######## design 1 ########
--- src/rtl/instr_fetch_unit.sv ---
// Y86-style instruction fetch: reads an instruction byte-by-byte from a
// one-cycle-latency byte memory, decodes fields, and hands them off with valid/ready.
module instr_fetch_unit #(
  parameter int unsigned DATA_WID  = 64,
  parameter int unsigned ADDR_WID  = 16,
  parameter int unsigned MEM_BYTES = 1024,
  parameter bit          AUTO      = 1'b1
) (
  input  logic                clk,
  input  logic                rst,
  input  logic                start,
  input  logic [ADDR_WID-1:0] pc_in,
  output logic                mem_rd,
  output logic [ADDR_WID-1:0] mem_addr,
  input  logic [7:0]          mem_rdata,
  output logic [3:0]          icode,
  output logic [3:0]          ifun,
  output logic [3:0]          rA,
  output logic [3:0]          rB,
  output logic [DATA_WID-1:0] valC,
  output logic [ADDR_WID-1:0] valP,
  output logic                instr_valid,
  input  logic                out_ready,
  output logic                instr_err,
  output logic                imem_err,
  output logic                busy
);

  localparam int unsigned W   = DATA_WID / 8;
  localparam int unsigned KW  = 4;
  localparam int unsigned AW1 = ADDR_WID + 1;
  localparam logic [AW1-1:0] MEM_LIM = AW1'(MEM_BYTES);

  typedef enum logic [1:0] {IDLE, RD, CAP, HOLD} state_t;

  // Total instruction length in bytes, keyed by icode.
  function automatic logic [KW-1:0] instr_len(input logic [3:0] ic);
    case (ic)
      4'h2, 4'h6, 4'hA, 4'hB: instr_len = KW'(2);
      4'h3, 4'h4, 4'h5:       instr_len = KW'(2 + W);
      4'h7, 4'h8:             instr_len = KW'(1 + W);
      default:                instr_len = KW'(1);
    endcase
  endfunction

  function automatic logic has_regs(input logic [3:0] ic);
    case (ic)
      4'h2, 4'h3, 4'h4, 4'h5, 4'h6, 4'hA, 4'hB: has_regs = 1'b1;
      default:                                  has_regs = 1'b0;
    endcase
  endfunction

  state_t                state, state_d;
  logic [ADDR_WID-1:0]   pc, pc_d;
  logic [KW-1:0]         k, k_d;
  logic [3:0]            icode_d, ifun_d, ra_d, rb_d;
  logic [DATA_WID-1:0]   valc_d;
  logic [ADDR_WID-1:0]   valp_d, mem_addr_d;
  logic                  valid_d, instr_err_d, imem_err_d, mem_rd_d, busy_d;
  logic [AW1-1:0]        rd_full, nxt_full;
  logic [3:0]            cap_ic;
  logic [KW-1:0]         cap_len, k_inc, vstart, vidx;

  always_comb begin
    state_d     = state;
    pc_d        = pc;
    k_d         = k;
    icode_d     = icode;
    ifun_d      = ifun;
    ra_d        = rA;
    rb_d        = rB;
    valc_d      = valC;
    valp_d      = valP;
    valid_d     = instr_valid;
    instr_err_d = instr_err;
    imem_err_d  = imem_err;
    rd_full     = AW1'(pc) + AW1'(k);
    cap_ic      = (k == '0) ? mem_rdata[7:4] : icode;
    cap_len     = instr_len(cap_ic);
    k_inc       = KW'(k + KW'(1));
    vstart      = has_regs(icode) ? KW'(2) : KW'(1);
    vidx        = KW'(k - vstart);

    case (state)
      IDLE: begin
        if (start) begin
          pc_d        = pc_in;
          k_d         = '0;
          instr_err_d = 1'b0;
          imem_err_d  = 1'b0;
          state_d     = RD;
        end
      end
      RD: begin
        if (rd_full < MEM_LIM) begin
          state_d = CAP;
        end else begin
          // Out-of-range byte: report a synthetic nop-like record with the error flag.
          imem_err_d = 1'b1;
          icode_d    = 4'h1;
          ifun_d     = 4'h0;
          ra_d       = 4'hF;
          rb_d       = 4'hF;
          valc_d     = '0;
          valp_d     = pc;
          valid_d    = 1'b1;
          state_d    = HOLD;
        end
      end
      CAP: begin
        if (k == '0) begin
          icode_d     = mem_rdata[7:4];
          ifun_d      = mem_rdata[3:0];
          ra_d        = 4'hF;
          rb_d        = 4'hF;
          valc_d      = '0;
          instr_err_d = (mem_rdata[7:4] > 4'hB);
        end else if (k == KW'(1) && has_regs(icode)) begin
          ra_d = mem_rdata[7:4];
          rb_d = mem_rdata[3:0];
        end else begin
          for (int unsigned b = 0; b < W; b++) begin
            if (vidx == KW'(b)) valc_d[8*b +: 8] = mem_rdata;
          end
        end
        k_d = k_inc;
        if (k_inc == cap_len) begin
          valp_d  = pc + ADDR_WID'(cap_len);
          valid_d = 1'b1;
          state_d = HOLD;
        end else begin
          state_d = RD;
        end
      end
      HOLD: begin
        if (out_ready) begin
          valid_d = 1'b0;
          if (AUTO && icode != 4'h0 && !instr_err && !imem_err) begin
            pc_d    = valP;
            k_d     = '0;
            state_d = RD;
          end else begin
            state_d = IDLE;
          end
        end
      end
      default: state_d = IDLE;
    endcase

    // Read strobe is registered: issue it for the RD cycle we are about to enter.
    nxt_full   = AW1'(pc_d) + AW1'(k_d);
    mem_rd_d   = (state_d == RD) && (nxt_full < MEM_LIM);
    mem_addr_d = ADDR_WID'(nxt_full);
    busy_d     = (state_d != IDLE);
  end

  always_ff @(posedge clk) begin
    if (rst) begin
      state       <= IDLE;
      pc          <= '0;
      k           <= '0;
      icode       <= 4'h0;
      ifun        <= 4'h0;
      rA          <= 4'hF;
      rB          <= 4'hF;
      valC        <= '0;
      valP        <= '0;
      instr_valid <= 1'b0;
      instr_err   <= 1'b0;
      imem_err    <= 1'b0;
      mem_rd      <= 1'b0;
      mem_addr    <= '0;
      busy        <= 1'b0;
    end else begin
      state       <= state_d;
      pc          <= pc_d;
      k           <= k_d;
      icode       <= icode_d;
      ifun        <= ifun_d;
      rA          <= ra_d;
      rB          <= rb_d;
      valC        <= valc_d;
      valP        <= valp_d;
      instr_valid <= valid_d;
      instr_err   <= instr_err_d;
      imem_err    <= imem_err_d;
      mem_rd      <= mem_rd_d;
      mem_addr    <= mem_addr_d;
      busy        <= busy_d;
    end
  end

endmodule

--- config.mk ---
export PLATFORM = sky130hd
export DESIGN_NAME = instr_fetch_unit
export DESIGN_NICKNAME = d
export VERILOG_FILES = /design/src/rtl/instr_fetch_unit.sv
export SDC_FILE = /design/constraint.sdc
export NUM_CORES = 1
export LEC_CHECK = 0
export ABC_AREA = 1
export CAP_MARGIN = 20
export CORE_MARGIN = 1.5
export CORE_UTILIZATION = 40
export DETAILED_ROUTE_END_ITERATION = 16
export PLACE_DENSITY = 0.75
export SLEW_MARGIN = 15
export SYNTH_ARGS = -nofsm -noshare
export SYNTH_HDL_FRONTEND = slang
export SYNTH_SLANG_ARGS = --single-unit
--- constraint.sdc ---
create_clock -name clk -period 10.2 [get_ports clk]
set_clock_uncertainty 0.2 [all_clocks]
set_input_delay 2.55 -clock clk [delete_from_list [all_inputs] [get_ports clk]]
set_output_delay 2.55 -clock clk [all_outputs]
set_load 0.1 [all_outputs]
### Wiring by layer, design 1

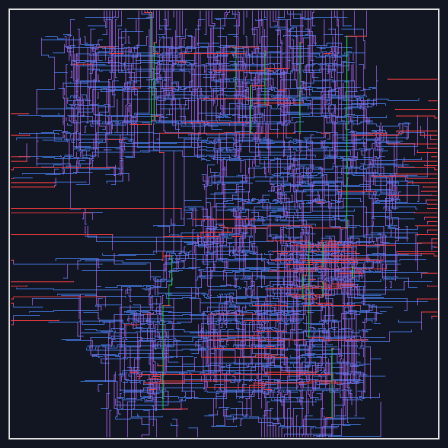
- blue: metal 1 (wire length 9530 microns)
- green: metal 4 (wire length 319 microns)
- red: metal 3 (wire length 1600 microns)
- purple: metal 2 (wire length 8740 microns)

### Clock nets, design 1

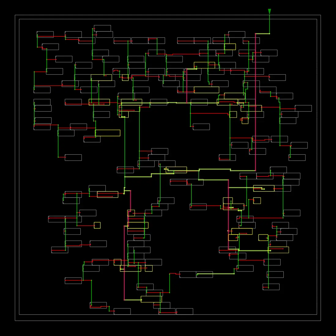
clk sink count: 139
Power Clock: 0.000644 W
TritonCTS buffer count: 17
Latency at later pin: 430 ps
num sequential: 139

### Register map, names as in the netlist, design 1

Other sequential cells in the stronger grey, the rest of the logic in the fainter grey.
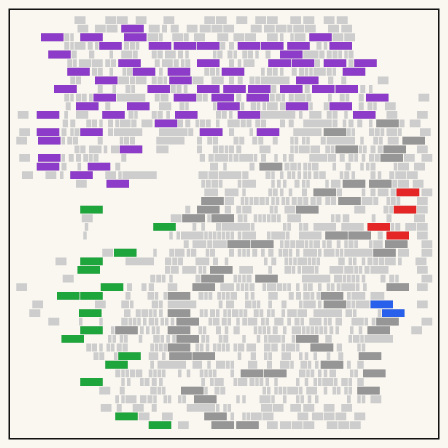
- blue: `state` (flops 2)
- purple: `valC` (flops 64; where a horizontal strip, top)
- green: `mem_addr` (flops 16)
- red: `ifun` (flops 4; where east)
- not coloured: 53

==> flow_summary.json <==
{
  "logic_family": "simple AND/OR/NAND/NOR gates",
  "path_cells": "clkdlybuf4s50_1 > inv_1 > nor3_4 > nand2_1 > nor2_2 > inv_1 > o21ai_0 > nand2_1 > nand2_1 > ha_1 > fa_1 > nand3_1 > and2_0 > inv_1 > nand2_1 > nor2_2 > inv_1 > nor2_1 > nand2_1 > nand2_1 > nand4_1 > nor2_1",
  "cpPeakStageDelay_ps": 460,
  "dieHeight_microns": 135,
  "crit_top_cell": "nand2_1",
  "path_class": "input pin to register",
  "grt_use_met1_pct": 31.6,
  "nClkBuffers": 18,
  "top_power_group": "combinational cells",
  "pg_comb_w": 0.000739,
  "power_frac_comb_pct": 36.6,
  "ys_sh_simple_pct": 34.0,
  "adder_share_pct": 4.45,
  "largest_class": "combinational gates",
  "final_area_sq_mm": 0.00911,
  "diodes": 1,
  "die-area_sq_mm": 0.0182,
  "tap_cells": 225,
  "route.met2.wl_microns": 8740,
  "port_buffers": 144,
  "cp_max_fo": 10,
  "route.met3.wl_microns": 1600,
  "layout_top_cell": "nand2_1",
  "status": "finished clean",
  "layout_min_cycle_time_ps": 5890,
  "synth.most_common_cell": "nand2_1",
  "hold_viol_final": 0,
  "wirelength_microns": 20200,
  "rows": 48,
  "yosysWarnings": 0,
  "tightest_slew_ps": 1040,
  "synth-xor-area-share_pct": 2.38,
  "dr.first_iter.drc_count": 715,
  "finalSetupViolations": 0,
  "io_pins": 145,
  "holdWs_ps": 244,
  "p_seq_w": 0.000638,
  "core_area_sq_mm": 0.0172,
  "rsz0062_at_grt": "no",
  "nMultiInputCombCells": 735,
  "ys_top_cells_by_area": "dfxtp_1 (40%), nand2_1 (15%), nand3_1 (8.3%)",
  "peakVddDrop_mv": 0.169,
  "cts_tree": "done",
  "powerDensity_mw_per_mm2": 222,
  "maxCapViolCount": 0,
  "hold_path.startpoint": "instr_valid$_SDFFE_PP0P_",
  "swShare_pct": 43.5,
  "floorplan.core_util_pct": 40.6,
  "path_depth": 22,
  "critPathRequiredTime_ps": 10370,
  "seq_area_share_pct": 30.5,
  "synth-seq-cells": 139,
  "grt_pass1_vias": 6179,
  "instances_no_fill": 1355,
  "ys_cells": 985,
  "final-seq-area_sq_mm": 0.00278,
  "largest_area_cell": "dfxtp_1",
  "fin_ws_ps": 4310,
  "use_met2_pct": 32.6,
  "top_usage_layer": "met2",
  "post_cts_resized": 0
}

######## design 2 ########
### Register map, names as in the netlist, design 2

Other sequential cells in the stronger grey, the rest of the logic in the fainter grey.
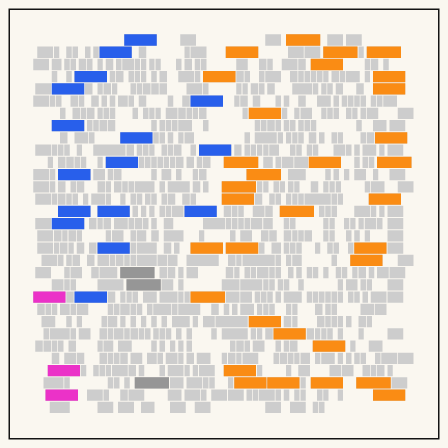
### Clock nets, design 2

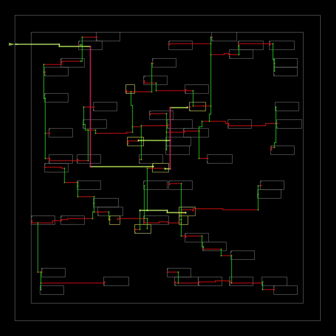
--- config.mk ---
export PLATFORM = sky130hd
export DESIGN_NAME = pipeline_run_ctrl
export DESIGN_NICKNAME = d
export VERILOG_FILES = /design/src/rtl/pipeline_pkg.sv /design/src/rtl/pipeline_run_ctrl_sat_counter.sv /design/src/rtl/pipeline_run_ctrl.sv
export SDC_FILE = /design/constraint.sdc
export NUM_CORES = 1
export LEC_CHECK = 0
export ABC_AREA = 1
export CORE_MARGIN = 5
export CORE_UTILIZATION = 54
export CTS_CLUSTER_SIZE = 40
export DETAILED_ROUTE_END_ITERATION = 10
export PLACE_DENSITY_LB_ADDON = 0.15
export SLEW_MARGIN = 20
export SYNTH_ARGS = -nofsm -noshare
export SYNTH_HDL_FRONTEND = slang
export SYNTH_SLANG_ARGS = --single-unit
export TNS_END_PERCENT = 20
--- constraint.sdc ---
create_clock -name clk -period 2 [get_ports clk]
set_input_delay 0.6 -clock clk [delete_from_list [all_inputs] [get_ports clk]]
set_output_delay 0.6 -clock clk [all_outputs]
set_load 0.01 [all_outputs]
--- src/rtl/pipeline_pkg.sv ---
// Shared types and constants for the pipeline run/step/halt sequencer.
// Latency: n/a (declarations only).
// Backpressure: n/a.
package pipeline_pkg;

  // Sequencer states; 3-bit encoding keeps the state register small and explicit.
  typedef enum logic [2:0] {
    IDLE   = 3'd0,
    RUN    = 3'd1,
    STEP   = 3'd2,
    DRAIN  = 3'd3,
    HALTED = 3'd4,
    CLEAR  = 3'd5
  } runState_t;

  // Host command encodings; 5-7 fall through as NOP.
  localparam logic [2:0] CMD_NOP   = 3'd0;
  localparam logic [2:0] CMD_RUN   = 3'd1;
  localparam logic [2:0] CMD_STEP  = 3'd2;
  localparam logic [2:0] CMD_STOP  = 3'd3;
  localparam logic [2:0] CMD_CLEAR = 3'd4;

  // Opcode field value (instruction[31:26]) that marks a HALT instruction.
  localparam logic [5:0] HALT_OPCODE_DEFAULT = 6'h3F;

endpackage

--- src/rtl/pipeline_run_ctrl_sat_counter.sv ---
// Saturating up-counter with synchronous clear.
// Latency: count updates one cycle after inc/clr.
// Backpressure: none; holds at all-ones instead of wrapping.
module sat_counter #(
  parameter int W = 32
) (
  input  logic         clk,
  input  logic         reset,
  input  logic         inc,
  input  logic         clr,
  output logic [W-1:0] count
);

  // Clear wins over increment; increment stops at the all-ones ceiling.
  always_ff @(posedge clk) begin
    if (reset || clr) begin
      count <= '0;
    end else if (inc && (count != '1)) begin
      count <= count + W'(1);
    end
  end

endmodule

--- src/rtl/pipeline_run_ctrl.sv ---
// Run/step/halt sequencer: owns pipeline enable, IF squash after HALT, PC clear and cycle count.
// Latency: outputs decode the state register; an accepted command takes effect the next cycle.
// Backpressure: cmd_ready is low in DRAIN and CLEAR; accepted but illegal commands are dropped.
module pipeline_run_ctrl
  import pipeline_pkg::*;
#(
  parameter int          CNT_W        = 32,
  parameter int          STEP_W       = 16,
  parameter int          DRAIN_CYCLES = 4,
  parameter logic [5:0]  HALT_OPCODE  = HALT_OPCODE_DEFAULT
) (
  input  logic              clk,
  input  logic              reset,
  input  logic              cmd_valid,
  output logic              cmd_ready,
  input  logic [2:0]        cmd_op,
  input  logic [STEP_W-1:0] step_count,
  input  logic [5:0]        if_opcode,
  output logic              pipe_en,
  output logic              if_bubble,
  output logic              pc_clear,
  output logic              busy,
  output logic              halted,
  output logic [CNT_W-1:0]  cycle_count
);

  // Drain counter only needs to hold DRAIN_CYCLES.
  localparam int DRAIN_W = (DRAIN_CYCLES < 2) ? 1 : $clog2(DRAIN_CYCLES + 1);

  runState_t          state;
  logic [STEP_W-1:0]  stepRem;
  logic [DRAIN_W-1:0] drainCnt;
  logic               cmdAccept;
  logic               haltSeen;
  logic               stopCmd;

  assign cmdAccept = cmd_valid && cmd_ready;
  assign haltSeen  = (if_opcode == HALT_OPCODE);
  assign stopCmd   = cmdAccept && (cmd_op == CMD_STOP);

  // Moore decodes of the state register: no path from cmd_* to pipe_en.
  assign cmd_ready = (state == IDLE) || (state == RUN) || (state == STEP) || (state == HALTED);
  assign pipe_en   = (state == RUN) || (state == STEP) || (state == DRAIN);
  assign if_bubble = (state == DRAIN);
  assign pc_clear  = (state == CLEAR);
  assign halted    = (state == HALTED);
  assign busy      = (state == RUN) || (state == STEP) || (state == DRAIN) || (state == CLEAR);

  // Sequencer FSM with step and drain down-counters; HALT beats STOP beats step expiry.
  always_ff @(posedge clk) begin
    if (reset) begin
      state    <= IDLE;
      stepRem  <= '0;
      drainCnt <= '0;
    end else begin
      unique case (state)
        IDLE: begin
          if (cmdAccept) begin
            case (cmd_op)
              CMD_RUN:   state <= RUN;
              CMD_STEP: begin
                state   <= STEP;
                stepRem <= (step_count == '0) ? STEP_W'(1) : step_count;
              end
              CMD_CLEAR: state <= CLEAR;
              default:   state <= IDLE;
            endcase
          end
        end

        RUN: begin
          if (haltSeen) begin
            drainCnt <= DRAIN_W'(DRAIN_CYCLES);
            state    <= (DRAIN_CYCLES == 0) ? HALTED : DRAIN;
          end else if (stopCmd) begin
            state <= IDLE;
          end
        end

        STEP: begin
          if (stepRem != '0) begin
            stepRem <= stepRem - STEP_W'(1);
          end
          if (haltSeen) begin
            drainCnt <= DRAIN_W'(DRAIN_CYCLES);
            state    <= (DRAIN_CYCLES == 0) ? HALTED : DRAIN;
          end else if (stopCmd) begin
            state <= IDLE;
          end else if (stepRem <= STEP_W'(1)) begin
            state <= IDLE;
          end
        end

        DRAIN: begin
          if (drainCnt != '0) begin
            drainCnt <= drainCnt - DRAIN_W'(1);
          end
          if (drainCnt <= DRAIN_W'(1)) begin
            state <= HALTED;
          end
        end

        HALTED: begin
          if (cmdAccept && (cmd_op == CMD_CLEAR)) begin
            state <= CLEAR;
          end
        end

        CLEAR: begin
          state <= IDLE;
        end

        default: begin
          state <= IDLE;
        end
      endcase
    end
  end

  sat_counter #(
    .W(CNT_W)
  ) uCycleCount (
    .clk   (clk),
    .reset (reset),
    .inc   (pipe_en),
    .clr   (pc_clear),
    .count (cycle_count)
  );

endmodule

==> flow_summary.json <==
{
  "status": "finished clean",
  "regMostFlops": "uCycleCount.count",
  "syn-cell-area_sq_mm": 0.00390,
  "crit_path_top_delay_cell": "clkdlybuf4s50_1",
  "top_area_share_pct": 27.7,
  "clockBufferDepth": 2,
  "dp_hpwl_microns": 8370,
  "critPathBufInv": 1,
  "route.met3.wl_microns": 613,
  "critPathCapture": "cycle_count[28]",
  "gp_congestion": 0.993,
  "p_leak_nw": 2.05,
  "endpoint_kind": "output pin",
  "rows": 31,
  "wirelength_microns": 10900,
  "io_pins": 66,
  "power_frac_comb_pct": 54.9,
  "holdWs_ps": 471,
  "preCtsSetupSlack_ps": -229,
  "yosysWarnings": 0,
  "hold_path.startpoint": "drainCnt[2]$_SDFFE_PP0P_",
  "nClkBuffers": 5,
  "warnings": 31,
  "clk_pin_slew_ps": 120,
  "dr.pass1.iters": 4,
  "worstPathArrival_ps": 1370,
  "grt_pass1_vias": 4000,
  "postCtsHoldBufs": 0,
  "dr.first_iter.drc_count": 187,
  "powerDensity_mw_per_mm2": 925,
  "comb_share_pct": 50.5,
  "h-tree-depth": 2,
  "power.total_w": 0.00454,
  "internal_power_w": 0.00239,
  "cts_setup_buffers": 0,
  "synth-xor-area-share_pct": 2.92,
  "grt_pass1_wl_microns": 17300,
  "path_depth": 1,
  "startpoint_type": "register",
  "buf_share_pct": 17.3,
  "startpoint": "uCycleCount.count[28]$_SDFFE_PP0P_",
  "ys_cells": 665,
  "die_width_microns": 95.0,
  "p_clk_w": 0.000671,
  "cpPeakStageDelay_ps": 580,
  "layout-drive-gt1-share_pct": 10.6,
  "post_cts_resized": 14,
  "antenna_found_initial": 0,
  "floorplan.core_util_pct": 54.7,
  "num_vias": 4372,
  "final_max_slew_viol_count": 0,
  "p_switching_w": 0.00215,
  "maxCapViolCount": 0,
  "largest_area_cell": "dfxtp_1",
  "grtUsageMet3_pct": 2.60,
  "max_slew_margin_pct": 64.5,
  "pg_comb_w": 0.00249,
  "tap_cells": 99
}
About 'Register map, names as in the netlist' of design 2:
- blue: `stepRem` (flops 16)
- magenta: `drainCnt` (flops 3)
- orange: `uCycleCount.count` (flops 32)
- not coloured: 3

About 'Clock nets' of design 2:
Fin Clk Skew: 15.2 ps
num sequential: 54
TritonCTS buffer count: 5


######## design 3 ########
### Wiring by layer, design 3

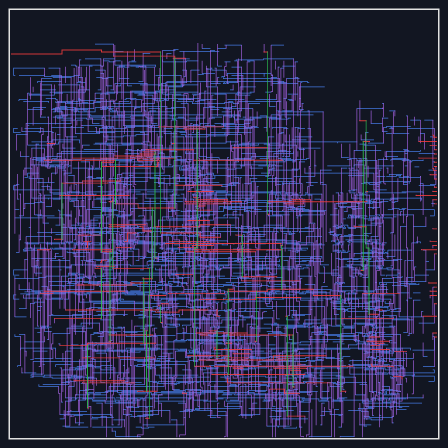
File: src/rtl/cpu_pkg.sv
// Shared types and helpers for the multi-cycle 8-bit-ISA core.
package cpu_pkg;

    typedef enum logic [1:0] {
        OP_ADD = 2'b00,
        OP_LW  = 2'b01,
        OP_SW  = 2'b10,
        OP_J   = 2'b11
    } opcode_t;

    typedef enum logic [2:0] {
        S_IDLE,
        S_FETCH,
        S_EXEC,
        S_MEM,
        S_WB,
        S_HALT
    } state_t;

    localparam int OP_HI = 7;
    localparam int OP_LO = 6;
    localparam int RS_HI = 5;
    localparam int RS_LO = 4;
    localparam int RT_HI = 3;
    localparam int RT_LO = 2;
    localparam int RD_HI = 1;
    localparam int RD_LO = 0;

    // J with this immediate targets itself and is treated as halt
    localparam logic [1:0] IMM_SELF = 2'b11;

    function automatic logic [31:0] sext2(input logic [1:0] imm);
        return {{30{imm[1]}}, imm};
    endfunction

endpackage

File: src/rtl/reg_file.sv
// Four-entry register file: two read ports, one write port and a debug read port.
module reg_file #(
    parameter int DATA_W = 8
) (
    input  logic              i_clk,
    input  logic              i_rst,
    input  logic [1:0]        i_ra,
    input  logic [1:0]        i_rb,
    input  logic [1:0]        i_wa,
    input  logic              i_we,
    input  logic [DATA_W-1:0] i_wd,
    input  logic [1:0]        i_dbg_sel,
    output logic [DATA_W-1:0] o_rd_a,
    output logic [DATA_W-1:0] o_rd_b,
    output logic [DATA_W-1:0] o_dbg
);

    logic [DATA_W-1:0] r_reg0, r_reg1, r_reg2, r_reg3;

    function automatic logic [DATA_W-1:0] pick(
        input logic [1:0]        s,
        input logic [DATA_W-1:0] v0,
        input logic [DATA_W-1:0] v1,
        input logic [DATA_W-1:0] v2,
        input logic [DATA_W-1:0] v3
    );
        case (s)
            2'd0:    return v0;
            2'd1:    return v1;
            2'd2:    return v2;
            default: return v3;
        endcase
    endfunction

    always_ff @(posedge i_clk or posedge i_rst) begin
        if (i_rst) begin
            r_reg0 <= '0;
            r_reg1 <= '0;
            r_reg2 <= '0;
            r_reg3 <= '0;
        end else if (i_we) begin
            case (i_wa)
                2'd0:    r_reg0 <= i_wd;
                2'd1:    r_reg1 <= i_wd;
                2'd2:    r_reg2 <= i_wd;
                default: r_reg3 <= i_wd;
            endcase
        end
    end

    assign o_rd_a = pick(i_ra, r_reg0, r_reg1, r_reg2, r_reg3);
    assign o_rd_b = pick(i_rb, r_reg0, r_reg1, r_reg2, r_reg3);
    assign o_dbg  = pick(i_dbg_sel, r_reg0, r_reg1, r_reg2, r_reg3);

endmodule

File: src/rtl/multicycle_cpu.sv
// Multi-cycle ADD/LW/SW/J core: FSM, ALU and data memory inline, register file
// in reg_file. Instructions arrive over a req/valid fetch handshake.
module multicycle_cpu
    import cpu_pkg::*;
#(
    parameter int DATA_W     = 8,
    parameter int PC_W       = 8,
    parameter int DMEM_DEPTH = 16
) (
    input  logic              clk,
    input  logic              reset,
    output logic              imem_req,
    output logic [PC_W-1:0]   imem_addr,
    input  logic              imem_valid,
    input  logic [7:0]        imem_data,
    output logic [PC_W-1:0]   pc,
    output logic              halted,
    output logic              retire,
    output logic [PC_W-1:0]   retire_pc,
    input  logic [1:0]        dbg_sel,
    output logic [DATA_W-1:0] dbg_data
);

    localparam int AW = (DMEM_DEPTH > 1) ? $clog2(DMEM_DEPTH) : 1;

    state_t            r_state, w_next;
    logic [7:0]        r_ir;
    logic [PC_W-1:0]   r_pc, r_retire_pc, w_pc_next;
    logic              r_imem_req, r_halted, r_retire;
    logic [DATA_W-1:0] r_alu, r_mdr;
    logic [DATA_W-1:0] r_dmem [DMEM_DEPTH];

    opcode_t           w_op;
    logic [1:0]        w_rs, w_rt, w_rd, w_waddr;
    logic [DATA_W-1:0] w_rs_val, w_rt_val, w_alu, w_wdata;
    logic [AW-1:0]     w_daddr;
    logic              w_rf_we, w_dmem_we, w_retire, w_halt;

    assign w_op = opcode_t'(r_ir[OP_HI:OP_LO]);
    assign w_rs = r_ir[RS_HI:RS_LO];
    assign w_rt = r_ir[RT_HI:RT_LO];
    assign w_rd = r_ir[RD_HI:RD_LO];

    // One adder serves both ADD and the LW/SW effective address
    assign w_alu   = w_rs_val + ((w_op == OP_ADD) ? w_rt_val : DATA_W'(sext2(w_rd)));
    assign w_daddr = r_alu[AW-1:0];
    assign w_waddr = (w_op == OP_ADD) ? w_rd : w_rt;
    assign w_wdata = (w_op == OP_ADD) ? r_alu : r_mdr;

    reg_file #(.DATA_W(DATA_W)) u_rf (
        .i_clk     (clk),
        .i_rst     (reset),
        .i_ra      (w_rs),
        .i_rb      (w_rt),
        .i_wa      (w_waddr),
        .i_we      (w_rf_we),
        .i_wd      (w_wdata),
        .i_dbg_sel (dbg_sel),
        .o_rd_a    (w_rs_val),
        .o_rd_b    (w_rt_val),
        .o_dbg     (dbg_data)
    );

    always_comb begin
        w_next    = r_state;
        w_pc_next = r_pc;
        w_rf_we   = 1'b0;
        w_dmem_we = 1'b0;
        w_retire  = 1'b0;
        w_halt    = 1'b0;
        case (r_state)
            S_IDLE:  w_next = S_FETCH;
            S_FETCH: if (imem_valid) w_next = S_EXEC;
            S_EXEC: begin
                case (w_op)
                    OP_ADD:       w_next = S_WB;
                    OP_LW, OP_SW: w_next = S_MEM;
                    default: begin
                        w_retire = 1'b1;
                        if (w_rd == IMM_SELF) begin
                            w_next = S_HALT;
                            w_halt = 1'b1;
                        end else begin
                            w_next    = S_FETCH;
                            w_pc_next = r_pc + PC_W'(1) + PC_W'(sext2(w_rd));
                        end
                    end
                endcase
            end
            S_MEM: begin
                if (w_op == OP_LW) begin
                    w_next = S_WB;
                end else begin
                    w_dmem_we = 1'b1;
                    w_retire  = 1'b1;
                    w_pc_next = r_pc + PC_W'(1);
                    w_next    = S_FETCH;
                end
            end
            S_WB: begin
                w_rf_we   = 1'b1;
                w_retire  = 1'b1;
                w_pc_next = r_pc + PC_W'(1);
                w_next    = S_FETCH;
            end
            S_HALT:  w_next = S_HALT;
            default: w_next = S_IDLE;
        endcase
    end

    always_ff @(posedge clk or posedge reset) begin
        if (reset) begin
            r_state     <= S_IDLE;
            r_ir        <= '0;
            r_pc        <= '0;
            r_retire_pc <= '0;
            r_imem_req  <= 1'b0;
            r_halted    <= 1'b0;
            r_retire    <= 1'b0;
            r_alu       <= '0;
            r_mdr       <= '0;
        end else begin
            r_state    <= w_next;
            r_pc       <= w_pc_next;
            r_imem_req <= (w_next == S_FETCH);
            r_retire   <= w_retire;
            if (w_retire) r_retire_pc <= r_pc;
            if (w_halt) r_halted <= 1'b1;
            if (r_state == S_FETCH && imem_valid) r_ir <= imem_data;
            if (r_state == S_EXEC) r_alu <= w_alu;
            if (r_state == S_MEM && w_op == OP_LW) r_mdr <= r_dmem[w_daddr];
        end
    end

    always_ff @(posedge clk or posedge reset) begin
        if (reset) begin
            for (int i = 0; i < DMEM_DEPTH; i++) r_dmem[i] <= '0;
        end else if (w_dmem_we) begin
            r_dmem[w_daddr] <= w_rt_val;
        end
    end

    assign imem_req  = r_imem_req;
    assign imem_addr = r_pc;
    assign pc        = r_pc;
    assign halted    = r_halted;
    assign retire    = r_retire;
    assign retire_pc = r_retire_pc;

endmodule

File: config.mk
export PLATFORM = sky130hd
export DESIGN_NAME = multicycle_cpu
export DESIGN_NICKNAME = d
export VERILOG_FILES = /design/src/rtl/cpu_pkg.sv /design/src/rtl/reg_file.sv /design/src/rtl/multicycle_cpu.sv
export SDC_FILE = /design/constraint.sdc
export NUM_CORES = 1
export LEC_CHECK = 0
export CAP_MARGIN = 10
export CORE_UTILIZATION = 55
export CTS_CLUSTER_DIAMETER = 50
export DETAILED_ROUTE_END_ITERATION = 16
export GPL_TIMING_DRIVEN = 0
export PLACE_DENSITY = 0.81
export SYNTH_ARGS = -nofsm -noshare
export SYNTH_HDL_FRONTEND = slang
export SYNTH_HIERARCHICAL = 1
export SYNTH_SLANG_ARGS = --single-unit
File: constraint.sdc
create_clock -name clk -period 8.1 [get_ports clk]
set_clock_uncertainty 0.15 [all_clocks]
set_input_delay 1.62 -clock clk [delete_from_list [all_inputs] [get_ports clk]]
set_output_delay 1.62 -clock clk [all_outputs]
set_load 0.05 [all_outputs]
==> flow_summary.json <==
{
  "layout_min_cycle_time_ps": 4940,
  "grt_pass1_vias": 7361,
  "startpoint_type": "input pin",
  "power.total_w": 0.00437,
  "nClkBuffers": 31,
  "logic_family": "multiplexers",
  "pg_comb_w": 0.00187,
  "ant_nets": 0,
  "fin_nets": 846,
  "preCtsSetupSlack_ps": 3160,
  "largest_reg_flops": 128,
  "regMostFlops": "r_dmem",
  "die_width_microns": 140,
  "final_layout_top_logic_cells": "dfrtp_1 (206), mux2_2 (189), mux4_2 (64)",
  "top_usage_layer": "met2",
  "r2r_end": "r_alu[6]$_DFFE_PP0P_",
  "use_met2_pct": 46.0,
  "status": "finished clean",
  "adder_share_pct": 2.90,
  "path_cells": "buf_2 > mux4_2 > clkdlybuf4s50_1",
  "hold_end": "retire_pc[6]$_DFFE_PP0P_",
  "comb_share_pct": 41.3,
  "postCtsHoldBufs": 0,
  "antenna_found_initial": 0,
  "ys_chip_area_sq_mm": 0.0105,
  "final_area_sq_mm": 0.0121
}
Notes on 'Wiring by layer' of design 3 above:
- blue: metal 1 (wire length 9550 microns)
- red: metal 3 (wire length 1520 microns)
- purple: metal 2 (wire length 12400 microns)
- green: metal 4 (wire length 799 microns)


######## design 4 ########
$ cat config.mk
export PLATFORM = sky130hd
export DESIGN_NAME = sat_counter
export DESIGN_NICKNAME = d
export VERILOG_FILES = /design/src/rtl/counter_seq_checker_sat_counter.sv
export SDC_FILE = /design/constraint.sdc
export NUM_CORES = 1
export LEC_CHECK = 0
export CAP_MARGIN = 20
export CORE_UTILIZATION = 51
export CTS_CLUSTER_SIZE = 25
export DETAILED_ROUTE_END_ITERATION = 12
export PLACE_DENSITY = 0.79
export SLEW_MARGIN = 20
export SYNTH_ARGS = -nofsm -noshare
export SYNTH_HDL_FRONTEND = slang
export SYNTH_SLANG_ARGS = --single-unit
$ cat constraint.sdc
create_clock -name clk -period 4.7 [get_ports clk]
set_input_delay 0.47 -clock clk [delete_from_list [all_inputs] [get_ports clk]]
set_output_delay 0.47 -clock clk [all_outputs]
set_load 0.02 [all_outputs]
$ cat src/rtl/counter_seq_checker_sat_counter.sv
// sat_counter: saturating up-counter with synchronous clear where a same-cycle increment beats the clear
module sat_counter #(
    parameter int W = 16
) (
    input  logic         clk,
    input  logic         reset,
    input  logic         clear,
    input  logic         inc,
    output logic [W-1:0] q
);
    // increment restarts from zero when clear coincides, and sticks at all-ones
    always_ff @(posedge clk)
        if (reset) q <= '0;
        else if (inc) q <= clear ? W'(1) : (&q ? q : q + W'(1));
        else if (clear) q <= '0;
endmodule

### Wiring by layer, design 4

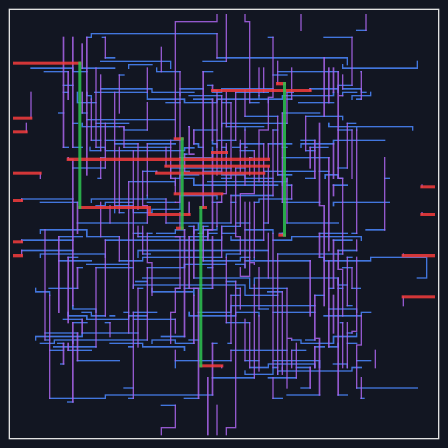
- purple: metal 2 (wire length 938 microns)
- blue: metal 1 (wire length 860 microns)
- red: metal 3 (wire length 93.8 microns)
- green: metal 4 (wire length 53.7 microns)

### Clock nets, design 4

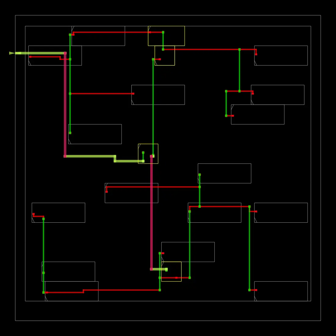
Power Clock: 0.0000943 W
clk sink count: 16
clkbuf count: 4
TritonCTS buffer count: 3
num sequential: 16

==> flow_summary.json <==
{
  "status": "finished clean",
  "p_seq_w": 0.000137,
  "dieHeight_microns": 42.3,
  "tns_ps": 0,
  "comb_area_sq_um": 488,
  "preCtsSetupSlack_ps": 2370,
  "floorplan.core_util_pct": 55.0,
  "gp_congestion": 0.766,
  "globalRouteOverflowTotal": 0,
  "nonClockInverterCount": 2,
  "dr.pass1.iters": 4,
  "largest_area_cell": "dfxtp_1",
  "swShare_pct": 22.6,
  "die_width_microns": 42.3,
  "h-tree-depth": 1,
  "yosys.stat.seqShare_pct": 38.7,
  "cts_setup_buffers": 0,
  "synth.most_common_cell": "dfxtp_1",
  "wirelength_microns": 1950,
  "skew_ps": 6.84,
  "logic_family": "simple AND/OR/NAND/NOR gates",
  "power_frac_comb_pct": 5.2,
  "clockBufferDepth": 2,
  "peakVddDrop_mv": 0.200,
  "syn_inst": 96,
  "adder_share_pct": 1.51,
  "ys_types": 31,
  "crit_path_top_delay_cell": "nor4_1",
  "power.total_w": 0.000244,
  "grt_start_max_net_pins": 15,
  "num_vias": 866,
  "p_leak_nw": 0.306,
  "grt_usage_pct": 24.7,
  "tightest_slew_ps": 867,
  "critPathBufInv": 0,
  "clk_pin_slew_ps": 100,
  "syn_area_per_cell_sq_um": 8.63,
  "regToRegSetupSlack_ps": 2600,
  "finalSetupViolations": 0,
  "endpoint_kind": "register",
  "reg.largest.list": "q x16",
  "startpoint": "q[0]$_SDFFE_PP0P_",
  "r2r_end": "q[7]$_SDFFE_PP0P_",
  "layout_min_cycle_time_ps": 2100,
  "powerDensity_mw_per_mm2": 230,
  "place_area_sq_mm": 0.00103,
  "postCtsHoldBufs": 0,
  "use_met2_pct": 39.4,
  "pg_comb_w": 0.0000128,
  "worstPathArrival_ps": 2300,
  "final_area_sq_mm": 0.00106,
  "top_area_share_pct": 38.7,
  "holdPathStages": 1,
  "hold_path.startpoint": "q[15]$_SDFFE_PP0P_",
  "syn_to_final_growth_pct": 28.2,
  "maxCapViolCount": 0,
  "yosysWarnings": 0,
  "rsz0062_at_grt": "no",
  "port_buffers": 19,
  "ys_cells": 96
}
### Pin placement, design 4

Pins as bars across the die edge, other pins in grey.
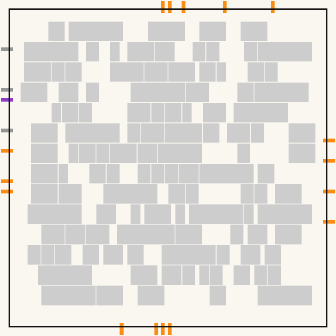
- orange: `q` (pins 16; direction output; edge 5 north, 4 south, 4 east, 3 west)
- purple: `reset` (pins 1; direction input; edge west)


######## design 5 ########
### Selected gate families, design 5

Scale bar: 50 microns.
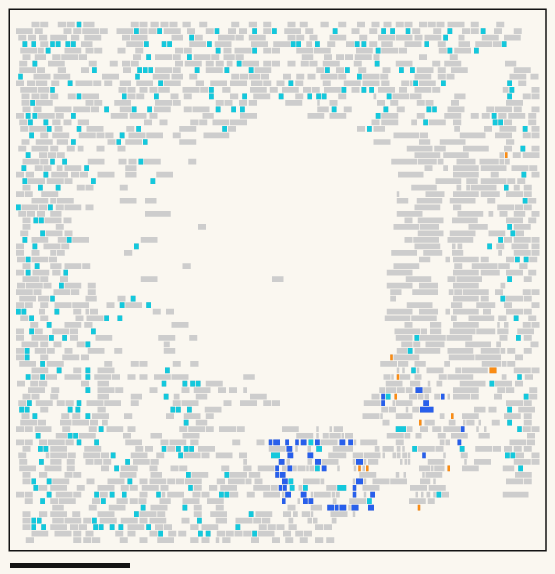
### Wiring by layer, design 5

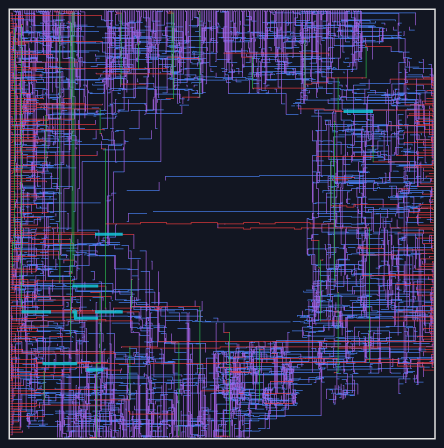
==> src/rtl/dot_product_feeder.sv <==
// Front-end sequencer for the fp16 multi-MLP dot-product stack, plus its result queue.
// The stack is fed (a, b, first, last) beats and its (sum, valid) results are queued here.

// Small first-word-fall-through FIFO, synchronous reset.
// Latency: a push is visible at the head one cycle later; a pop takes effect at the clock edge.
// Backpressure: the caller must push only when not full or when popping in the same cycle.
module dpf_fifo #(
  parameter int W     = 16,
  parameter int DEPTH = 4
) (
  input  logic         i_clk,
  input  logic         i_reset,
  input  logic         push_vld,
  input  logic [W-1:0] push_dat,
  input  logic         pop_rdy,
  output logic         head_vld,
  output logic [W-1:0] head_dat,
  output logic         full
);
  localparam int AW = $clog2(DEPTH);

  logic [W-1:0] mem [DEPTH];
  logic [AW:0]  wr_ptr;
  logic [AW:0]  rd_ptr;
  logic         empty;
  logic         pop;

  assign empty    = (wr_ptr == rd_ptr);
  assign full     = (wr_ptr[AW] != rd_ptr[AW]) && (wr_ptr[AW-1:0] == rd_ptr[AW-1:0]);
  assign pop      = !empty && pop_rdy;
  assign head_vld = !empty;
  assign head_dat = empty ? '0 : mem[rd_ptr[AW-1:0]];

  always_ff @(posedge i_clk) begin
    if (i_reset) begin
      wr_ptr <= '0;
      rd_ptr <= '0;
    end else begin
      if (push_vld) begin
        mem[wr_ptr[AW-1:0]] <= push_dat;
        wr_ptr              <= wr_ptr + 1'b1;
      end
      if (pop) begin
        rd_ptr <= rd_ptr + 1'b1;
      end
    end
  end
endmodule

// Sequences length commands and operand beats into the dot-product stack; queues its results.
// Latency: an accepted beat appears on o_a/o_b one cycle later; results fall through the FIFO one cycle after i_valid.
// Backpressure: commands stall while credits are exhausted; starved cycles emit zero beats; results wait on i_res_ready.
module dot_product_feeder #(
  parameter int K         = 4,
  parameter int B         = 2,
  parameter int FP        = 16,
  parameter int LEN_W     = 16,
  parameter int RES_DEPTH = 4,
  parameter int PIPE_LAT  = 16
) (
  input  logic                i_clk,
  input  logic                i_reset,
  input  logic                i_cmd_valid,
  output logic                o_cmd_ready,
  input  logic [LEN_W-1:0]    i_cmd_len,
  input  logic                i_in_valid,
  output logic                o_in_ready,
  input  logic [K*B*FP-1:0]   i_in_a,
  input  logic [K*B*FP-1:0]   i_in_b,
  output logic [K*B*FP-1:0]   o_a,
  output logic [K*B*FP-1:0]   o_b,
  output logic                o_first,
  output logic                o_last,
  input  logic [FP-1:0]       i_sum,
  input  logic                i_valid,
  output logic                o_res_valid,
  input  logic                i_res_ready,
  output logic [FP-1:0]       o_res_sum,
  output logic                o_busy,
  output logic                o_overflow
);
  localparam int CW  = $clog2(RES_DEPTH + 1);
  localparam int DCW = $clog2(PIPE_LAT + 1);

  typedef enum logic [1:0] {DRAIN, IDLE, STREAM} state_t;

  state_t           state;
  state_t           state_nxt;
  logic [DCW-1:0]   drain_cnt;
  logic [LEN_W-1:0] remaining;
  logic             first_pend;
  logic [CW-1:0]    credits;
  logic             cmd_acc;
  logic             beat_acc;
  logic             zero_beat;
  logic             res_push;
  logic             res_pop;
  logic             fifo_full;

  always_comb begin
    state_nxt   = state;
    o_cmd_ready = 1'b0;
    o_in_ready  = 1'b0;
    case (state)
      DRAIN: begin
        if (drain_cnt == DCW'(PIPE_LAT - 1)) state_nxt = IDLE;
      end
      IDLE: begin
        o_cmd_ready = (credits < CW'(RES_DEPTH));
        if (i_cmd_valid && o_cmd_ready && (i_cmd_len != '0)) state_nxt = STREAM;
      end
      STREAM: begin
        o_in_ready = 1'b1;
        if (i_in_valid && (remaining == LEN_W'(1))) state_nxt = IDLE;
      end
      default: state_nxt = DRAIN;
    endcase
  end

  assign cmd_acc   = i_cmd_valid && o_cmd_ready;
  assign beat_acc  = i_in_valid && o_in_ready;
  // An empty vector still needs one first+last beat so the stack emits a 0 result in order.
  assign zero_beat = cmd_acc && (i_cmd_len == '0);
  assign res_pop   = o_res_valid && i_res_ready;
  assign res_push  = i_valid && (state != DRAIN) && (!fifo_full || res_pop);
  assign o_busy    = (state != IDLE) || (credits != '0);

  always_ff @(posedge i_clk) begin
    if (i_reset) begin
      state      <= DRAIN;
      drain_cnt  <= '0;
      remaining  <= '0;
      first_pend <= 1'b0;
      credits    <= '0;
      o_a        <= '0;
      o_b        <= '0;
      o_first    <= 1'b0;
      o_last     <= 1'b0;
      o_overflow <= 1'b0;
    end else begin
      state     <= state_nxt;
      drain_cnt <= (state == DRAIN) ? drain_cnt + 1'b1 : '0;

      if (cmd_acc) begin
        remaining  <= i_cmd_len;
        first_pend <= 1'b1;
      end else if (beat_acc) begin
        remaining  <= remaining - 1'b1;
        first_pend <= 1'b0;
      end

      if (cmd_acc && !res_pop) begin
        credits <= credits + CW'(1);
      end else if (!cmd_acc && res_pop) begin
        credits <= credits - CW'(1);
      end

      o_a     <= beat_acc ? i_in_a : '0;
      o_b     <= beat_acc ? i_in_b : '0;
      o_first <= beat_acc ? first_pend : zero_beat;
      o_last  <= beat_acc ? (remaining == LEN_W'(1)) : zero_beat;

      if (i_valid && (state != DRAIN) && fifo_full && !res_pop) begin
        o_overflow <= 1'b1;
      end
    end
  end

  dpf_fifo #(
    .W     (FP),
    .DEPTH (RES_DEPTH)
  ) u_res_fifo (
    .i_clk    (i_clk),
    .i_reset  (i_reset),
    .push_vld (res_push),
    .push_dat (i_sum),
    .pop_rdy  (i_res_ready),
    .head_vld (o_res_valid),
    .head_dat (o_res_sum),
    .full     (fifo_full)
  );
endmodule

==> config.mk <==
export PLATFORM = sky130hd
export DESIGN_NAME = dot_product_feeder
export DESIGN_NICKNAME = d
export VERILOG_FILES = /design/src/rtl/dot_product_feeder.sv
export SDC_FILE = /design/constraint.sdc
export NUM_CORES = 1
export LEC_CHECK = 0
export CORE_AREA = 2 2 221 223
export CTS_BUF_LIST = sky130_fd_sc_hd__clkbuf_4 sky130_fd_sc_hd__clkbuf_8
export CTS_CLUSTER_SIZE = 25
export DETAILED_ROUTE_END_ITERATION = 8
export DIE_AREA = 0 0 223 225
export GPL_ROUTABILITY_DRIVEN = 0
export PLACE_DENSITY = 0.55
export SKIP_CTS_REPAIR_TIMING = 1
export SYNTH_ARGS = -nofsm -noshare
export SYNTH_HDL_FRONTEND = slang
export SYNTH_SLANG_ARGS = --single-unit
==> constraint.sdc <==
create_clock -name i_clk -period 2.95 [get_ports i_clk]
set_input_delay 0.295 -clock i_clk [delete_from_list [all_inputs] [get_ports i_clk]]
set_output_delay 0.295 -clock i_clk [all_outputs]
set_load 0.01 [all_outputs]
==> flow_summary.json <==
{
  "synth-xor-area-share_pct": 0.926,
  "layout_top_cell": "clkdlybuf4s50_1",
  "grt_use_met1_pct": 16.7,
  "path_class": "register to output pin",
  "die-area_sq_mm": 0.0502,
  "final_area_sq_mm": 0.0191,
  "synthTopCellsByCount": "dfxtp_1 (294), and3_1 (259), clkbuf_1 (64), edfxtp_1 (64), nor2_1 (31)",
  "status": "finished clean",
  "finalCritPeriodShare_pct": 94.3,
  "synth-edff-count": 64,
  "syn_inst": 898,
  "ys_sh_simple_pct": 19.7,
  "yosys.stat.seqShare_pct": 68.8,
  "max_freq_mhz": 359,
  "ant_nets": 0,
  "ys_top_cells_by_area": "dfxtp_1 (52%), edfxtp_1 (17%), and3_1 (14%)",
  "ys_chip_area_sq_mm": 0.0113,
  "startpoint": "u_res_fifo.wr_ptr[1]$_SDFFE_PP0P_",
  "rsz0062_at_grt": "no",
  "drc": 0,
  "final-seq-area_sq_mm": 0.00781,
  "synth.most_common_cell": "dfxtp_1",
  "port_buffers": 572,
  "largest_class": "sequential cells",
  "tightest_slew_ps": 864,
  "skew_ps": 41.0,
  "clk_pin_slew_ps": 60,
  "largest_area_cell": "dfxtp_1",
  "floorplan.core_util_pct": 23.9,
  "critPathCapture": "o_res_sum[14]",
  "top_area_share_pct": 51.9,
  "layout_min_cycle_time_ps": 2780,
  "p_switching_w": 0.00216,
  "hold_path.startpoint": "i_in_a[51]",
  "post-route-util_pct": 40.2,
  "grt_pass1_wl_microns": 58900,
  "p_leak_nw": 7.98,
  "grt_usage_pct": 15.7,
  "comb_area_sq_mm": 0.00325,
  "ys_sh_aoi_pct": 3.01,
  "hold_viol_final": 0,
  "postSynthNetCount": 1203,
  "peakVddDrop_mv": 0.352,
  "place_inst": 2033,
  "dieHeight_microns": 225,
  "max_slew_margin_pct": 42.4,
  "grt_start_max_net_pins": 135,
  "rr_worst_depth": 8,
  "ys_dominant_reg_cell": "dfxtp_1",
  "nonClockInverterCount": 11,
  "power_frac_clock_pct": 46.6,
  "drt-met1-wl_microns": 15400,
  "grtUsageMet3_pct": 7.99,
  "power.total_w": 0.0102,
  "ys_cells": 898,
  "clock_area_share_pct": 6.96,
  "clockBufferDepth": 3,
  "yosysWarnings": 0,
  "globalRouteOverflowTotal": 0
}
Notes on 'Selected gate families' of design 5 above:
- blue: aoi and oai cells (cells 45; where south)
- cyan: and/or cells (cells 273; where all over the die)
- orange: inv cells (cells 11; where south-east)

Notes on 'Wiring by layer' of design 5 above:
- green: metal 4 (wire length 1740 microns)
- blue: metal 1 (wire length 15400 microns)
- cyan: metal 5 (wire length 105 microns)
- red: metal 3 (wire length 4730 microns)
- purple: metal 2 (wire length 19500 microns)


######## design 6 ########
### Pin placement, design 6

Pins as bars across the die edge, other pins in grey.
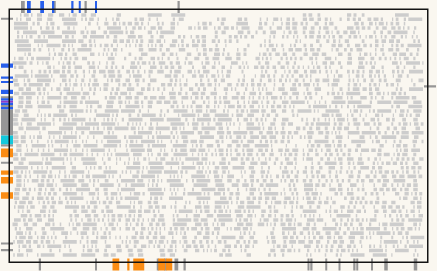
### Register map, names as in the netlist, design 6

Other sequential cells in the stronger grey, the rest of the logic in the fainter grey.
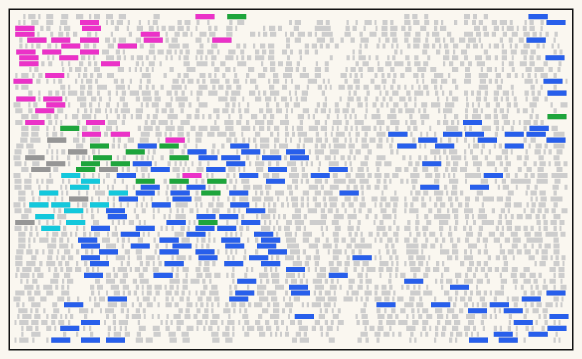
$ cat src/rtl/sqrt_pipe.sv
// sqrt_pipe: fully pipelined unsigned integer square root with valid/ready
// handshake, global stall, sideband tag, optional round-to-nearest.
//
// Ports:
//   clock, reset            rising-edge clock, async active-high reset
//   in_valid/in_ready       operand handshake (in_ready = pipeline advance)
//   in_data [IN_W]          unsigned operand
//   in_tag  [TAG_W]         sideband tag carried with the operand
//   out_valid/out_ready     result handshake
//   out_data [RW+FRAC_BITS] root << FRAC_BITS
//   out_rem  [RW+1]         operand - floor_root^2
//   out_exact               operand is a perfect square
//   out_tag  [TAG_W]        tag captured with the operand
//   busy                    any stage holds a valid entry
module sqrt_pipe #(
    parameter int IN_W           = 32,
    parameter int BITS_PER_STAGE = 4,
    parameter int FRAC_BITS      = 16,
    parameter int TAG_W          = 4,
    parameter int ROUND          = 0
) (
    input  logic                          clock,
    input  logic                          reset,
    input  logic                          in_valid,
    output logic                          in_ready,
    input  logic [IN_W-1:0]               in_data,
    input  logic [TAG_W-1:0]              in_tag,
    output logic                          out_valid,
    input  logic                          out_ready,
    output logic [IN_W/2+FRAC_BITS-1:0]   out_data,
    output logic [IN_W/2:0]               out_rem,
    output logic                          out_exact,
    output logic [TAG_W-1:0]              out_tag,
    output logic                          busy
);

    localparam int RW = IN_W / 2;
    localparam int NS = RW / BITS_PER_STAGE;
    // Two spare bits so the trial subtrahend never wraps.
    localparam int CW = IN_W + 2;

    typedef struct packed {
        logic [RW-1:0]   root;
        logic [IN_W-1:0] rem;
    } acc_t;

    acc_t             st_q  [NS];
    acc_t             st_d  [NS];
    logic [TAG_W-1:0] tag_q [NS];
    logic [NS-1:0]    vld_q;
    acc_t             seed;
    logic             advance;

    // Resolve BITS_PER_STAGE root bits for stage k.
    // Setting bit b grows root^2 by (root << (b+1)) + (1 << 2b); the bit is
    // kept when the running remainder can absorb that increment.
    function automatic acc_t resolve(input acc_t a, input int k);
        acc_t          r;
        logic [CW-1:0] trial;
        int            b;
        r = a;
        for (int j = 0; j < BITS_PER_STAGE; j++) begin
            b     = RW - 1 - k * BITS_PER_STAGE - j;
            trial = (CW'(r.root) << (b + 1)) + (CW'(1) << (2 * b));
            if (CW'(r.rem) >= trial) begin
                r.rem  = r.rem - trial[IN_W-1:0];
                r.root = r.root | (RW'(1) << b);
            end
        end
        return r;
    endfunction

    assign seed    = {{RW{1'b0}}, in_data};
    assign advance = !vld_q[NS-1] || out_ready;
    assign in_ready = advance;

    always_comb begin
        st_d[0] = resolve(seed, 0);
        for (int k = 1; k < NS; k++) begin
            st_d[k] = resolve(st_q[k-1], k);
        end
    end

    always_ff @(posedge clock or posedge reset) begin
        if (reset) begin
            vld_q <= '0;
            for (int k = 0; k < NS; k++) begin
                st_q[k]  <= '0;
                tag_q[k] <= '0;
            end
        end else if (advance) begin
            vld_q[0] <= in_valid;
            tag_q[0] <= in_tag;
            st_q[0]  <= st_d[0];
            for (int k = 1; k < NS; k++) begin
                vld_q[k] <= vld_q[k-1];
                tag_q[k] <= tag_q[k-1];
                st_q[k]  <= st_d[k];
            end
        end
    end

    // Output stage: last pipeline register plus rounding.
    logic [RW-1:0]   root_f;
    logic [IN_W-1:0] rem_f;
    logic [RW-1:0]   root_r;
    logic            round_up;

    assign root_f = st_q[NS-1].root;
    assign rem_f  = st_q[NS-1].rem;

    // rem > root  <=>  operand > root^2 + root, i.e. nearer to root+1.
    always_comb begin
        round_up = (ROUND != 0) && (rem_f > IN_W'(root_f));
        root_r   = root_f;
        if (round_up && (root_f != '1)) begin
            root_r = root_f + RW'(1);
        end
    end

    assign out_valid = vld_q[NS-1];
    assign out_data  = {root_r, {FRAC_BITS{1'b0}}};
    assign out_rem   = rem_f[RW:0];
    assign out_exact = vld_q[NS-1] && (rem_f == '0);
    assign out_tag   = tag_q[NS-1];
    assign busy      = |vld_q;

endmodule

$ cat config.mk
export PLATFORM = sky130hd
export DESIGN_NAME = sqrt_pipe
export DESIGN_NICKNAME = d
export VERILOG_FILES = /design/src/rtl/sqrt_pipe.sv
export SDC_FILE = /design/constraint.sdc
export NUM_CORES = 1
export LEC_CHECK = 0
export ABC_CLOCK_PERIOD_IN_PS = 20900
export CAP_MARGIN = 0
export CELL_PAD_IN_SITES_DETAIL_PLACEMENT = 1
export CELL_PAD_IN_SITES_GLOBAL_PLACEMENT = 1
export CORE_ASPECT_RATIO = 0.6
export CORE_UTILIZATION = 51
export CTS_BUF_LIST = sky130_fd_sc_hd__clkbuf_8
export CTS_CLUSTER_DIAMETER = 60
export DETAILED_ROUTE_END_ITERATION = 16
export MAX_ROUTING_LAYER = met4
export PLACE_DENSITY_LB_ADDON = 0.1
export SYNTH_ARGS = -nofsm -noshare
export SYNTH_HDL_FRONTEND = slang
export SYNTH_SLANG_ARGS = --single-unit
$ cat constraint.sdc
create_clock -name clock -period 20.9 [get_ports clock]
set_clock_uncertainty 0.2 [all_clocks]
set_input_delay 6.27 -clock clock [delete_from_list [all_inputs] [get_ports clock]]
set_output_delay 6.27 -clock clock [all_outputs]
set_load 0.03 [all_outputs]
==> flow_summary.json <==
{
  "status": "finished clean",
  "syn_to_final_growth_pct": 5.80,
  "path_delay_family": "buffers and inverters",
  "vias_per_cell": 6.50,
  "instances_no_fill": 3181,
  "flops": 188,
  "grt_start_max_net_pins": 122,
  "die_width_microns": 260,
  "hold_end": "tag_q[14]$_DFFE_PP0P_",
  "h-tree-depth": 4,
  "ys_types": 105,
  "nMultiInputCombCells": 2237,
  "place_area_sq_mm": 0.0211,
  "top_area_share_pct": 23.1,
  "layout_top_cell": "nand2_1",
  "floorplan.core_util_pct": 52.0,
  "buffers_excl_clock": 89,
  "tap_cells": 522,
  "clock_sinks": 188,
  "ys_top_cells_by_area": "dfrtp_1 (23%), ha_1 (10%), nand2_1 (7.4%)",
  "die-area_sq_mm": 0.0407,
  "final_max_slew_viol_count": 0
}
About 'Pin placement' of design 6:
- blue: `out_rem` (pins 17; direction output; edge 9 west, 8 north)
- purple: `reset` (pins 1; direction input; edge west)
- orange: `in_data` (pins 32; direction input; edge 20 south, 12 west)
- cyan: `in_tag` (pins 4; direction input; edge west)
- all pins by edge: 45 west, 38 south, 13 north, 1 east

About 'Register map, names as in the netlist' of design 6:
- green: `root_f` (flops 16; where west)
- blue: `st_q` (flops 120)
- magenta: `rem_f` (flops 32; where north-west)
- cyan: `tag_q` (flops 12; where west)
- not coloured: 8


######## design 7 ########
### Wiring by layer, design 7

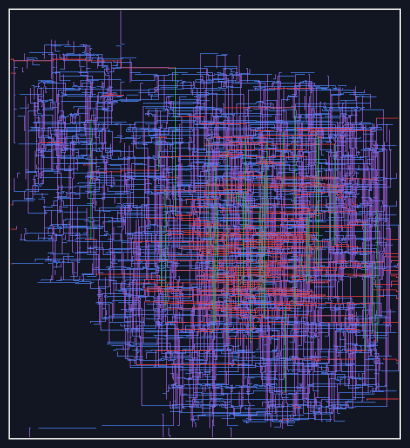
### Selected gate families, design 7

Scale bar: 50 microns.
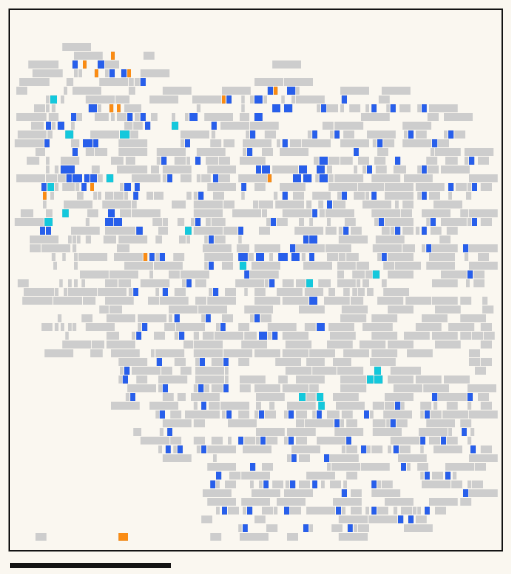
File: config.mk
export PLATFORM = sky130hd
export DESIGN_NAME = i2c_target_regs
export DESIGN_NICKNAME = d
export VERILOG_FILES = /design/src/rtl/i2c_target_regs.sv
export SDC_FILE = /design/constraint.sdc
export NUM_CORES = 1
export LEC_CHECK = 0
export CELL_PAD_IN_SITES_DETAIL_PLACEMENT = 0
export CELL_PAD_IN_SITES_GLOBAL_PLACEMENT = 1
export CORE_ASPECT_RATIO = 1.1
export CORE_UTILIZATION = 42
export DETAILED_ROUTE_END_ITERATION = 7
export PLACE_DENSITY = 0.76
export SLEW_MARGIN = 10
export SYNTH_ARGS = -nofsm -noshare
export SYNTH_HDL_FRONTEND = slang
export SYNTH_SLANG_ARGS = --single-unit
File: constraint.sdc
create_clock -name system_clock -period 7 [get_ports system_clock]
set_input_delay 0.7 -clock system_clock [delete_from_list [all_inputs] [get_ports system_clock]]
set_output_delay 0.7 -clock system_clock [all_outputs]
set_load 0.02 [all_outputs]
File: src/rtl/i2c_target_regs.sv
// I2C target responder with a byte-wide register file and a host-side access port.
// SCL/SDA are oversampled on system_clock; SDA is only ever pulled low.
module i2c_target_regs #(
    parameter logic [6:0]  TARGET_ADDR = 7'h50,
    parameter int unsigned DEPTH       = 16,
    parameter int unsigned HOLD_CYC    = 4
) (
    input  logic                     system_clock,
    input  logic                     reset,
    input  logic                     scl_i,
    input  logic                     sda_i,
    output logic                     sda_oe,
    input  logic [$clog2(DEPTH)-1:0] host_addr,
    input  logic                     host_we,
    input  logic [7:0]               host_wdata,
    output logic [7:0]               host_rdata,
    output logic                     wr_pulse,
    output logic                     busy
);

    localparam int unsigned AW = $clog2(DEPTH);
    localparam int unsigned HW = (HOLD_CYC > 1) ? $clog2(HOLD_CYC) : 1;

    typedef enum logic [2:0] {
        ST_IDLE,
        ST_ADDR,
        ST_PTR,
        ST_WR_DATA,
        ST_RD_DATA,
        ST_IGNORE
    } state_t;

    state_t        state;
    logic [2:0]    scl_q;
    logic [2:0]    sda_q;
    logic          scl_s;
    logic          sda_s;
    logic          scl_rise;
    logic          scl_fall;
    logic          start_det;
    logic          stop_det;
    logic [3:0]    bit_cnt;
    logic [6:0]    rx_sh;
    logic [7:0]    rx_byte;
    logic [7:0]    rd_sh;
    logic          ack_pend;
    logic          rw;
    logic [AW-1:0] ptr;
    logic [7:0]    wr_byte;
    logic          hold_act;
    logic [HW-1:0] hold_cnt;
    logic [7:0]    regs [DEPTH];

    always_ff @(posedge system_clock or posedge reset) begin
        if (reset) begin
            scl_q <= '1;
            sda_q <= '1;
        end else begin
            scl_q <= {scl_q[1:0], scl_i};
            sda_q <= {sda_q[1:0], sda_i};
        end
    end

    assign scl_s     = scl_q[1];
    assign sda_s     = sda_q[1];
    assign scl_rise  = scl_q[1] & ~scl_q[2];
    assign scl_fall  = ~scl_q[1] & scl_q[2];
    assign start_det = ~sda_q[1] & sda_q[2] & scl_s & scl_q[2];
    assign stop_det  = sda_q[1] & ~sda_q[2] & scl_s & scl_q[2];
    assign rx_byte   = {rx_sh, sda_s};

    assign host_rdata = regs[host_addr];

    always_ff @(posedge system_clock or posedge reset) begin
        if (reset) begin
            state    <= ST_IDLE;
            bit_cnt  <= '0;
            rx_sh    <= '0;
            rd_sh    <= '0;
            ack_pend <= 1'b0;
            rw       <= 1'b0;
            busy     <= 1'b0;
            sda_oe   <= 1'b0;
            ptr      <= '0;
            wr_pulse <= 1'b0;
            wr_byte  <= '0;
            hold_act <= 1'b0;
            hold_cnt <= '0;
            for (int unsigned i = 0; i < DEPTH; i++) begin
                regs[i] <= '0;
            end
        end else begin
            wr_pulse <= 1'b0;
            // The bus write lands after the host write so it wins a same-register collision
            if (host_we) begin
                regs[host_addr] <= host_wdata;
            end
            if (wr_pulse) begin
                regs[ptr] <= wr_byte;
                ptr       <= ptr + AW'(1);
            end

            if (start_det) begin
                state    <= ST_ADDR;
                bit_cnt  <= '0;
                sda_oe   <= 1'b0;
                hold_act <= 1'b0;
                ack_pend <= 1'b0;
            end else if (stop_det) begin
                state    <= ST_IDLE;
                bit_cnt  <= '0;
                sda_oe   <= 1'b0;
                busy     <= 1'b0;
                hold_act <= 1'b0;
                ack_pend <= 1'b0;
            end else begin
                // Every SDA change is deferred HOLD_CYC cycles past the detected SCL fall
                if (scl_fall) begin
                    hold_act <= 1'b1;
                    hold_cnt <= HW'(HOLD_CYC - 1);
                end else if (hold_act) begin
                    if (hold_cnt != '0) begin
                        hold_cnt <= hold_cnt - HW'(1);
                    end else begin
                        hold_act <= 1'b0;
                        sda_oe   <= 1'b0;
                        if (bit_cnt == 4'd8) begin
                            sda_oe <= ack_pend;
                        end else if (state == ST_RD_DATA) begin
                            if (bit_cnt == 4'd0) begin
                                rd_sh  <= {regs[ptr][6:0], 1'b0};
                                sda_oe <= ~regs[ptr][7];
                            end else begin
                                rd_sh  <= {rd_sh[6:0], 1'b0};
                                sda_oe <= ~rd_sh[7];
                            end
                        end
                    end
                end

                if (scl_rise && state != ST_IDLE && state != ST_IGNORE) begin
                    if (bit_cnt == 4'd8) begin
                        bit_cnt  <= '0;
                        ack_pend <= 1'b0;
                        case (state)
                            ST_ADDR:    state <= rw ? ST_RD_DATA : ST_PTR;
                            ST_PTR:     state <= ST_WR_DATA;
                            ST_RD_DATA: begin
                                ptr <= ptr + AW'(1);
                                if (sda_s) begin
                                    state <= ST_IGNORE;
                                end
                            end
                            default:    ;
                        endcase
                    end else begin
                        rx_sh   <= rx_byte[6:0];
                        bit_cnt <= bit_cnt + 4'd1;
                        if (bit_cnt == 4'd7) begin
                            case (state)
                                ST_ADDR: begin
                                    if (rx_sh == TARGET_ADDR) begin
                                        ack_pend <= 1'b1;
                                        busy     <= 1'b1;
                                        rw       <= sda_s;
                                    end else begin
                                        state <= ST_IGNORE;
                                        busy  <= 1'b0;
                                    end
                                end
                                ST_PTR: begin
                                    ptr      <= rx_byte[AW-1:0];
                                    ack_pend <= 1'b1;
                                end
                                ST_WR_DATA: begin
                                    wr_byte  <= rx_byte;
                                    wr_pulse <= 1'b1;
                                    ack_pend <= 1'b1;
                                end
                                default: ;
                            endcase
                        end
                    end
                end
            end
        end
    end

endmodule

==> flow_summary.json <==
{
  "status": "finished, violations left",
  "violations": "design-rule violations",
  "largest_area_cell": "dfrtp_1",
  "critPathCapture": "host_rdata[0]",
  "holdPathStages": 0,
  "reg.largest.list": "regs x128, wr_byte x8",
  "preCtsSetupSlack_ps": 3190,
  "drc": 3,
  "die_width_microns": 153,
  "clock_latency_ps": 450,
  "comb_share_pct": 49.6,
  "nonClockInverterCount": 13,
  "clock_sinks": 175,
  "clockBufferDepth": 2,
  "maxCapViolCount": 0,
  "path_depth": 5,
  "p_seq_share_pct": 47.3,
  "fin_nets": 960,
  "post-route-util_pct": 46.3,
  "layout_min_cycle_time_ps": 3800,
  "worstPathArrival_ps": 3100,
  "vias_per_cell": 6.21,
  "postCtsHoldBufs": 0,
  "globalRouteOverflowTotal": 0
}
Notes on 'Wiring by layer' of design 7 above:
- blue: metal 1 (wire length 12800 microns)
- green: metal 4 (wire length 1230 microns)
- purple: metal 2 (wire length 15200 microns)
- red: metal 3 (wire length 3270 microns)

Notes on 'Selected gate families' of design 7 above:
- blue: aoi and oai cells (cells 186; where all over the die)
- cyan: and/or cells (cells 18)
- orange: inv cells (cells 13; where north-west)


######## design 8 ########
`config.mk`:
```
export PLATFORM = sky130hd
export DESIGN_NAME = imem_dmem_arbiter
export DESIGN_NICKNAME = d
export VERILOG_FILES = /design/src/rtl/imem_dmem_arbiter.sv
export SDC_FILE = /design/constraint.sdc
export NUM_CORES = 1
export LEC_CHECK = 0
export CELL_PAD_IN_SITES_DETAIL_PLACEMENT = 0
export CELL_PAD_IN_SITES_GLOBAL_PLACEMENT = 1
export CORE_AREA = 2 2 83 85
export CTS_CLUSTER_DIAMETER = 60
export DETAILED_ROUTE_END_ITERATION = 6
export DIE_AREA = 0 0 85 87
export DONT_BUFFER_PORTS = 1
export PLACE_DENSITY = 0.5
export RECOVER_POWER = 50
export SLEW_MARGIN = 20
export SYNTH_ARGS = -nofsm -noshare
export SYNTH_HDL_FRONTEND = slang
export SYNTH_SLANG_ARGS = --single-unit
```
`constraint.sdc`:
```
create_clock -name clk -period 5.6 [get_ports clk]
set_clock_uncertainty 0.15 [all_clocks]
set_input_delay 1.4 -clock clk [delete_from_list [all_inputs] [get_ports clk]]
set_output_delay 1.4 -clock clk [all_outputs]
set_load 0.01 [all_outputs]
```
`src/rtl/imem_dmem_arbiter.sv`:
```
// Shares one synchronous-read memory port between instruction fetch and data access.
// Data wins ties unless fetch has been starved; responses return one cycle after acceptance.
module imem_dmem_arbiter #(
    parameter int ADDR_WIDTH   = 12,
    parameter int DATA_WIDTH   = 32,
    parameter int STARVE_LIMIT = 4
) (
    input  logic                    clk,
    input  logic                    rst,
    input  logic                    f_req_valid,
    output logic                    f_req_ready,
    input  logic [ADDR_WIDTH-1:0]   f_addr,
    input  logic                    d_req_valid,
    output logic                    d_req_ready,
    input  logic [ADDR_WIDTH-1:0]   d_addr,
    input  logic [DATA_WIDTH-1:0]   d_wdata,
    input  logic [DATA_WIDTH/8-1:0] d_wbe,
    output logic                    f_resp_valid,
    output logic [DATA_WIDTH-1:0]   f_resp_rdata,
    output logic                    d_resp_valid,
    output logic [DATA_WIDTH-1:0]   d_resp_rdata,
    output logic                    mem_en,
    output logic [DATA_WIDTH/8-1:0] mem_we,
    output logic [ADDR_WIDTH-1:0]   mem_addr,
    output logic [DATA_WIDTH-1:0]   mem_din,
    input  logic [DATA_WIDTH-1:0]   mem_dout
);

    localparam int CNT_WIDTH = (STARVE_LIMIT > 0) ? $clog2(STARVE_LIMIT + 1) : 1;
    localparam logic [CNT_WIDTH-1:0] CNT_LIMIT = CNT_WIDTH'(STARVE_LIMIT);

    logic [CNT_WIDTH-1:0] starveCnt_q, starveCnt_d;
    logic                 respPending_q, respPending_d;
    logic                 respOwner_q, respOwner_d;
    logic                 fetchStarved;
    logic                 grantF;
    logic                 grantD;

    // With STARVE_LIMIT=0 the counter is pinned at its limit, so fetch always wins ties.
    always_comb begin
        fetchStarved = (starveCnt_q == CNT_LIMIT);
        grantD       = rst && d_req_valid && !(f_req_valid && fetchStarved);
        grantF       = rst && f_req_valid && !grantD;
    end

    always_comb begin
        starveCnt_d   = '0;
        respPending_d = grantF || grantD;
        respOwner_d   = grantD;
        if (f_req_valid && !grantF) begin
            starveCnt_d = fetchStarved ? starveCnt_q : starveCnt_q + 1'b1;
        end
    end

    always_ff @(posedge clk or negedge rst) begin
        if (!rst) begin
            starveCnt_q   <= '0;
            respPending_q <= 1'b0;
            respOwner_q   <= 1'b0;
        end else begin
            starveCnt_q   <= starveCnt_d;
            respPending_q <= respPending_d;
            respOwner_q   <= respOwner_d;
        end
    end

    assign f_req_ready  = grantF;
    assign d_req_ready  = grantD;

    assign mem_en       = grantF || grantD;
    assign mem_addr     = grantD ? d_addr : f_addr;
    assign mem_we       = grantD ? d_wbe : '0;
    assign mem_din      = d_wdata;

    // Read data is not registered here; the memory already delays it by one cycle.
    assign f_resp_valid = rst && respPending_q && !respOwner_q;
    assign d_resp_valid = rst && respPending_q && respOwner_q;
    assign f_resp_rdata = mem_dout;
    assign d_resp_rdata = mem_dout;

endmodule

```
### Signal metal coverage by tile, design 8

The die is cut into 17 by 17 equal tiles; dark blue is low, red is high, scaled to the fullest tile. Values are wire area over tile area, all layers added.
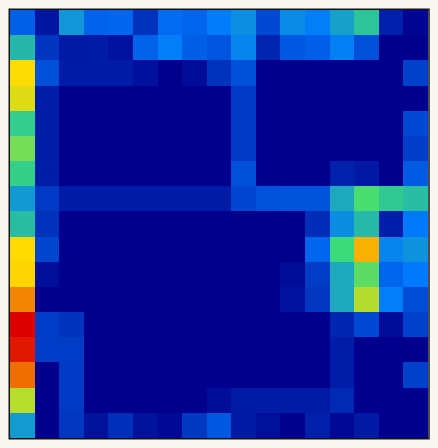
- nearly empty tiles: 52%
- fullest tile: 0.47
- mean over tiles: 0.050
- tiles over half the peak: 4.8%
- densest ninth of the die: east

### Selected gate families, design 8

Scale bar: 20 microns.
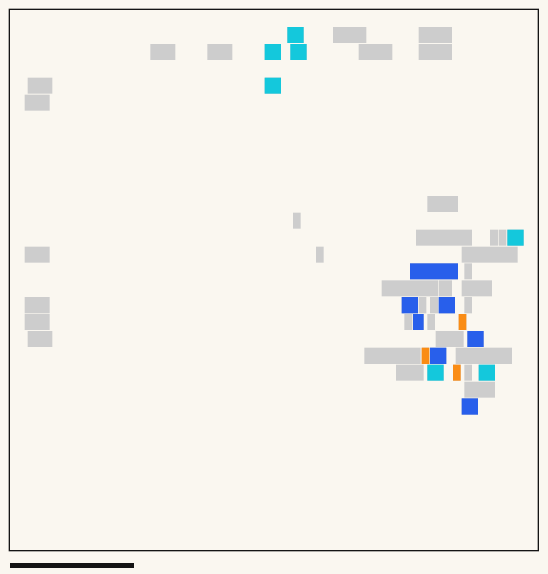
- cyan: and/or cells (cells 7)
- orange: inv cells (cells 3)
- blue: aoi and oai cells (cells 7; where east)

==> flow_summary.json <==
{
  "p_leak_nw": 0.228,
  "grt_pass1_wl_microns": 2440,
  "warnings": 27,
  "antenna_found_initial": 0,
  "floorplan.core_util_pct": 18.4,
  "yosysWarnings": 0,
  "place_inst": 127,
  "layout_min_cycle_time_ps": 4020,
  "power_frac_comb_pct": 20.7,
  "regMostFlops": "starveCnt_q",
  "adder_share_pct": 2.07,
  "gp_congestion": 0.686,
  "globalRouteOverflowTotal": 0,
  "largest_reg_flops": 3,
  "max_slew_margin_pct": 53.7,
  "p_clk_w": 0.0000696,
  "preCtsSetupSlack_ps": 1520,
  "syn_to_final_growth_pct": -48.9,
  "regToRegSetupSlack_ps": 3880,
  "cts-root-buf": "clkbuf_8",
  "holdPathStages": 3,
  "dieHeight_microns": 87,
  "die_width_microns": 85,
  "largest_class": "combinational gates",
  "path_depth": 3,
  "diodes": 0,
  "syn_area_per_cell_sq_um": 8.38,
  "post-route-util_pct": 9.39,
  "synth.mux.area_fraction_pct": 12.4,
  "ys_cells": 144,
  "path_class": "input pin to output pin",
  "maxCapViolCount": 0,
  "final_layout_top_logic_cells": "mux2_2 (8), nand2_1 (5), nor2_1 (5), dfrtp_1 (5)",
  "status": "finished clean",
  "layout_top_cell": "mux2_2",
  "syn-cell-area_sq_mm": 0.00121,
  "cp_max_fo": 19,
  "final_area_sq_um": 617,
  "grtUsageMet3_pct": 2.56,
  "ant_nets": 0,
  "p_seq_w": 0.0000398,
  "cts_tree": "done",
  "top_area_share_pct": 59.7
}

######## design 9 ########
`config.mk`:
```
export PLATFORM = sky130hd
export DESIGN_NAME = mem_port_arbiter
export DESIGN_NICKNAME = d
export VERILOG_FILES = /design/src/rtl/mem_port_arbiter.sv
export SDC_FILE = /design/constraint.sdc
export NUM_CORES = 1
export LEC_CHECK = 0
export ABC_AREA = 1
export CAP_MARGIN = 20
export CORE_MARGIN = 3
export CORE_UTILIZATION = 55
export DETAILED_ROUTE_END_ITERATION = 16
export DONT_BUFFER_PORTS = 1
export PLACE_DENSITY = 0.7
export SKIP_CTS_REPAIR_TIMING = 1
export SLEW_MARGIN = 0
export SYNTH_ARGS = -nofsm -noshare
export SYNTH_HDL_FRONTEND = slang
export SYNTH_SLANG_ARGS = --single-unit
export TNS_END_PERCENT = 1
```
`constraint.sdc`:
```
create_clock -name clk -period 2.6 [get_ports clk]
set_input_delay 0.65 -clock clk [delete_from_list [all_inputs] [get_ports clk]]
set_output_delay 0.65 -clock clk [all_outputs]
set_load 0.02 [all_outputs]
```
`src/rtl/mem_port_arbiter.sv`:
```
// Round-robin arbiter sharing one data-memory port between the I-cache and D-cache refill engines.
// One word transaction at a time; aborts a memory access that never completes.
module mem_port_arbiter #(
    parameter int unsigned ADDR_WIDTH = 32,
    parameter int unsigned DATA_WIDTH = 32,
    parameter int unsigned TIMEOUT    = 64,
    parameter int unsigned CNT_WIDTH  = 7
) (
    input  logic                  clk,
    input  logic                  rst_n,
    input  logic                  m0_req,
    input  logic                  m0_we,
    input  logic [2:0]            m0_ctrl,
    input  logic [ADDR_WIDTH-1:0] m0_addr,
    input  logic [DATA_WIDTH-1:0] m0_wdata,
    output logic [DATA_WIDTH-1:0] m0_rdata,
    output logic                  m0_ready,
    input  logic                  m1_req,
    input  logic                  m1_we,
    input  logic [2:0]            m1_ctrl,
    input  logic [ADDR_WIDTH-1:0] m1_addr,
    input  logic [DATA_WIDTH-1:0] m1_wdata,
    output logic [DATA_WIDTH-1:0] m1_rdata,
    output logic                  m1_ready,
    output logic                  mem_req,
    output logic                  mem_we,
    output logic [2:0]            mem_ctrl,
    output logic [ADDR_WIDTH-1:0] mem_addr,
    output logic [DATA_WIDTH-1:0] mem_wdata,
    input  logic [DATA_WIDTH-1:0] mem_rdata,
    input  logic                  mem_ready,
    output logic                  grant_id,
    output logic                  busy,
    output logic                  timeout_err
);

    typedef enum logic [2:0] {StIdle, StGrant0, StGrant1, StDone0, StDone1} state_e;

    localparam logic [CNT_WIDTH-1:0] CntMax = CNT_WIDTH'(TIMEOUT - 1);

    state_e                state_q;
    logic                  last_grant_q;
    logic [CNT_WIDTH-1:0]  cnt_q;
    logic                  mem_req_q, mem_we_q;
    logic [2:0]            mem_ctrl_q;
    logic [ADDR_WIDTH-1:0] mem_addr_q;
    logic [DATA_WIDTH-1:0] mem_wdata_q;
    logic [DATA_WIDTH-1:0] m0_rdata_q, m1_rdata_q;
    logic                  m0_ready_q, m1_ready_q;
    logic                  grant_id_q, busy_q, timeout_err_q;

    logic                  pick1;
    logic                  finish;
    logic [DATA_WIDTH-1:0] cap_data;

    // On a tie the requester that did not own the last transaction wins.
    always_comb begin
        pick1 = m1_req;
        if (m0_req && m1_req) begin
            pick1 = ~last_grant_q;
        end
    end

    assign finish   = mem_ready || (cnt_q == CntMax);
    assign cap_data = mem_ready ? mem_rdata : '0;

    always_ff @(posedge clk) begin
        if (!rst_n) begin
            state_q       <= StIdle;
            last_grant_q  <= 1'b1;
            cnt_q         <= '0;
            mem_req_q     <= 1'b0;
            mem_we_q      <= 1'b0;
            mem_ctrl_q    <= '0;
            mem_addr_q    <= '0;
            mem_wdata_q   <= '0;
            m0_rdata_q    <= '0;
            m1_rdata_q    <= '0;
            m0_ready_q    <= 1'b0;
            m1_ready_q    <= 1'b0;
            grant_id_q    <= 1'b0;
            busy_q        <= 1'b0;
            timeout_err_q <= 1'b0;
        end else begin
            m0_ready_q <= 1'b0;
            m1_ready_q <= 1'b0;
            unique case (state_q)
                StIdle: begin
                    if (m0_req || m1_req) begin
                        state_q     <= pick1 ? StGrant1 : StGrant0;
                        grant_id_q  <= pick1;
                        busy_q      <= 1'b1;
                        cnt_q       <= '0;
                        mem_req_q   <= 1'b1;
                        mem_we_q    <= pick1 ? m1_we    : m0_we;
                        mem_ctrl_q  <= pick1 ? m1_ctrl  : m0_ctrl;
                        mem_addr_q  <= pick1 ? m1_addr  : m0_addr;
                        mem_wdata_q <= pick1 ? m1_wdata : m0_wdata;
                    end
                end
                StGrant0, StGrant1: begin
                    if (finish) begin
                        cnt_q       <= '0;
                        mem_req_q   <= 1'b0;
                        mem_we_q    <= 1'b0;
                        mem_ctrl_q  <= '0;
                        mem_addr_q  <= '0;
                        mem_wdata_q <= '0;
                        if (!mem_ready) begin
                            timeout_err_q <= 1'b1;
                        end
                        if (state_q == StGrant0) begin
                            state_q    <= StDone0;
                            m0_rdata_q <= cap_data;
                            m0_ready_q <= 1'b1;
                        end else begin
                            state_q    <= StDone1;
                            m1_rdata_q <= cap_data;
                            m1_ready_q <= 1'b1;
                        end
                    end else begin
                        cnt_q <= cnt_q + 1'b1;
                    end
                end
                StDone0: begin
                    state_q      <= StIdle;
                    last_grant_q <= 1'b0;
                    busy_q       <= 1'b0;
                end
                StDone1: begin
                    state_q      <= StIdle;
                    last_grant_q <= 1'b1;
                    busy_q       <= 1'b0;
                end
                default: state_q <= StIdle;
            endcase
        end
    end

    assign mem_req     = mem_req_q;
    assign mem_we      = mem_we_q;
    assign mem_ctrl    = mem_ctrl_q;
    assign mem_addr    = mem_addr_q;
    assign mem_wdata   = mem_wdata_q;
    assign m0_rdata    = m0_rdata_q;
    assign m1_rdata    = m1_rdata_q;
    assign m0_ready    = m0_ready_q;
    assign m1_ready    = m1_ready_q;
    assign grant_id    = grant_id_q;
    assign busy        = busy_q;
    assign timeout_err = timeout_err_q;

endmodule

```
==> flow_summary.json <==
{
  "path_delay_family": "simple AND/OR/NAND/NOR gates",
  "yosys.stat.seqShare_pct": 40.4,
  "layout_top_cell": "nand2_1",
  "route.met3.wl_microns": 2330,
  "synth-edff-count": 0,
  "clock_area_share_pct": 7.43,
  "wirelength_microns": 21000,
  "path_cells": "ha_1 > nand2_1 > nor2_2 > nand2_2 > nand2_1 > nand2_2 > nand2_4 > nor2_1 > nor2_1",
  "hold_path.startpoint": "rst_n",
  "startpoint_type": "register",
  "instances_no_fill": 1273,
  "endpoint_kind": "register",
  "nFillCells": 1276,
  "regToRegSetupSlack_ps": 510,
  "h-tree-depth": 4,
  "path_class": "register to register",
  "p_leak_nw": 3.78,
  "flops": 149,
  "critPathBufInv": 0,
  "logic_family": "simple AND/OR/NAND/NOR gates",
  "critPathRequiredTime_ps": 2940,
  "dieHeight_microns": 122,
  "ys_cells": 1137,
  "clk_pin_slew_ps": 60,
  "tns_ps": 0,
  "pg_comb_w": 0.00225,
  "max_freq_mhz": 479,
  "layout_min_cycle_time_ps": 2090,
  "cts_buffers": 17,
  "ys_types": 24,
  "power.total_w": 0.00834,
  "clock_latency_ps": 410,
  "r2r_end": "mem_addr[5]$_SDFFE_PN0P_",
  "ant_nets": 0,
  "status": "finished clean",
  "holdWs_ps": 367,
  "comb_area_sq_mm": 0.00354,
  "synthTopCellsByCount": "nand2_1 (331), nor2_1 (153), dfxtp_1 (149)",
  "adder_share_pct": 0.169,
  "final_area_sq_mm": 0.00792,
  "rr_worst_depth": 9,
  "final_layout_top_logic_cells": "nand2_1 (329), nor2_1 (153), dfxtp_1 (149)",
  "use_met2_pct": 44.2,
  "ys_dominant_reg_cell": "dfxtp_1",
  "top_usage_layer": "met2",
  "rr_startpoint": "cnt_q[1]$_SDFFE_PN0P_",
  "comb_share_pct": 44.7,
  "port_buffers": 0,
  "tap_cells": 172,
  "path_depth": 9,
  "syn_area_per_cell_sq_um": 6.49,
  "route.met2.wl_microns": 10100,
  "nMultiInputCombCells": 787,
  "worstPathArrival_ps": 2430,
  "routed.top_layer": "met4",
  "largest_class": "combinational gates",
  "p_seq_share_pct": 44.0,
  "syn_to_final_growth_pct": 7.24,
  "dr.pass1.iters": 5,
  "ys_sh_simple_pct": 41.4,
  "rsz0062_at_grt": "no",
  "gp_congestion": 0.842,
  "num_vias": 6790,
  "cp_max_fo": 58,
  "clockBufferDepth": 2,
  "clock_sinks": 149,
  "seq_area_share_pct": 37.7,
  "swShare_pct": 40.5
}
### Wiring by layer, design 9

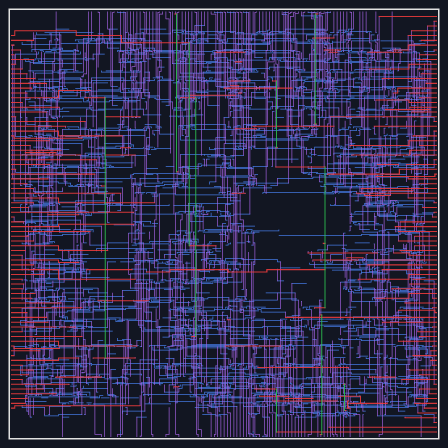
- purple: metal 2 (wire length 10100 microns)
- red: metal 3 (wire length 2330 microns)
- blue: metal 1 (wire length 8190 microns)
- green: metal 4 (wire length 389 microns)

### Selected gate families, design 9

Scale bar: 20 microns.
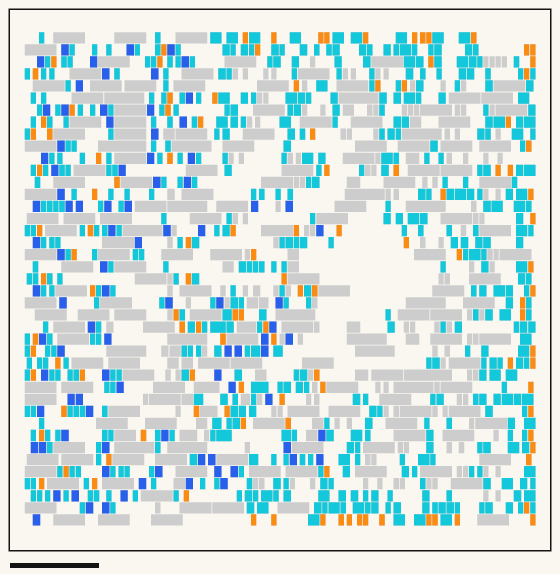
- blue: aoi and oai cells (cells 91)
- orange: inv cells (cells 117; where all over the die)
- cyan: nand cells (cells 536; where all over the die)


######## design 10 ########
### Register map, names as in the netlist, design 10

Other sequential cells in the stronger grey, the rest of the logic in the fainter grey.
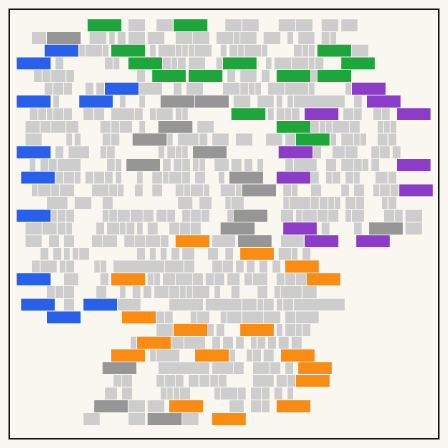
### Clock nets, design 10

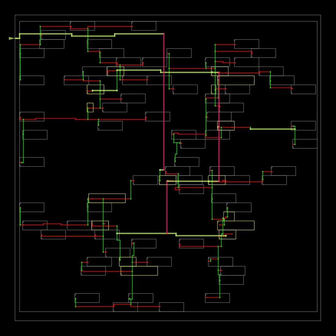
<file path="src/rtl/batch_sequencer_if.sv">
// Sample stream from input_buffer into the sequencer and the re-timed,
// run-tagged stream it forwards to the spectral stage.
interface batch_sequencer_if #(
    parameter int unsigned DATA_WIDTH = 14,
    parameter int unsigned RUN_WIDTH  = 2
);
    logic                  in_valid;
    logic                  in_sop;
    logic                  in_eop;
    logic [DATA_WIDTH-1:0] in_data;
    logic                  out_valid;
    logic                  out_sop;
    logic                  out_eop;
    logic [DATA_WIDTH-1:0] out_data;
    logic [RUN_WIDTH-1:0]  out_run;

    // master is the buffer/consumer side, slave is the sequencer itself
    modport master (
        output in_valid, in_sop, in_eop, in_data,
        input  out_valid, out_sop, out_eop, out_data, out_run
    );
    modport slave (
        input  in_valid, in_sop, in_eop, in_data,
        output out_valid, out_sop, out_eop, out_data, out_run
    );
endinterface

</file>
<file path="src/rtl/batch_sequencer.sv">
// Arms input_buffer, checks and re-times RUNS batches of BATCH_SIZE samples,
// tags each beat with its run index and optionally re-arms after a holdoff.
module batch_sequencer #(
    parameter int unsigned DATA_WIDTH = 14,
    parameter int unsigned BATCH_SIZE = 2048,
    parameter int unsigned RUNS       = 3,
    parameter int unsigned HOLDOFF    = 1024,
    parameter int unsigned TIMEOUT    = 65536,
    parameter int unsigned RUN_WIDTH  = (RUNS > 1) ? $clog2(RUNS) : 1
) (
    input  logic             source_clk,
    input  logic             reset,
    input  logic             start,
    input  logic             auto,
    input  logic             abort,
    input  logic             err_clr,
    batch_sequencer_if.slave stream,
    output logic             buf_arm,
    output logic             busy,
    output logic             done,
    output logic [2:0]       err
);

    localparam int unsigned CNT_W  = $clog2(BATCH_SIZE + 1);
    localparam int unsigned WAIT_W = $clog2(TIMEOUT + 1);
    localparam int unsigned HOLD_W = $clog2(HOLDOFF + 1);

    localparam logic [CNT_W-1:0]     LAST_SAMPLE = CNT_W'(BATCH_SIZE);
    localparam logic [WAIT_W-1:0]    WAIT_LIMIT  = WAIT_W'(TIMEOUT);
    localparam logic [HOLD_W-1:0]    HOLD_LIMIT  = HOLD_W'(HOLDOFF);
    localparam logic [RUN_WIDTH-1:0] RUN_LAST    = RUN_WIDTH'(RUNS - 1);

    typedef enum logic [2:0] {
        stIdle,
        stArm,
        stWaitSop,
        stStream,
        stNext,
        stHoldoff
    } state_t;

    state_t               state, stateNext;
    logic [RUN_WIDTH-1:0] runCnt, runNext;
    logic [CNT_W-1:0]     sampleCnt, sampleNext;
    logic [WAIT_W-1:0]    waitCnt, waitNext;
    logic [HOLD_W-1:0]    holdCnt, holdNext;
    logic [2:0]           errSet;
    logic                 fwd, fwdSop, fwdEop;
    logic                 armNext, doneNext;

    always_comb begin
        stateNext  = state;
        runNext    = runCnt;
        sampleNext = sampleCnt;
        waitNext   = waitCnt;
        holdNext   = holdCnt;
        errSet     = '0;
        fwd        = 1'b0;
        fwdSop     = 1'b0;
        fwdEop     = 1'b0;
        armNext    = 1'b0;
        doneNext   = 1'b0;

        unique case (state)
            stIdle: begin
                errSet[0] = stream.in_valid;
                if (start) stateNext = stArm;
            end
            stArm: begin
                errSet[0] = stream.in_valid;
                armNext   = 1'b1;
                runNext   = '0;
                waitNext  = '0;
                stateNext = stWaitSop;
            end
            stWaitSop: begin
                if (stream.in_valid && stream.in_sop) begin
                    fwd        = 1'b1;
                    fwdSop     = 1'b1;
                    sampleNext = CNT_W'(1);
                    errSet[1]  = stream.in_eop;
                    stateNext  = stStream;
                end else begin
                    errSet[0] = stream.in_valid;
                    if (waitCnt + WAIT_W'(1) == WAIT_LIMIT) begin
                        errSet[2] = 1'b1;
                        waitNext  = '0;
                        stateNext = stIdle;
                    end else begin
                        waitNext = waitCnt + WAIT_W'(1);
                    end
                end
            end
            stStream: begin
                if (stream.in_valid) begin
                    fwd        = 1'b1;
                    sampleNext = sampleCnt + CNT_W'(1);
                    if (stream.in_sop) errSet[1] = 1'b1;
                    // eop is regenerated from the count; in_eop only feeds the framing check
                    if (sampleNext == LAST_SAMPLE) begin
                        fwdEop    = 1'b1;
                        stateNext = stNext;
                        if (!stream.in_eop) errSet[1] = 1'b1;
                    end else if (stream.in_eop) begin
                        errSet[1] = 1'b1;
                    end
                end
            end
            stNext: begin
                errSet[0]  = stream.in_valid;
                sampleNext = '0;
                if (runCnt != RUN_LAST) begin
                    runNext   = runCnt + RUN_WIDTH'(1);
                    waitNext  = '0;
                    stateNext = stWaitSop;
                end else begin
                    doneNext  = 1'b1;
                    holdNext  = '0;
                    stateNext = auto ? stHoldoff : stIdle;
                end
            end
            stHoldoff: begin
                errSet[0] = stream.in_valid;
                if (!auto) begin
                    holdNext  = '0;
                    stateNext = stIdle;
                end else if (holdCnt + HOLD_W'(1) == HOLD_LIMIT) begin
                    holdNext  = '0;
                    stateNext = stArm;
                end else begin
                    holdNext = holdCnt + HOLD_W'(1);
                end
            end
            default: stateNext = stIdle;
        endcase

        // abort overrides everything: the beat in this cycle is discarded, not flagged
        if (abort) begin
            stateNext = stIdle;
            errSet    = '0;
            fwd       = 1'b0;
            fwdSop    = 1'b0;
            fwdEop    = 1'b0;
            armNext   = 1'b0;
            doneNext  = 1'b0;
        end
    end

    always_ff @(posedge source_clk) begin
        if (!reset) begin
            state            <= stIdle;
            runCnt           <= '0;
            sampleCnt        <= '0;
            waitCnt          <= '0;
            holdCnt          <= '0;
            err              <= '0;
            buf_arm          <= 1'b0;
            busy             <= 1'b0;
            done             <= 1'b0;
            stream.out_valid <= 1'b0;
            stream.out_sop   <= 1'b0;
            stream.out_eop   <= 1'b0;
            stream.out_data  <= '0;
            stream.out_run   <= '0;
        end else begin
            state            <= stateNext;
            runCnt           <= runNext;
            sampleCnt        <= sampleNext;
            waitCnt          <= waitNext;
            holdCnt          <= holdNext;
            err              <= (err & ~{3{err_clr}}) | errSet;
            buf_arm          <= armNext;
            busy             <= (stateNext != stIdle);
            done             <= doneNext;
            stream.out_valid <= fwd;
            stream.out_sop   <= fwdSop;
            stream.out_eop   <= fwdEop;
            if (fwd) begin
                stream.out_data <= stream.in_data;
                stream.out_run  <= runCnt;
            end
        end
    end

endmodule

</file>
<file path="src/flat_wrapper.sv">
// flat-port wrapper written by rule: the top's interface ports become plain ports
module batch_sequencer_flat 
#(
    parameter int unsigned DATA_WIDTH = 14,
    parameter int unsigned BATCH_SIZE = 2048,
    parameter int unsigned RUNS       = 3,
    parameter int unsigned HOLDOFF    = 1024,
    parameter int unsigned TIMEOUT    = 65536,
    parameter int unsigned RUN_WIDTH  = (RUNS > 1) ? $clog2(RUNS) : 1
)
  (source_clk, reset, start, auto, abort, err_clr, buf_arm, busy, done, err, stream_in_valid, stream_in_sop, stream_in_eop, stream_in_data, stream_out_valid, stream_out_sop, stream_out_eop, stream_out_data, stream_out_run);
  batch_sequencer_if #(.DATA_WIDTH(DATA_WIDTH), .RUN_WIDTH(RUN_WIDTH)) stream_i ();
  input  logic source_clk;
  input  logic reset;
  input  logic start;
  input  logic auto;
  input  logic abort;
  input  logic err_clr;
  output logic buf_arm;
  output logic busy;
  output logic done;
  output logic [2:0] err;
  input wire logic [$bits(stream_i.in_valid)-1:0] stream_in_valid;
  input wire logic [$bits(stream_i.in_sop)-1:0] stream_in_sop;
  input wire logic [$bits(stream_i.in_eop)-1:0] stream_in_eop;
  input wire logic [$bits(stream_i.in_data)-1:0] stream_in_data;
  output wire logic [$bits(stream_i.out_valid)-1:0] stream_out_valid;
  output wire logic [$bits(stream_i.out_sop)-1:0] stream_out_sop;
  output wire logic [$bits(stream_i.out_eop)-1:0] stream_out_eop;
  output wire logic [$bits(stream_i.out_data)-1:0] stream_out_data;
  output wire logic [$bits(stream_i.out_run)-1:0] stream_out_run;
  assign stream_i.in_valid = stream_in_valid;
  assign stream_i.in_sop = stream_in_sop;
  assign stream_i.in_eop = stream_in_eop;
  assign stream_i.in_data = stream_in_data;
  assign stream_out_valid = stream_i.out_valid;
  assign stream_out_sop = stream_i.out_sop;
  assign stream_out_eop = stream_i.out_eop;
  assign stream_out_data = stream_i.out_data;
  assign stream_out_run = stream_i.out_run;
  batch_sequencer #(.DATA_WIDTH(DATA_WIDTH), .BATCH_SIZE(BATCH_SIZE), .RUNS(RUNS), .HOLDOFF(HOLDOFF), .TIMEOUT(TIMEOUT), .RUN_WIDTH(RUN_WIDTH)) u_core (.source_clk(source_clk), .reset(reset), .start(start), .auto(auto), .abort(abort), .err_clr(err_clr), .stream(stream_i), .buf_arm(buf_arm), .busy(busy), .done(done), .err(err));
endmodule
</file>
<file path="config.mk">
export PLATFORM = sky130hd
export DESIGN_NAME = batch_sequencer_flat
export DESIGN_NICKNAME = d
export VERILOG_FILES = /design/src/rtl/batch_sequencer_if.sv /design/src/rtl/batch_sequencer.sv /design/src/flat_wrapper.sv
export SDC_FILE = /design/constraint.sdc
export NUM_CORES = 1
export LEC_CHECK = 0
export CAP_MARGIN = 20
export CORE_MARGIN = 1
export CORE_UTILIZATION = 45
export CTS_CLUSTER_SIZE = 16
export DETAILED_ROUTE_END_ITERATION = 16
export GPL_ROUTABILITY_DRIVEN = 0
export PLACE_DENSITY = 0.76
export SYNTH_ARGS = -nofsm -noshare
export SYNTH_HDL_FRONTEND = slang
export SYNTH_SLANG_ARGS = --single-unit
</file>
<file path="constraint.sdc">
create_clock -name source_clk -period 7 [get_ports source_clk]
set_input_delay 1.05 -clock source_clk [delete_from_list [all_inputs] [get_ports source_clk]]
set_output_delay 1.05 -clock source_clk [all_outputs]
set_load 0.02 [all_outputs]
</file>
==> flow_summary.json <==
{
  "status": "finished clean",
  "final_layout_top_logic_cells": "dfxtp_1 (70), nand2_1 (61), a21oi_1 (59)",
  "postSynthNetCount": 497,
  "syn_inst": 470,
  "syn_area_per_cell_sq_um": 7.70,
  "routedWlPerCell_microns": 13.8,
  "nFillCells": 719,
  "regToRegSetupSlack_ps": 4050,
  "dieHeight_microns": 91.7,
  "cts-root-buf": "clkbuf_8",
  "powerDensity_mw_per_mm2": 198,
  "comb_area_sq_mm": 0.00206,
  "reg.largest.list": "u_core.waitCnt x17, u_core.stream.out_data x14, u_core.sampleCnt x12",
  "final_area_sq_mm": 0.00437,
  "hold_end": "u_core.stream.out_data[3]$_SDFFE_PN0P_",
  "postCtsHoldBufs": 0,
  "num_vias": 3475,
  "antenna_found_initial": 0,
  "async_reset_ff_share_pct": 0,
  "globalRouteOverflowTotal": 0,
  "hold_path.startpoint": "u_core.stream.out_data[3]$_SDFFE_PN0P_",
  "die_width_microns": 91.7,
  "grtUsageMet3_pct": 4.73,
  "clockBufferDepth": 2,
  "layout-drive-gt1-share_pct": 7.27,
  "tightest_slew_ps": 894,
  "synth-seq-cells": 70,
  "endpoint_kind": "register",
  "post_cts_resized": 0,
  "tap_cells": 102,
  "dr.pass1.iters": 5,
  "buf_share_pct": 11.3
}
About 'Register map, names as in the netlist' of design 10:
- green: `u_core.stream.out_data` (flops 14)
- purple: `u_core.holdCnt` (flops 11)
- blue: `u_core.sampleCnt` (flops 12)
- orange: `u_core.waitCnt` (flops 17; where south)
- not coloured: 16

About 'Clock nets' of design 10:
Fin Clk Skew: 8.53 ps
Latency at later pin: 350 ps
clkbuf count: 10
TritonCTS buffer count: 9


######## design 11 ########
### Selected gate families, design 11

Scale bar: 20 microns.
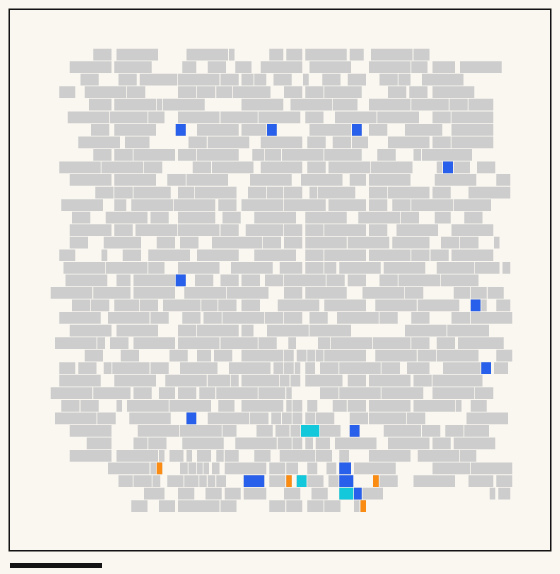
### Wiring by layer, design 11

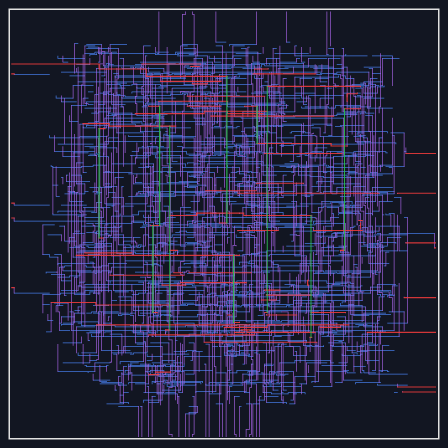
**src/rtl/td4_pkg.sv**
```systemverilog
// Shared types and constants for the TD4 program sequencer.
package td4_pkg;

  localparam int unsigned OPCODE_W = 4;
  localparam int unsigned IMM_W    = 4;
  localparam int unsigned INSTR_W  = 8;

  localparam logic [INSTR_W-1:0] NOP_INSTR = 8'h00;

  typedef enum logic [1:0] {
    IDLE,
    RUN,
    STEP,
    HALTED
  } seq_state_t;

endpackage

```
**src/rtl/td4_prog_mem.sv**
```systemverilog
// Program store: register file cleared by reset, one sync write port, one async read port.
module td4_prog_mem
  import td4_pkg::*;
#(
  parameter int unsigned DEPTH = 16,
  localparam int unsigned AW   = $clog2(DEPTH)
) (
  input  logic               clk,
  input  logic               rst_n,
  input  logic               we,
  input  logic [AW-1:0]      waddr,
  input  logic [INSTR_W-1:0] wdata,
  input  logic [AW-1:0]      raddr,
  output logic [INSTR_W-1:0] rdata
);

  logic [INSTR_W-1:0] mem_q [DEPTH];
  logic [INSTR_W-1:0] mem_d [DEPTH];

  always_comb begin
    mem_d = mem_q;
    if (we) mem_d[waddr] = wdata;
  end

  always_ff @(posedge clk or negedge rst_n) begin
    if (!rst_n) begin
      for (int unsigned i = 0; i < DEPTH; i++) mem_q[i] <= NOP_INSTR;
    end else begin
      mem_q <= mem_d;
    end
  end

  assign rdata = mem_q[raddr];

endmodule

```
**src/rtl/td4_sequencer.sv**
```systemverilog
// TD4 program sequencer: run/step/halt FSM, CPU clock-enable gating, program store, exec counter.
// Optional breakpoint logic is enabled by defining TD4_SEQ_BREAKPOINT_EN.
module td4_sequencer
  import td4_pkg::*;
#(
  parameter int unsigned PROG_DEPTH = 16,
  parameter int unsigned CNT_W      = 8
) (
  input  logic                clk,
  input  logic                rst_n,
  input  logic                load_valid,
  output logic                load_ready,
  input  logic [3:0]          load_addr,
  input  logic [INSTR_W-1:0]  load_data,
  input  logic                run,
  input  logic                step,
  input  logic                halt,
  input  logic [3:0]          pc_in,
  output logic [OPCODE_W-1:0] opcode,
  output logic [IMM_W-1:0]    immediate,
  output logic                cpu_ce,
  output logic                running,
  output logic [CNT_W-1:0]    exec_count,
  input  logic                bp_en,
  input  logic [3:0]          bp_addr,
  output logic                bp_hit
);

  seq_state_t         state_q, state_d;
  logic [CNT_W-1:0]   cnt_q, cnt_d;
  logic               brk;
  logic               cmd_accept;
  logic [INSTR_W-1:0] rdata;

`ifdef TD4_SEQ_BREAKPOINT_EN
  logic first_q, first_d;
  logic bp_hit_q, bp_hit_d;

  // The first RUN cycle after entry is exempt so resuming executes the breakpoint word.
  assign brk = (state_q == RUN) && bp_en && (pc_in == bp_addr) && !first_q;

  always_comb begin
    first_d  = (state_q != RUN);
    bp_hit_d = cmd_accept ? 1'b0 : (bp_hit_q | brk);
  end

  always_ff @(posedge clk or negedge rst_n) begin
    if (!rst_n) begin
      first_q  <= 1'b0;
      bp_hit_q <= 1'b0;
    end else begin
      first_q  <= first_d;
      bp_hit_q <= bp_hit_d;
    end
  end

  assign bp_hit = bp_hit_q;
`else
  logic unused_bp;
  assign unused_bp = ^{bp_en, bp_addr};
  assign brk       = 1'b0;
  assign bp_hit    = 1'b0;
`endif

  assign load_ready = (state_q == IDLE) || (state_q == HALTED);
  assign running    = (state_q == RUN) || (state_q == STEP);
  assign cmd_accept = load_ready && !halt && (step || run);
  assign cpu_ce     = ((state_q == RUN) && !halt && !brk) || (state_q == STEP);

  always_comb begin
    state_d = state_q;
    unique case (state_q)
      IDLE, HALTED: begin
        if (!halt) begin
          if (step)     state_d = STEP;
          else if (run) state_d = RUN;
        end
      end
      RUN:     if (halt || brk) state_d = HALTED;
      STEP:    state_d = HALTED;
      default: state_d = IDLE;
    endcase

    cnt_d = cnt_q;
    if (cpu_ce && (cnt_q != '1)) cnt_d = cnt_q + CNT_W'(1);
  end

  always_ff @(posedge clk or negedge rst_n) begin
    if (!rst_n) begin
      state_q <= IDLE;
      cnt_q   <= '0;
    end else begin
      state_q <= state_d;
      cnt_q   <= cnt_d;
    end
  end

  assign exec_count = cnt_q;

  td4_prog_mem #(
    .DEPTH (PROG_DEPTH)
  ) u_mem (
    .clk   (clk),
    .rst_n (rst_n),
    .we    (load_valid && load_ready),
    .waddr (load_addr),
    .wdata (load_data),
    .raddr (pc_in),
    .rdata (rdata)
  );

  assign {opcode, immediate} = cpu_ce ? rdata : NOP_INSTR;

endmodule

```
**config.mk**
```make
export PLATFORM = sky130hd
export DESIGN_NAME = td4_sequencer
export DESIGN_NICKNAME = d
export VERILOG_FILES = /design/src/rtl/td4_pkg.sv /design/src/rtl/td4_prog_mem.sv /design/src/rtl/td4_sequencer.sv
export SDC_FILE = /design/constraint.sdc
export NUM_CORES = 1
export LEC_CHECK = 0
export CAP_MARGIN = 30
export CORE_MARGIN = 8
export CORE_UTILIZATION = 63
export CTS_CLUSTER_DIAMETER = 40
export DETAILED_ROUTE_END_ITERATION = 16
export GPL_TIMING_DRIVEN = 0
export MAX_ROUTING_LAYER = met4
export PLACE_DENSITY = 0.85
export SLEW_MARGIN = 20
export SYNTH_ARGS = -nofsm -noshare
export SYNTH_HDL_FRONTEND = slang
export SYNTH_SLANG_ARGS = --single-unit
```
**constraint.sdc**
```tcl
create_clock -name clk -period 3.3 [get_ports clk]
set_input_delay 0.495 -clock clk [delete_from_list [all_inputs] [get_ports clk]]
set_output_delay 0.495 -clock clk [all_outputs]
set_load 0.03 [all_outputs]
```
==> flow_summary.json <==
{
  "status": "finished clean",
  "largest_class": "sequential cells",
  "routed.top_layer": "met4",
  "critPathRequiredTime_ps": 2800,
  "cts-root-buf": "clkbuf_8",
  "cts_tree": "done",
  "grtUsageMet3_pct": 6.11,
  "ant_nets": 0,
  "grt_usage_pct": 25.1,
  "postCtsHoldBufs": 1,
  "tns_ps": 0,
  "rsz0062_at_grt": "no",
  "ys_types": 37,
  "synth-seq-cells": 138,
  "cts_buffers": 17,
  "hold_viol_final": 0,
  "preCtsSetupSlack_ps": -316,
  "tightest_slew_ps": 899,
  "syn_inst": 412,
  "largest_area_cell": "dfrtp_1",
  "nFillCells": 611,
  "path_cells": "inv_1 > ha_1 > nor2b_1 > or2_2 > nand2_2 > o22ai_1 > dlygate4sd2_1",
  "drc": 0,
  "cpPeakStageDelay_ps": 450,
  "synthTopCellsByCount": "dfrtp_1 (138), mux2_2 (121), mux4_2 (32)",
  "globalRouteOverflowTotal": 0,
  "cts_setup_buffers": 0,
  "synth.most_common_cell": "dfrtp_1",
  "place_inst": 588,
  "p_seq_share_pct": 42.5,
  "internal_power_w": 0.00498,
  "clock_latency_ps": 530,
  "final_max_slew_viol_count": 0,
  "ys_chip_area_sq_mm": 0.00644,
  "io_pins": 47,
  "syn_area_per_cell_sq_um": 15.6,
  "final-seq-area_sq_mm": 0.00345,
  "syn_to_final_growth_pct": 18.8,
  "dr.first_iter.drc_count": 272,
  "route.met3.wl_microns": 961,
  "top_usage_layer": "met2",
  "top_area_share_pct": 53.6,
  "nMultiInputCombCells": 247,
  "synth.mux.area_fraction_pct": 36.7,
  "swShare_pct": 29.2,
  "finalSetupViolations": 0,
  "comb_share_pct": 37.4,
  "p_switching_w": 0.00206,
  "r2r_end": "u_mem.mem_q[38]$_DFFE_PN0P_",
  "crit_path_top_delay_cell": "dlygate4sd2_1"
}
## Picture notes: 'Selected gate families' of design 11
- blue: aoi and oai cells (cells 13)
- cyan: and/or cells (cells 3)
- orange: inv cells (cells 4)

## Picture notes: 'Wiring by layer' of design 11
- purple: metal 2 (wire length 7660 microns)
- red: metal 3 (wire length 962 microns)
- blue: metal 1 (wire length 6330 microns)
- green: metal 4 (wire length 345 microns)


######## design 12 ########
[src/rtl/srb_pkg.sv]
// rtl/srb_pkg.sv - shared types and width helpers for the sparse reorder buffer
package srb_pkg;

    // Lifecycle of one reorder-buffer entry
    typedef enum logic [1:0] {
        SRB_FREE   = 2'd0,
        SRB_ALLOC  = 2'd1,
        SRB_FILLED = 2'd2
    } srb_state_e;

    localparam int SRB_DEPTH_DEF = 16;
    localparam int SRB_WIDTH_DEF = 32;

    // Tag/index width for a given depth
    function automatic int srb_tag_w(input int depth);
        return $clog2(depth);
    endfunction

    // Pointer width: one extra MSB tells full apart from empty
    function automatic int srb_ptr_w(input int depth);
        return $clog2(depth) + 1;
    endfunction

endpackage

[src/rtl/sparse_reorder_buffer_if.sv]
// rtl/sparse_reorder_buffer_if.sv - alloc/fill/drain/status bundle of the reorder buffer
interface sparse_reorder_buffer_if
    import srb_pkg::*;
#(
    parameter int DEPTH = SRB_DEPTH_DEF,
    parameter int WIDTH = SRB_WIDTH_DEF
);
    localparam int TAG_W = srb_tag_w(DEPTH);

    logic             alloc_valid;
    logic             alloc_ready;
    logic [TAG_W-1:0] alloc_tag;
    logic             fill_valid;
    logic [TAG_W-1:0] fill_tag;
    logic [WIDTH-1:0] fill_data;
    logic             drain_valid;
    logic             drain_ready;
    logic [WIDTH-1:0] drain_data;
    logic [TAG_W-1:0] drain_tag;
    logic             flush;
    logic             fill_err;
    logic [TAG_W:0]   occupancy;
    logic [DEPTH-1:0] entry_filled;
    logic             full;
    logic             empty;

    // Requester / filler / consumer side
    modport master (
        output alloc_valid, fill_valid, fill_tag, fill_data, drain_ready, flush,
        input  alloc_ready, alloc_tag, drain_valid, drain_data, drain_tag,
        input  fill_err, occupancy, entry_filled, full, empty
    );

    // Reorder buffer side
    modport slave (
        input  alloc_valid, fill_valid, fill_tag, fill_data, drain_ready, flush,
        output alloc_ready, alloc_tag, drain_valid, drain_data, drain_tag,
        output fill_err, occupancy, entry_filled, full, empty
    );
endinterface

[src/rtl/srb_ptr_ctrl.sv]
// rtl/srb_ptr_ctrl.sv - head/tail pointers with occupancy, full and empty
module srb_ptr_ctrl
    import srb_pkg::*;
#(
    parameter  int DEPTH = SRB_DEPTH_DEF,
    localparam int PTR_W = srb_ptr_w(DEPTH),
    localparam int TAG_W = srb_tag_w(DEPTH)
) (
    input  logic             clk,
    input  logic             rstn,
    input  logic             inc_tail,
    input  logic             inc_head,
    input  logic             clear,
    output logic [PTR_W-1:0] head,
    output logic [PTR_W-1:0] tail,
    output logic [PTR_W-1:0] occupancy,
    output logic             full,
    output logic             empty
);
    logic [PTR_W-1:0] head_q, head_d;
    logic [PTR_W-1:0] tail_q, tail_d;

    // Next pointers; clear wins over any advance in the same cycle
    always_comb begin
        head_d = head_q;
        tail_d = tail_q;
        if (clear) begin
            head_d = '0;
            tail_d = '0;
        end else begin
            if (inc_head) head_d = head_q + PTR_W'(1);
            if (inc_tail) tail_d = tail_q + PTR_W'(1);
        end
    end

    // Pointer registers
    always_ff @(posedge clk or negedge rstn) begin
        if (!rstn) begin
            head_q <= '0;
            tail_q <= '0;
        end else begin
            head_q <= head_d;
            tail_q <= tail_d;
        end
    end

    assign head      = head_q;
    assign tail      = tail_q;
    assign occupancy = tail_q - head_q;
    assign empty     = (head_q == tail_q);
    assign full      = (head_q[PTR_W-1] != tail_q[PTR_W-1]) &&
                       (head_q[TAG_W-1:0] == tail_q[TAG_W-1:0]);

endmodule

[src/rtl/sparse_reorder_buffer.sv]
// rtl/sparse_reorder_buffer.sv - in-order tag issue, any-order fill, in-order drain
module sparse_reorder_buffer
    import srb_pkg::*;
#(
    parameter int DEPTH = SRB_DEPTH_DEF,
    parameter int WIDTH = SRB_WIDTH_DEF
) (
    input  logic                   clk,
    input  logic                   rstn,
    sparse_reorder_buffer_if.slave bus
);
    localparam int TAG_W = srb_tag_w(DEPTH);

    logic [TAG_W:0]   head, tail, occupancy;
    logic             full, empty;
    logic [TAG_W-1:0] head_idx, tail_idx;

    srb_state_e       state_q [DEPTH];
    srb_state_e       state_d [DEPTH];
    logic [WIDTH-1:0] data_q  [DEPTH];
    logic [WIDTH-1:0] data_d  [DEPTH];
    logic             fill_err_q, fill_err_d;

    logic             alloc_fire, drain_fire, drain_valid;
    logic             fill_ok, fill_bad;
    logic [DEPTH-1:0] entry_filled;

    srb_ptr_ctrl #(.DEPTH(DEPTH)) u_ptr (
        .clk       (clk),
        .rstn      (rstn),
        .inc_tail  (alloc_fire),
        .inc_head  (drain_fire),
        .clear     (bus.flush),
        .head      (head),
        .tail      (tail),
        .occupancy (occupancy),
        .full      (full),
        .empty     (empty)
    );

    assign head_idx    = head[TAG_W-1:0];
    assign tail_idx    = tail[TAG_W-1:0];
    // alloc_ready looks only at registered fullness: no bypass from a same-cycle drain
    assign alloc_fire  = bus.alloc_valid && !full && !bus.flush;
    assign drain_valid = !empty && (state_q[head_idx] == SRB_FILLED);
    assign drain_fire  = drain_valid && bus.drain_ready && !bus.flush;

    // Classify a fill: only an ALLOC entry accepts data; flush drops fills silently
    always_comb begin
        fill_ok  = 1'b0;
        fill_bad = 1'b0;
        if (bus.fill_valid && !bus.flush) begin
            if (state_q[bus.fill_tag] == SRB_ALLOC) fill_ok  = 1'b1;
            else                                    fill_bad = 1'b1;
        end
    end

    // Per-entry next state and data; alloc, fill and drain always touch distinct entries
    always_comb begin
        for (int i = 0; i < DEPTH; i++) begin
            state_d[i] = state_q[i];
            data_d[i]  = data_q[i];
        end
        fill_err_d = fill_bad;
        if (bus.flush) begin
            for (int i = 0; i < DEPTH; i++) state_d[i] = SRB_FREE;
        end else begin
            if (alloc_fire) state_d[tail_idx] = SRB_ALLOC;
            if (fill_ok) begin
                state_d[bus.fill_tag] = SRB_FILLED;
                data_d[bus.fill_tag]  = bus.fill_data;
            end
            if (drain_fire) state_d[head_idx] = SRB_FREE;
        end
    end

    // Entry states and the error pulse
    always_ff @(posedge clk or negedge rstn) begin
        if (!rstn) begin
            for (int i = 0; i < DEPTH; i++) state_q[i] <= SRB_FREE;
            fill_err_q <= 1'b0;
        end else begin
            state_q    <= state_d;
            fill_err_q <= fill_err_d;
        end
    end

    // Data array carries no reset; it is only observed once an entry is FILLED
    always_ff @(posedge clk) begin
        data_q <= data_d;
    end

    // Per-entry FILLED flags for status
    always_comb begin
        entry_filled = '0;
        for (int i = 0; i < DEPTH; i++) entry_filled[i] = (state_q[i] == SRB_FILLED);
    end

    assign bus.alloc_ready  = !full;
    assign bus.alloc_tag    = tail_idx;
    assign bus.drain_valid  = drain_valid;
    assign bus.drain_data   = data_q[head_idx];
    assign bus.drain_tag    = head_idx;
    assign bus.fill_err     = fill_err_q;
    assign bus.occupancy    = occupancy;
    assign bus.entry_filled = entry_filled;
    assign bus.full         = full;
    assign bus.empty        = empty;

endmodule

[src/flat_wrapper.sv]
// flat-port wrapper written by rule: the top's interface ports become plain ports
module sparse_reorder_buffer_flat import srb_pkg::*;
#(
    parameter int DEPTH = SRB_DEPTH_DEF,
    parameter int WIDTH = SRB_WIDTH_DEF
)
  (clk, rstn, bus_alloc_valid, bus_fill_valid, bus_fill_tag, bus_fill_data, bus_drain_ready, bus_flush, bus_alloc_ready, bus_alloc_tag, bus_drain_valid, bus_drain_data, bus_drain_tag, bus_fill_err, bus_occupancy, bus_entry_filled, bus_full, bus_empty);
  sparse_reorder_buffer_if #(.DEPTH(DEPTH), .WIDTH(WIDTH)) bus_i ();
  input  logic clk;
  input  logic rstn;
  input wire logic [$bits(bus_i.alloc_valid)-1:0] bus_alloc_valid;
  input wire logic [$bits(bus_i.fill_valid)-1:0] bus_fill_valid;
  input wire logic [$bits(bus_i.fill_tag)-1:0] bus_fill_tag;
  input wire logic [$bits(bus_i.fill_data)-1:0] bus_fill_data;
  input wire logic [$bits(bus_i.drain_ready)-1:0] bus_drain_ready;
  input wire logic [$bits(bus_i.flush)-1:0] bus_flush;
  output wire logic [$bits(bus_i.alloc_ready)-1:0] bus_alloc_ready;
  output wire logic [$bits(bus_i.alloc_tag)-1:0] bus_alloc_tag;
  output wire logic [$bits(bus_i.drain_valid)-1:0] bus_drain_valid;
  output wire logic [$bits(bus_i.drain_data)-1:0] bus_drain_data;
  output wire logic [$bits(bus_i.drain_tag)-1:0] bus_drain_tag;
  output wire logic [$bits(bus_i.fill_err)-1:0] bus_fill_err;
  output wire logic [$bits(bus_i.occupancy)-1:0] bus_occupancy;
  output wire logic [$bits(bus_i.entry_filled)-1:0] bus_entry_filled;
  output wire logic [$bits(bus_i.full)-1:0] bus_full;
  output wire logic [$bits(bus_i.empty)-1:0] bus_empty;
  assign bus_i.alloc_valid = bus_alloc_valid;
  assign bus_i.fill_valid = bus_fill_valid;
  assign bus_i.fill_tag = bus_fill_tag;
  assign bus_i.fill_data = bus_fill_data;
  assign bus_i.drain_ready = bus_drain_ready;
  assign bus_i.flush = bus_flush;
  assign bus_alloc_ready = bus_i.alloc_ready;
  assign bus_alloc_tag = bus_i.alloc_tag;
  assign bus_drain_valid = bus_i.drain_valid;
  assign bus_drain_data = bus_i.drain_data;
  assign bus_drain_tag = bus_i.drain_tag;
  assign bus_fill_err = bus_i.fill_err;
  assign bus_occupancy = bus_i.occupancy;
  assign bus_entry_filled = bus_i.entry_filled;
  assign bus_full = bus_i.full;
  assign bus_empty = bus_i.empty;
  sparse_reorder_buffer #(.DEPTH(DEPTH), .WIDTH(WIDTH)) u_core (.clk(clk), .rstn(rstn), .bus(bus_i));
endmodule
[config.mk]
export PLATFORM = sky130hd
export DESIGN_NAME = sparse_reorder_buffer_flat
export DESIGN_NICKNAME = d
export VERILOG_FILES = /design/src/rtl/srb_pkg.sv /design/src/rtl/sparse_reorder_buffer_if.sv /design/src/rtl/srb_ptr_ctrl.sv /design/src/rtl/sparse_reorder_buffer.sv /design/src/flat_wrapper.sv
export SDC_FILE = /design/constraint.sdc
export NUM_CORES = 1
export LEC_CHECK = 0
export CORE_ASPECT_RATIO = 0.9
export CORE_MARGIN = 2
export CORE_UTILIZATION = 52
export CTS_BUF_LIST = sky130_fd_sc_hd__clkbuf_8
export CTS_CLUSTER_DIAMETER = 120
export CTS_CLUSTER_SIZE = 20
export DETAILED_ROUTE_END_ITERATION = 16
export GPL_TIMING_DRIVEN = 0
export PLACE_DENSITY_LB_ADDON = 0.1
export SLEW_MARGIN = 10
export SYNTH_ARGS = -nofsm -noshare
export SYNTH_HDL_FRONTEND = slang
export SYNTH_HIERARCHICAL = 1
export SYNTH_SLANG_ARGS = --single-unit
export TNS_END_PERCENT = 1
[constraint.sdc]
create_clock -name clk -period 4.95 [get_ports clk]
set_input_delay 1.485 -clock clk [delete_from_list [all_inputs] [get_ports clk]]
set_output_delay 1.485 -clock clk [all_outputs]
set_load 0.05 [all_outputs]
### Clock nets, design 12

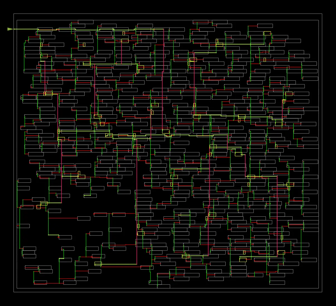
Latency at later pin: 690 ps
Power Clock: 0.00195 W

==> flow_summary.json <==
{
  "status": "finished clean",
  "instances_no_fill": 1783,
  "ys_sh_aoi_pct": 2.83,
  "synth-seq-cells": 555,
  "comb_area_sq_mm": 0.00547,
  "grt_usage_pct": 23.5,
  "drc": 0,
  "grt_pass1_vias": 11300,
  "route.met3.wl_microns": 3250,
  "clock_area_share_pct": 2.14,
  "synth-edff-count": 512,
  "buffers_excl_clock": 180,
  "layout_top_cell": "edfxtp_1",
  "synthTopCellsByCount": "edfxtp_1 (512), mux4_2 (135), dfrtp_1 (43)",
  "tightest_slew_ps": 837,
  "path_class": "register to output pin",
  "syn_to_final_growth_pct": 12.3
}
### Wiring by layer, design 12

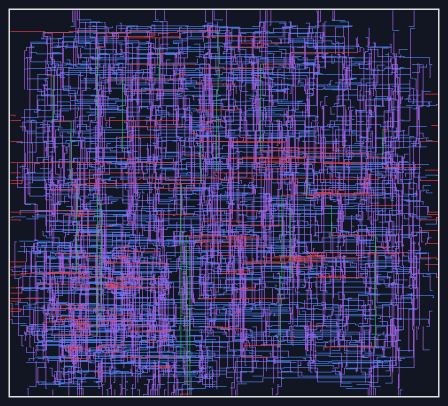
- blue: metal 1 (wire length 23.0 mm)
- green: metal 4 (wire length 921 microns)
- purple: metal 2 (wire length 24.7 mm)
- red: metal 3 (wire length 3250 microns)



==> screenshots <==
Pin placement.
Pins as bars across the die edge, other pins in grey.
image #1
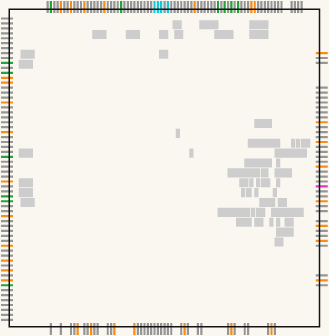
image #2
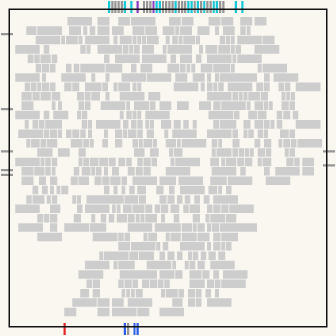
image #3
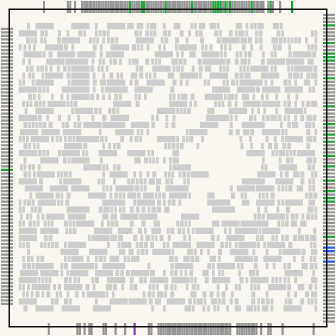
image #4
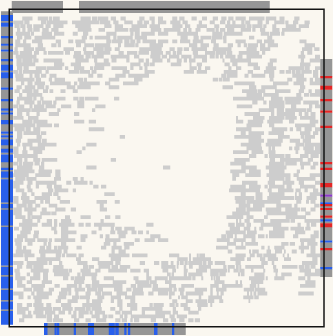
image #5
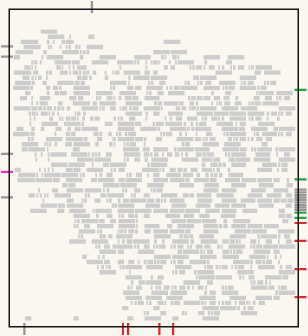
image #6
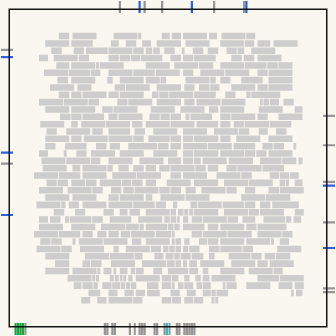
image #1 -> design 8
image #3 -> design 9
image #2 -> design 10
image #4 -> design 5
image #6 -> design 11
image #5 -> design 7


==> gallery <==
Selected gate families.
Plate I
Scale bar: 50 microns.
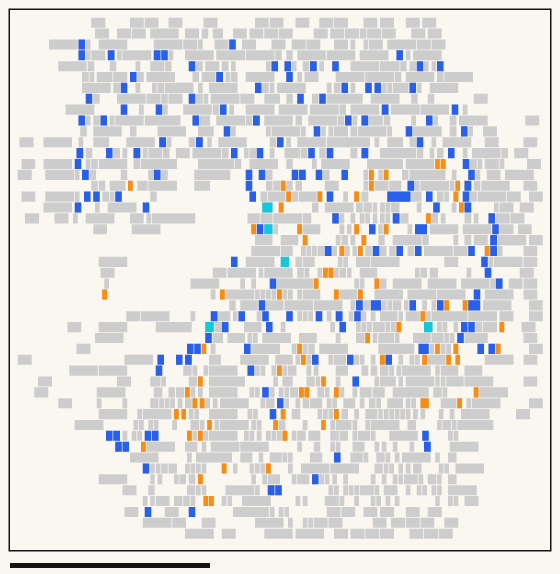
Plate II
Scale bar: 50 microns.
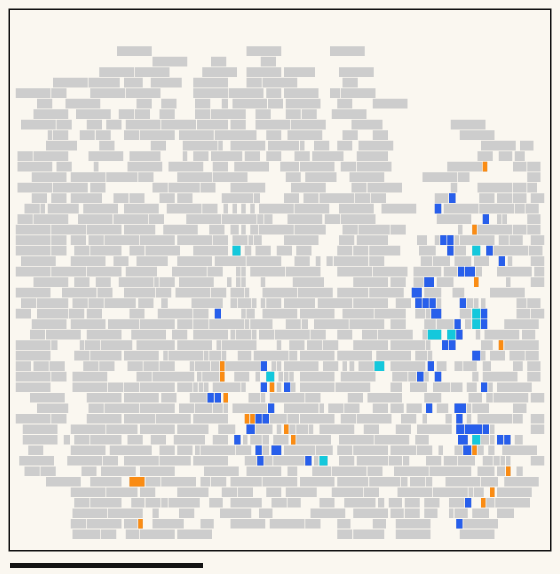
Plate III
Scale bar: 20 microns.
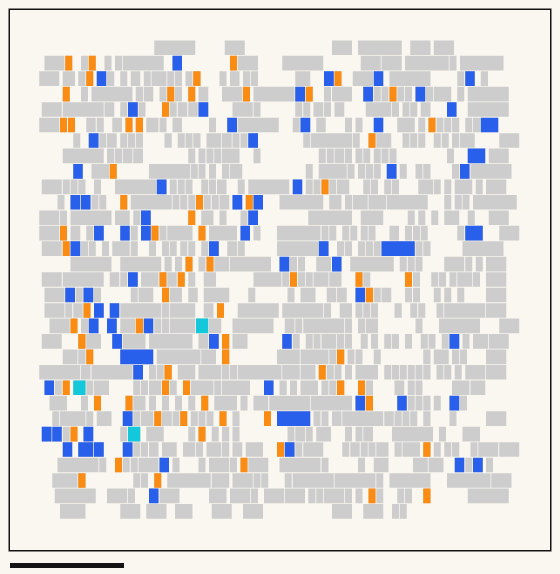
Plate IV
Scale bar: 50 microns.
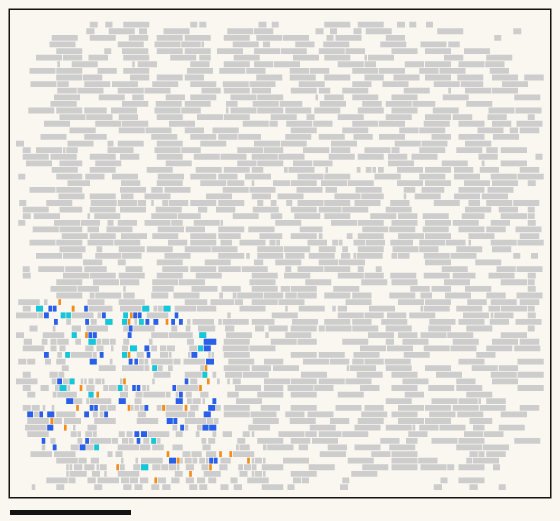
Plate V
Scale bar: 10 microns.
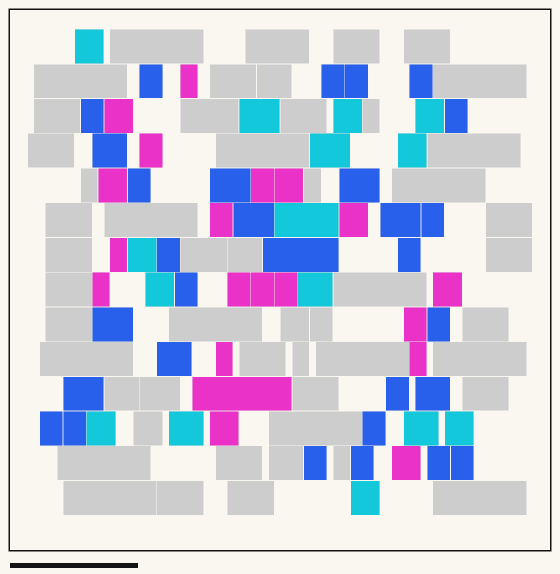
Plate VI
Scale bar: 20 microns.
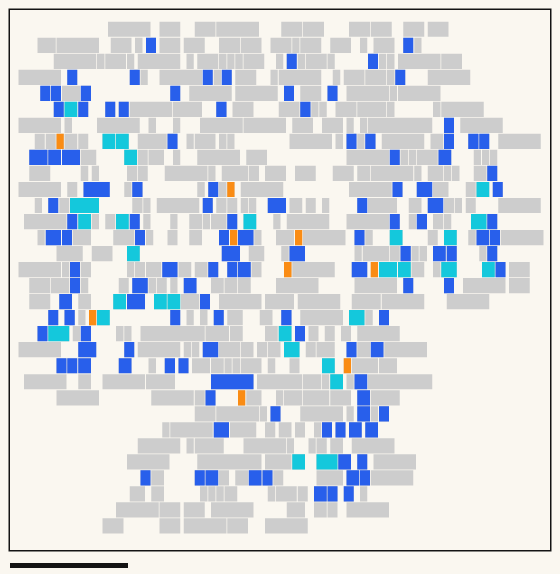
The one with the largest die is Plate IV.
The one with the fewest cells is Plate V.
| from | picture |
|---|---|
| design 2 | Plate III |
| design 12 | Plate IV |
| design 4 | Plate V |
| design 10 | Plate VI |
| design 1 | Plate I |
| design 3 | Plate II |

Power and IR drop assume default switching activity.
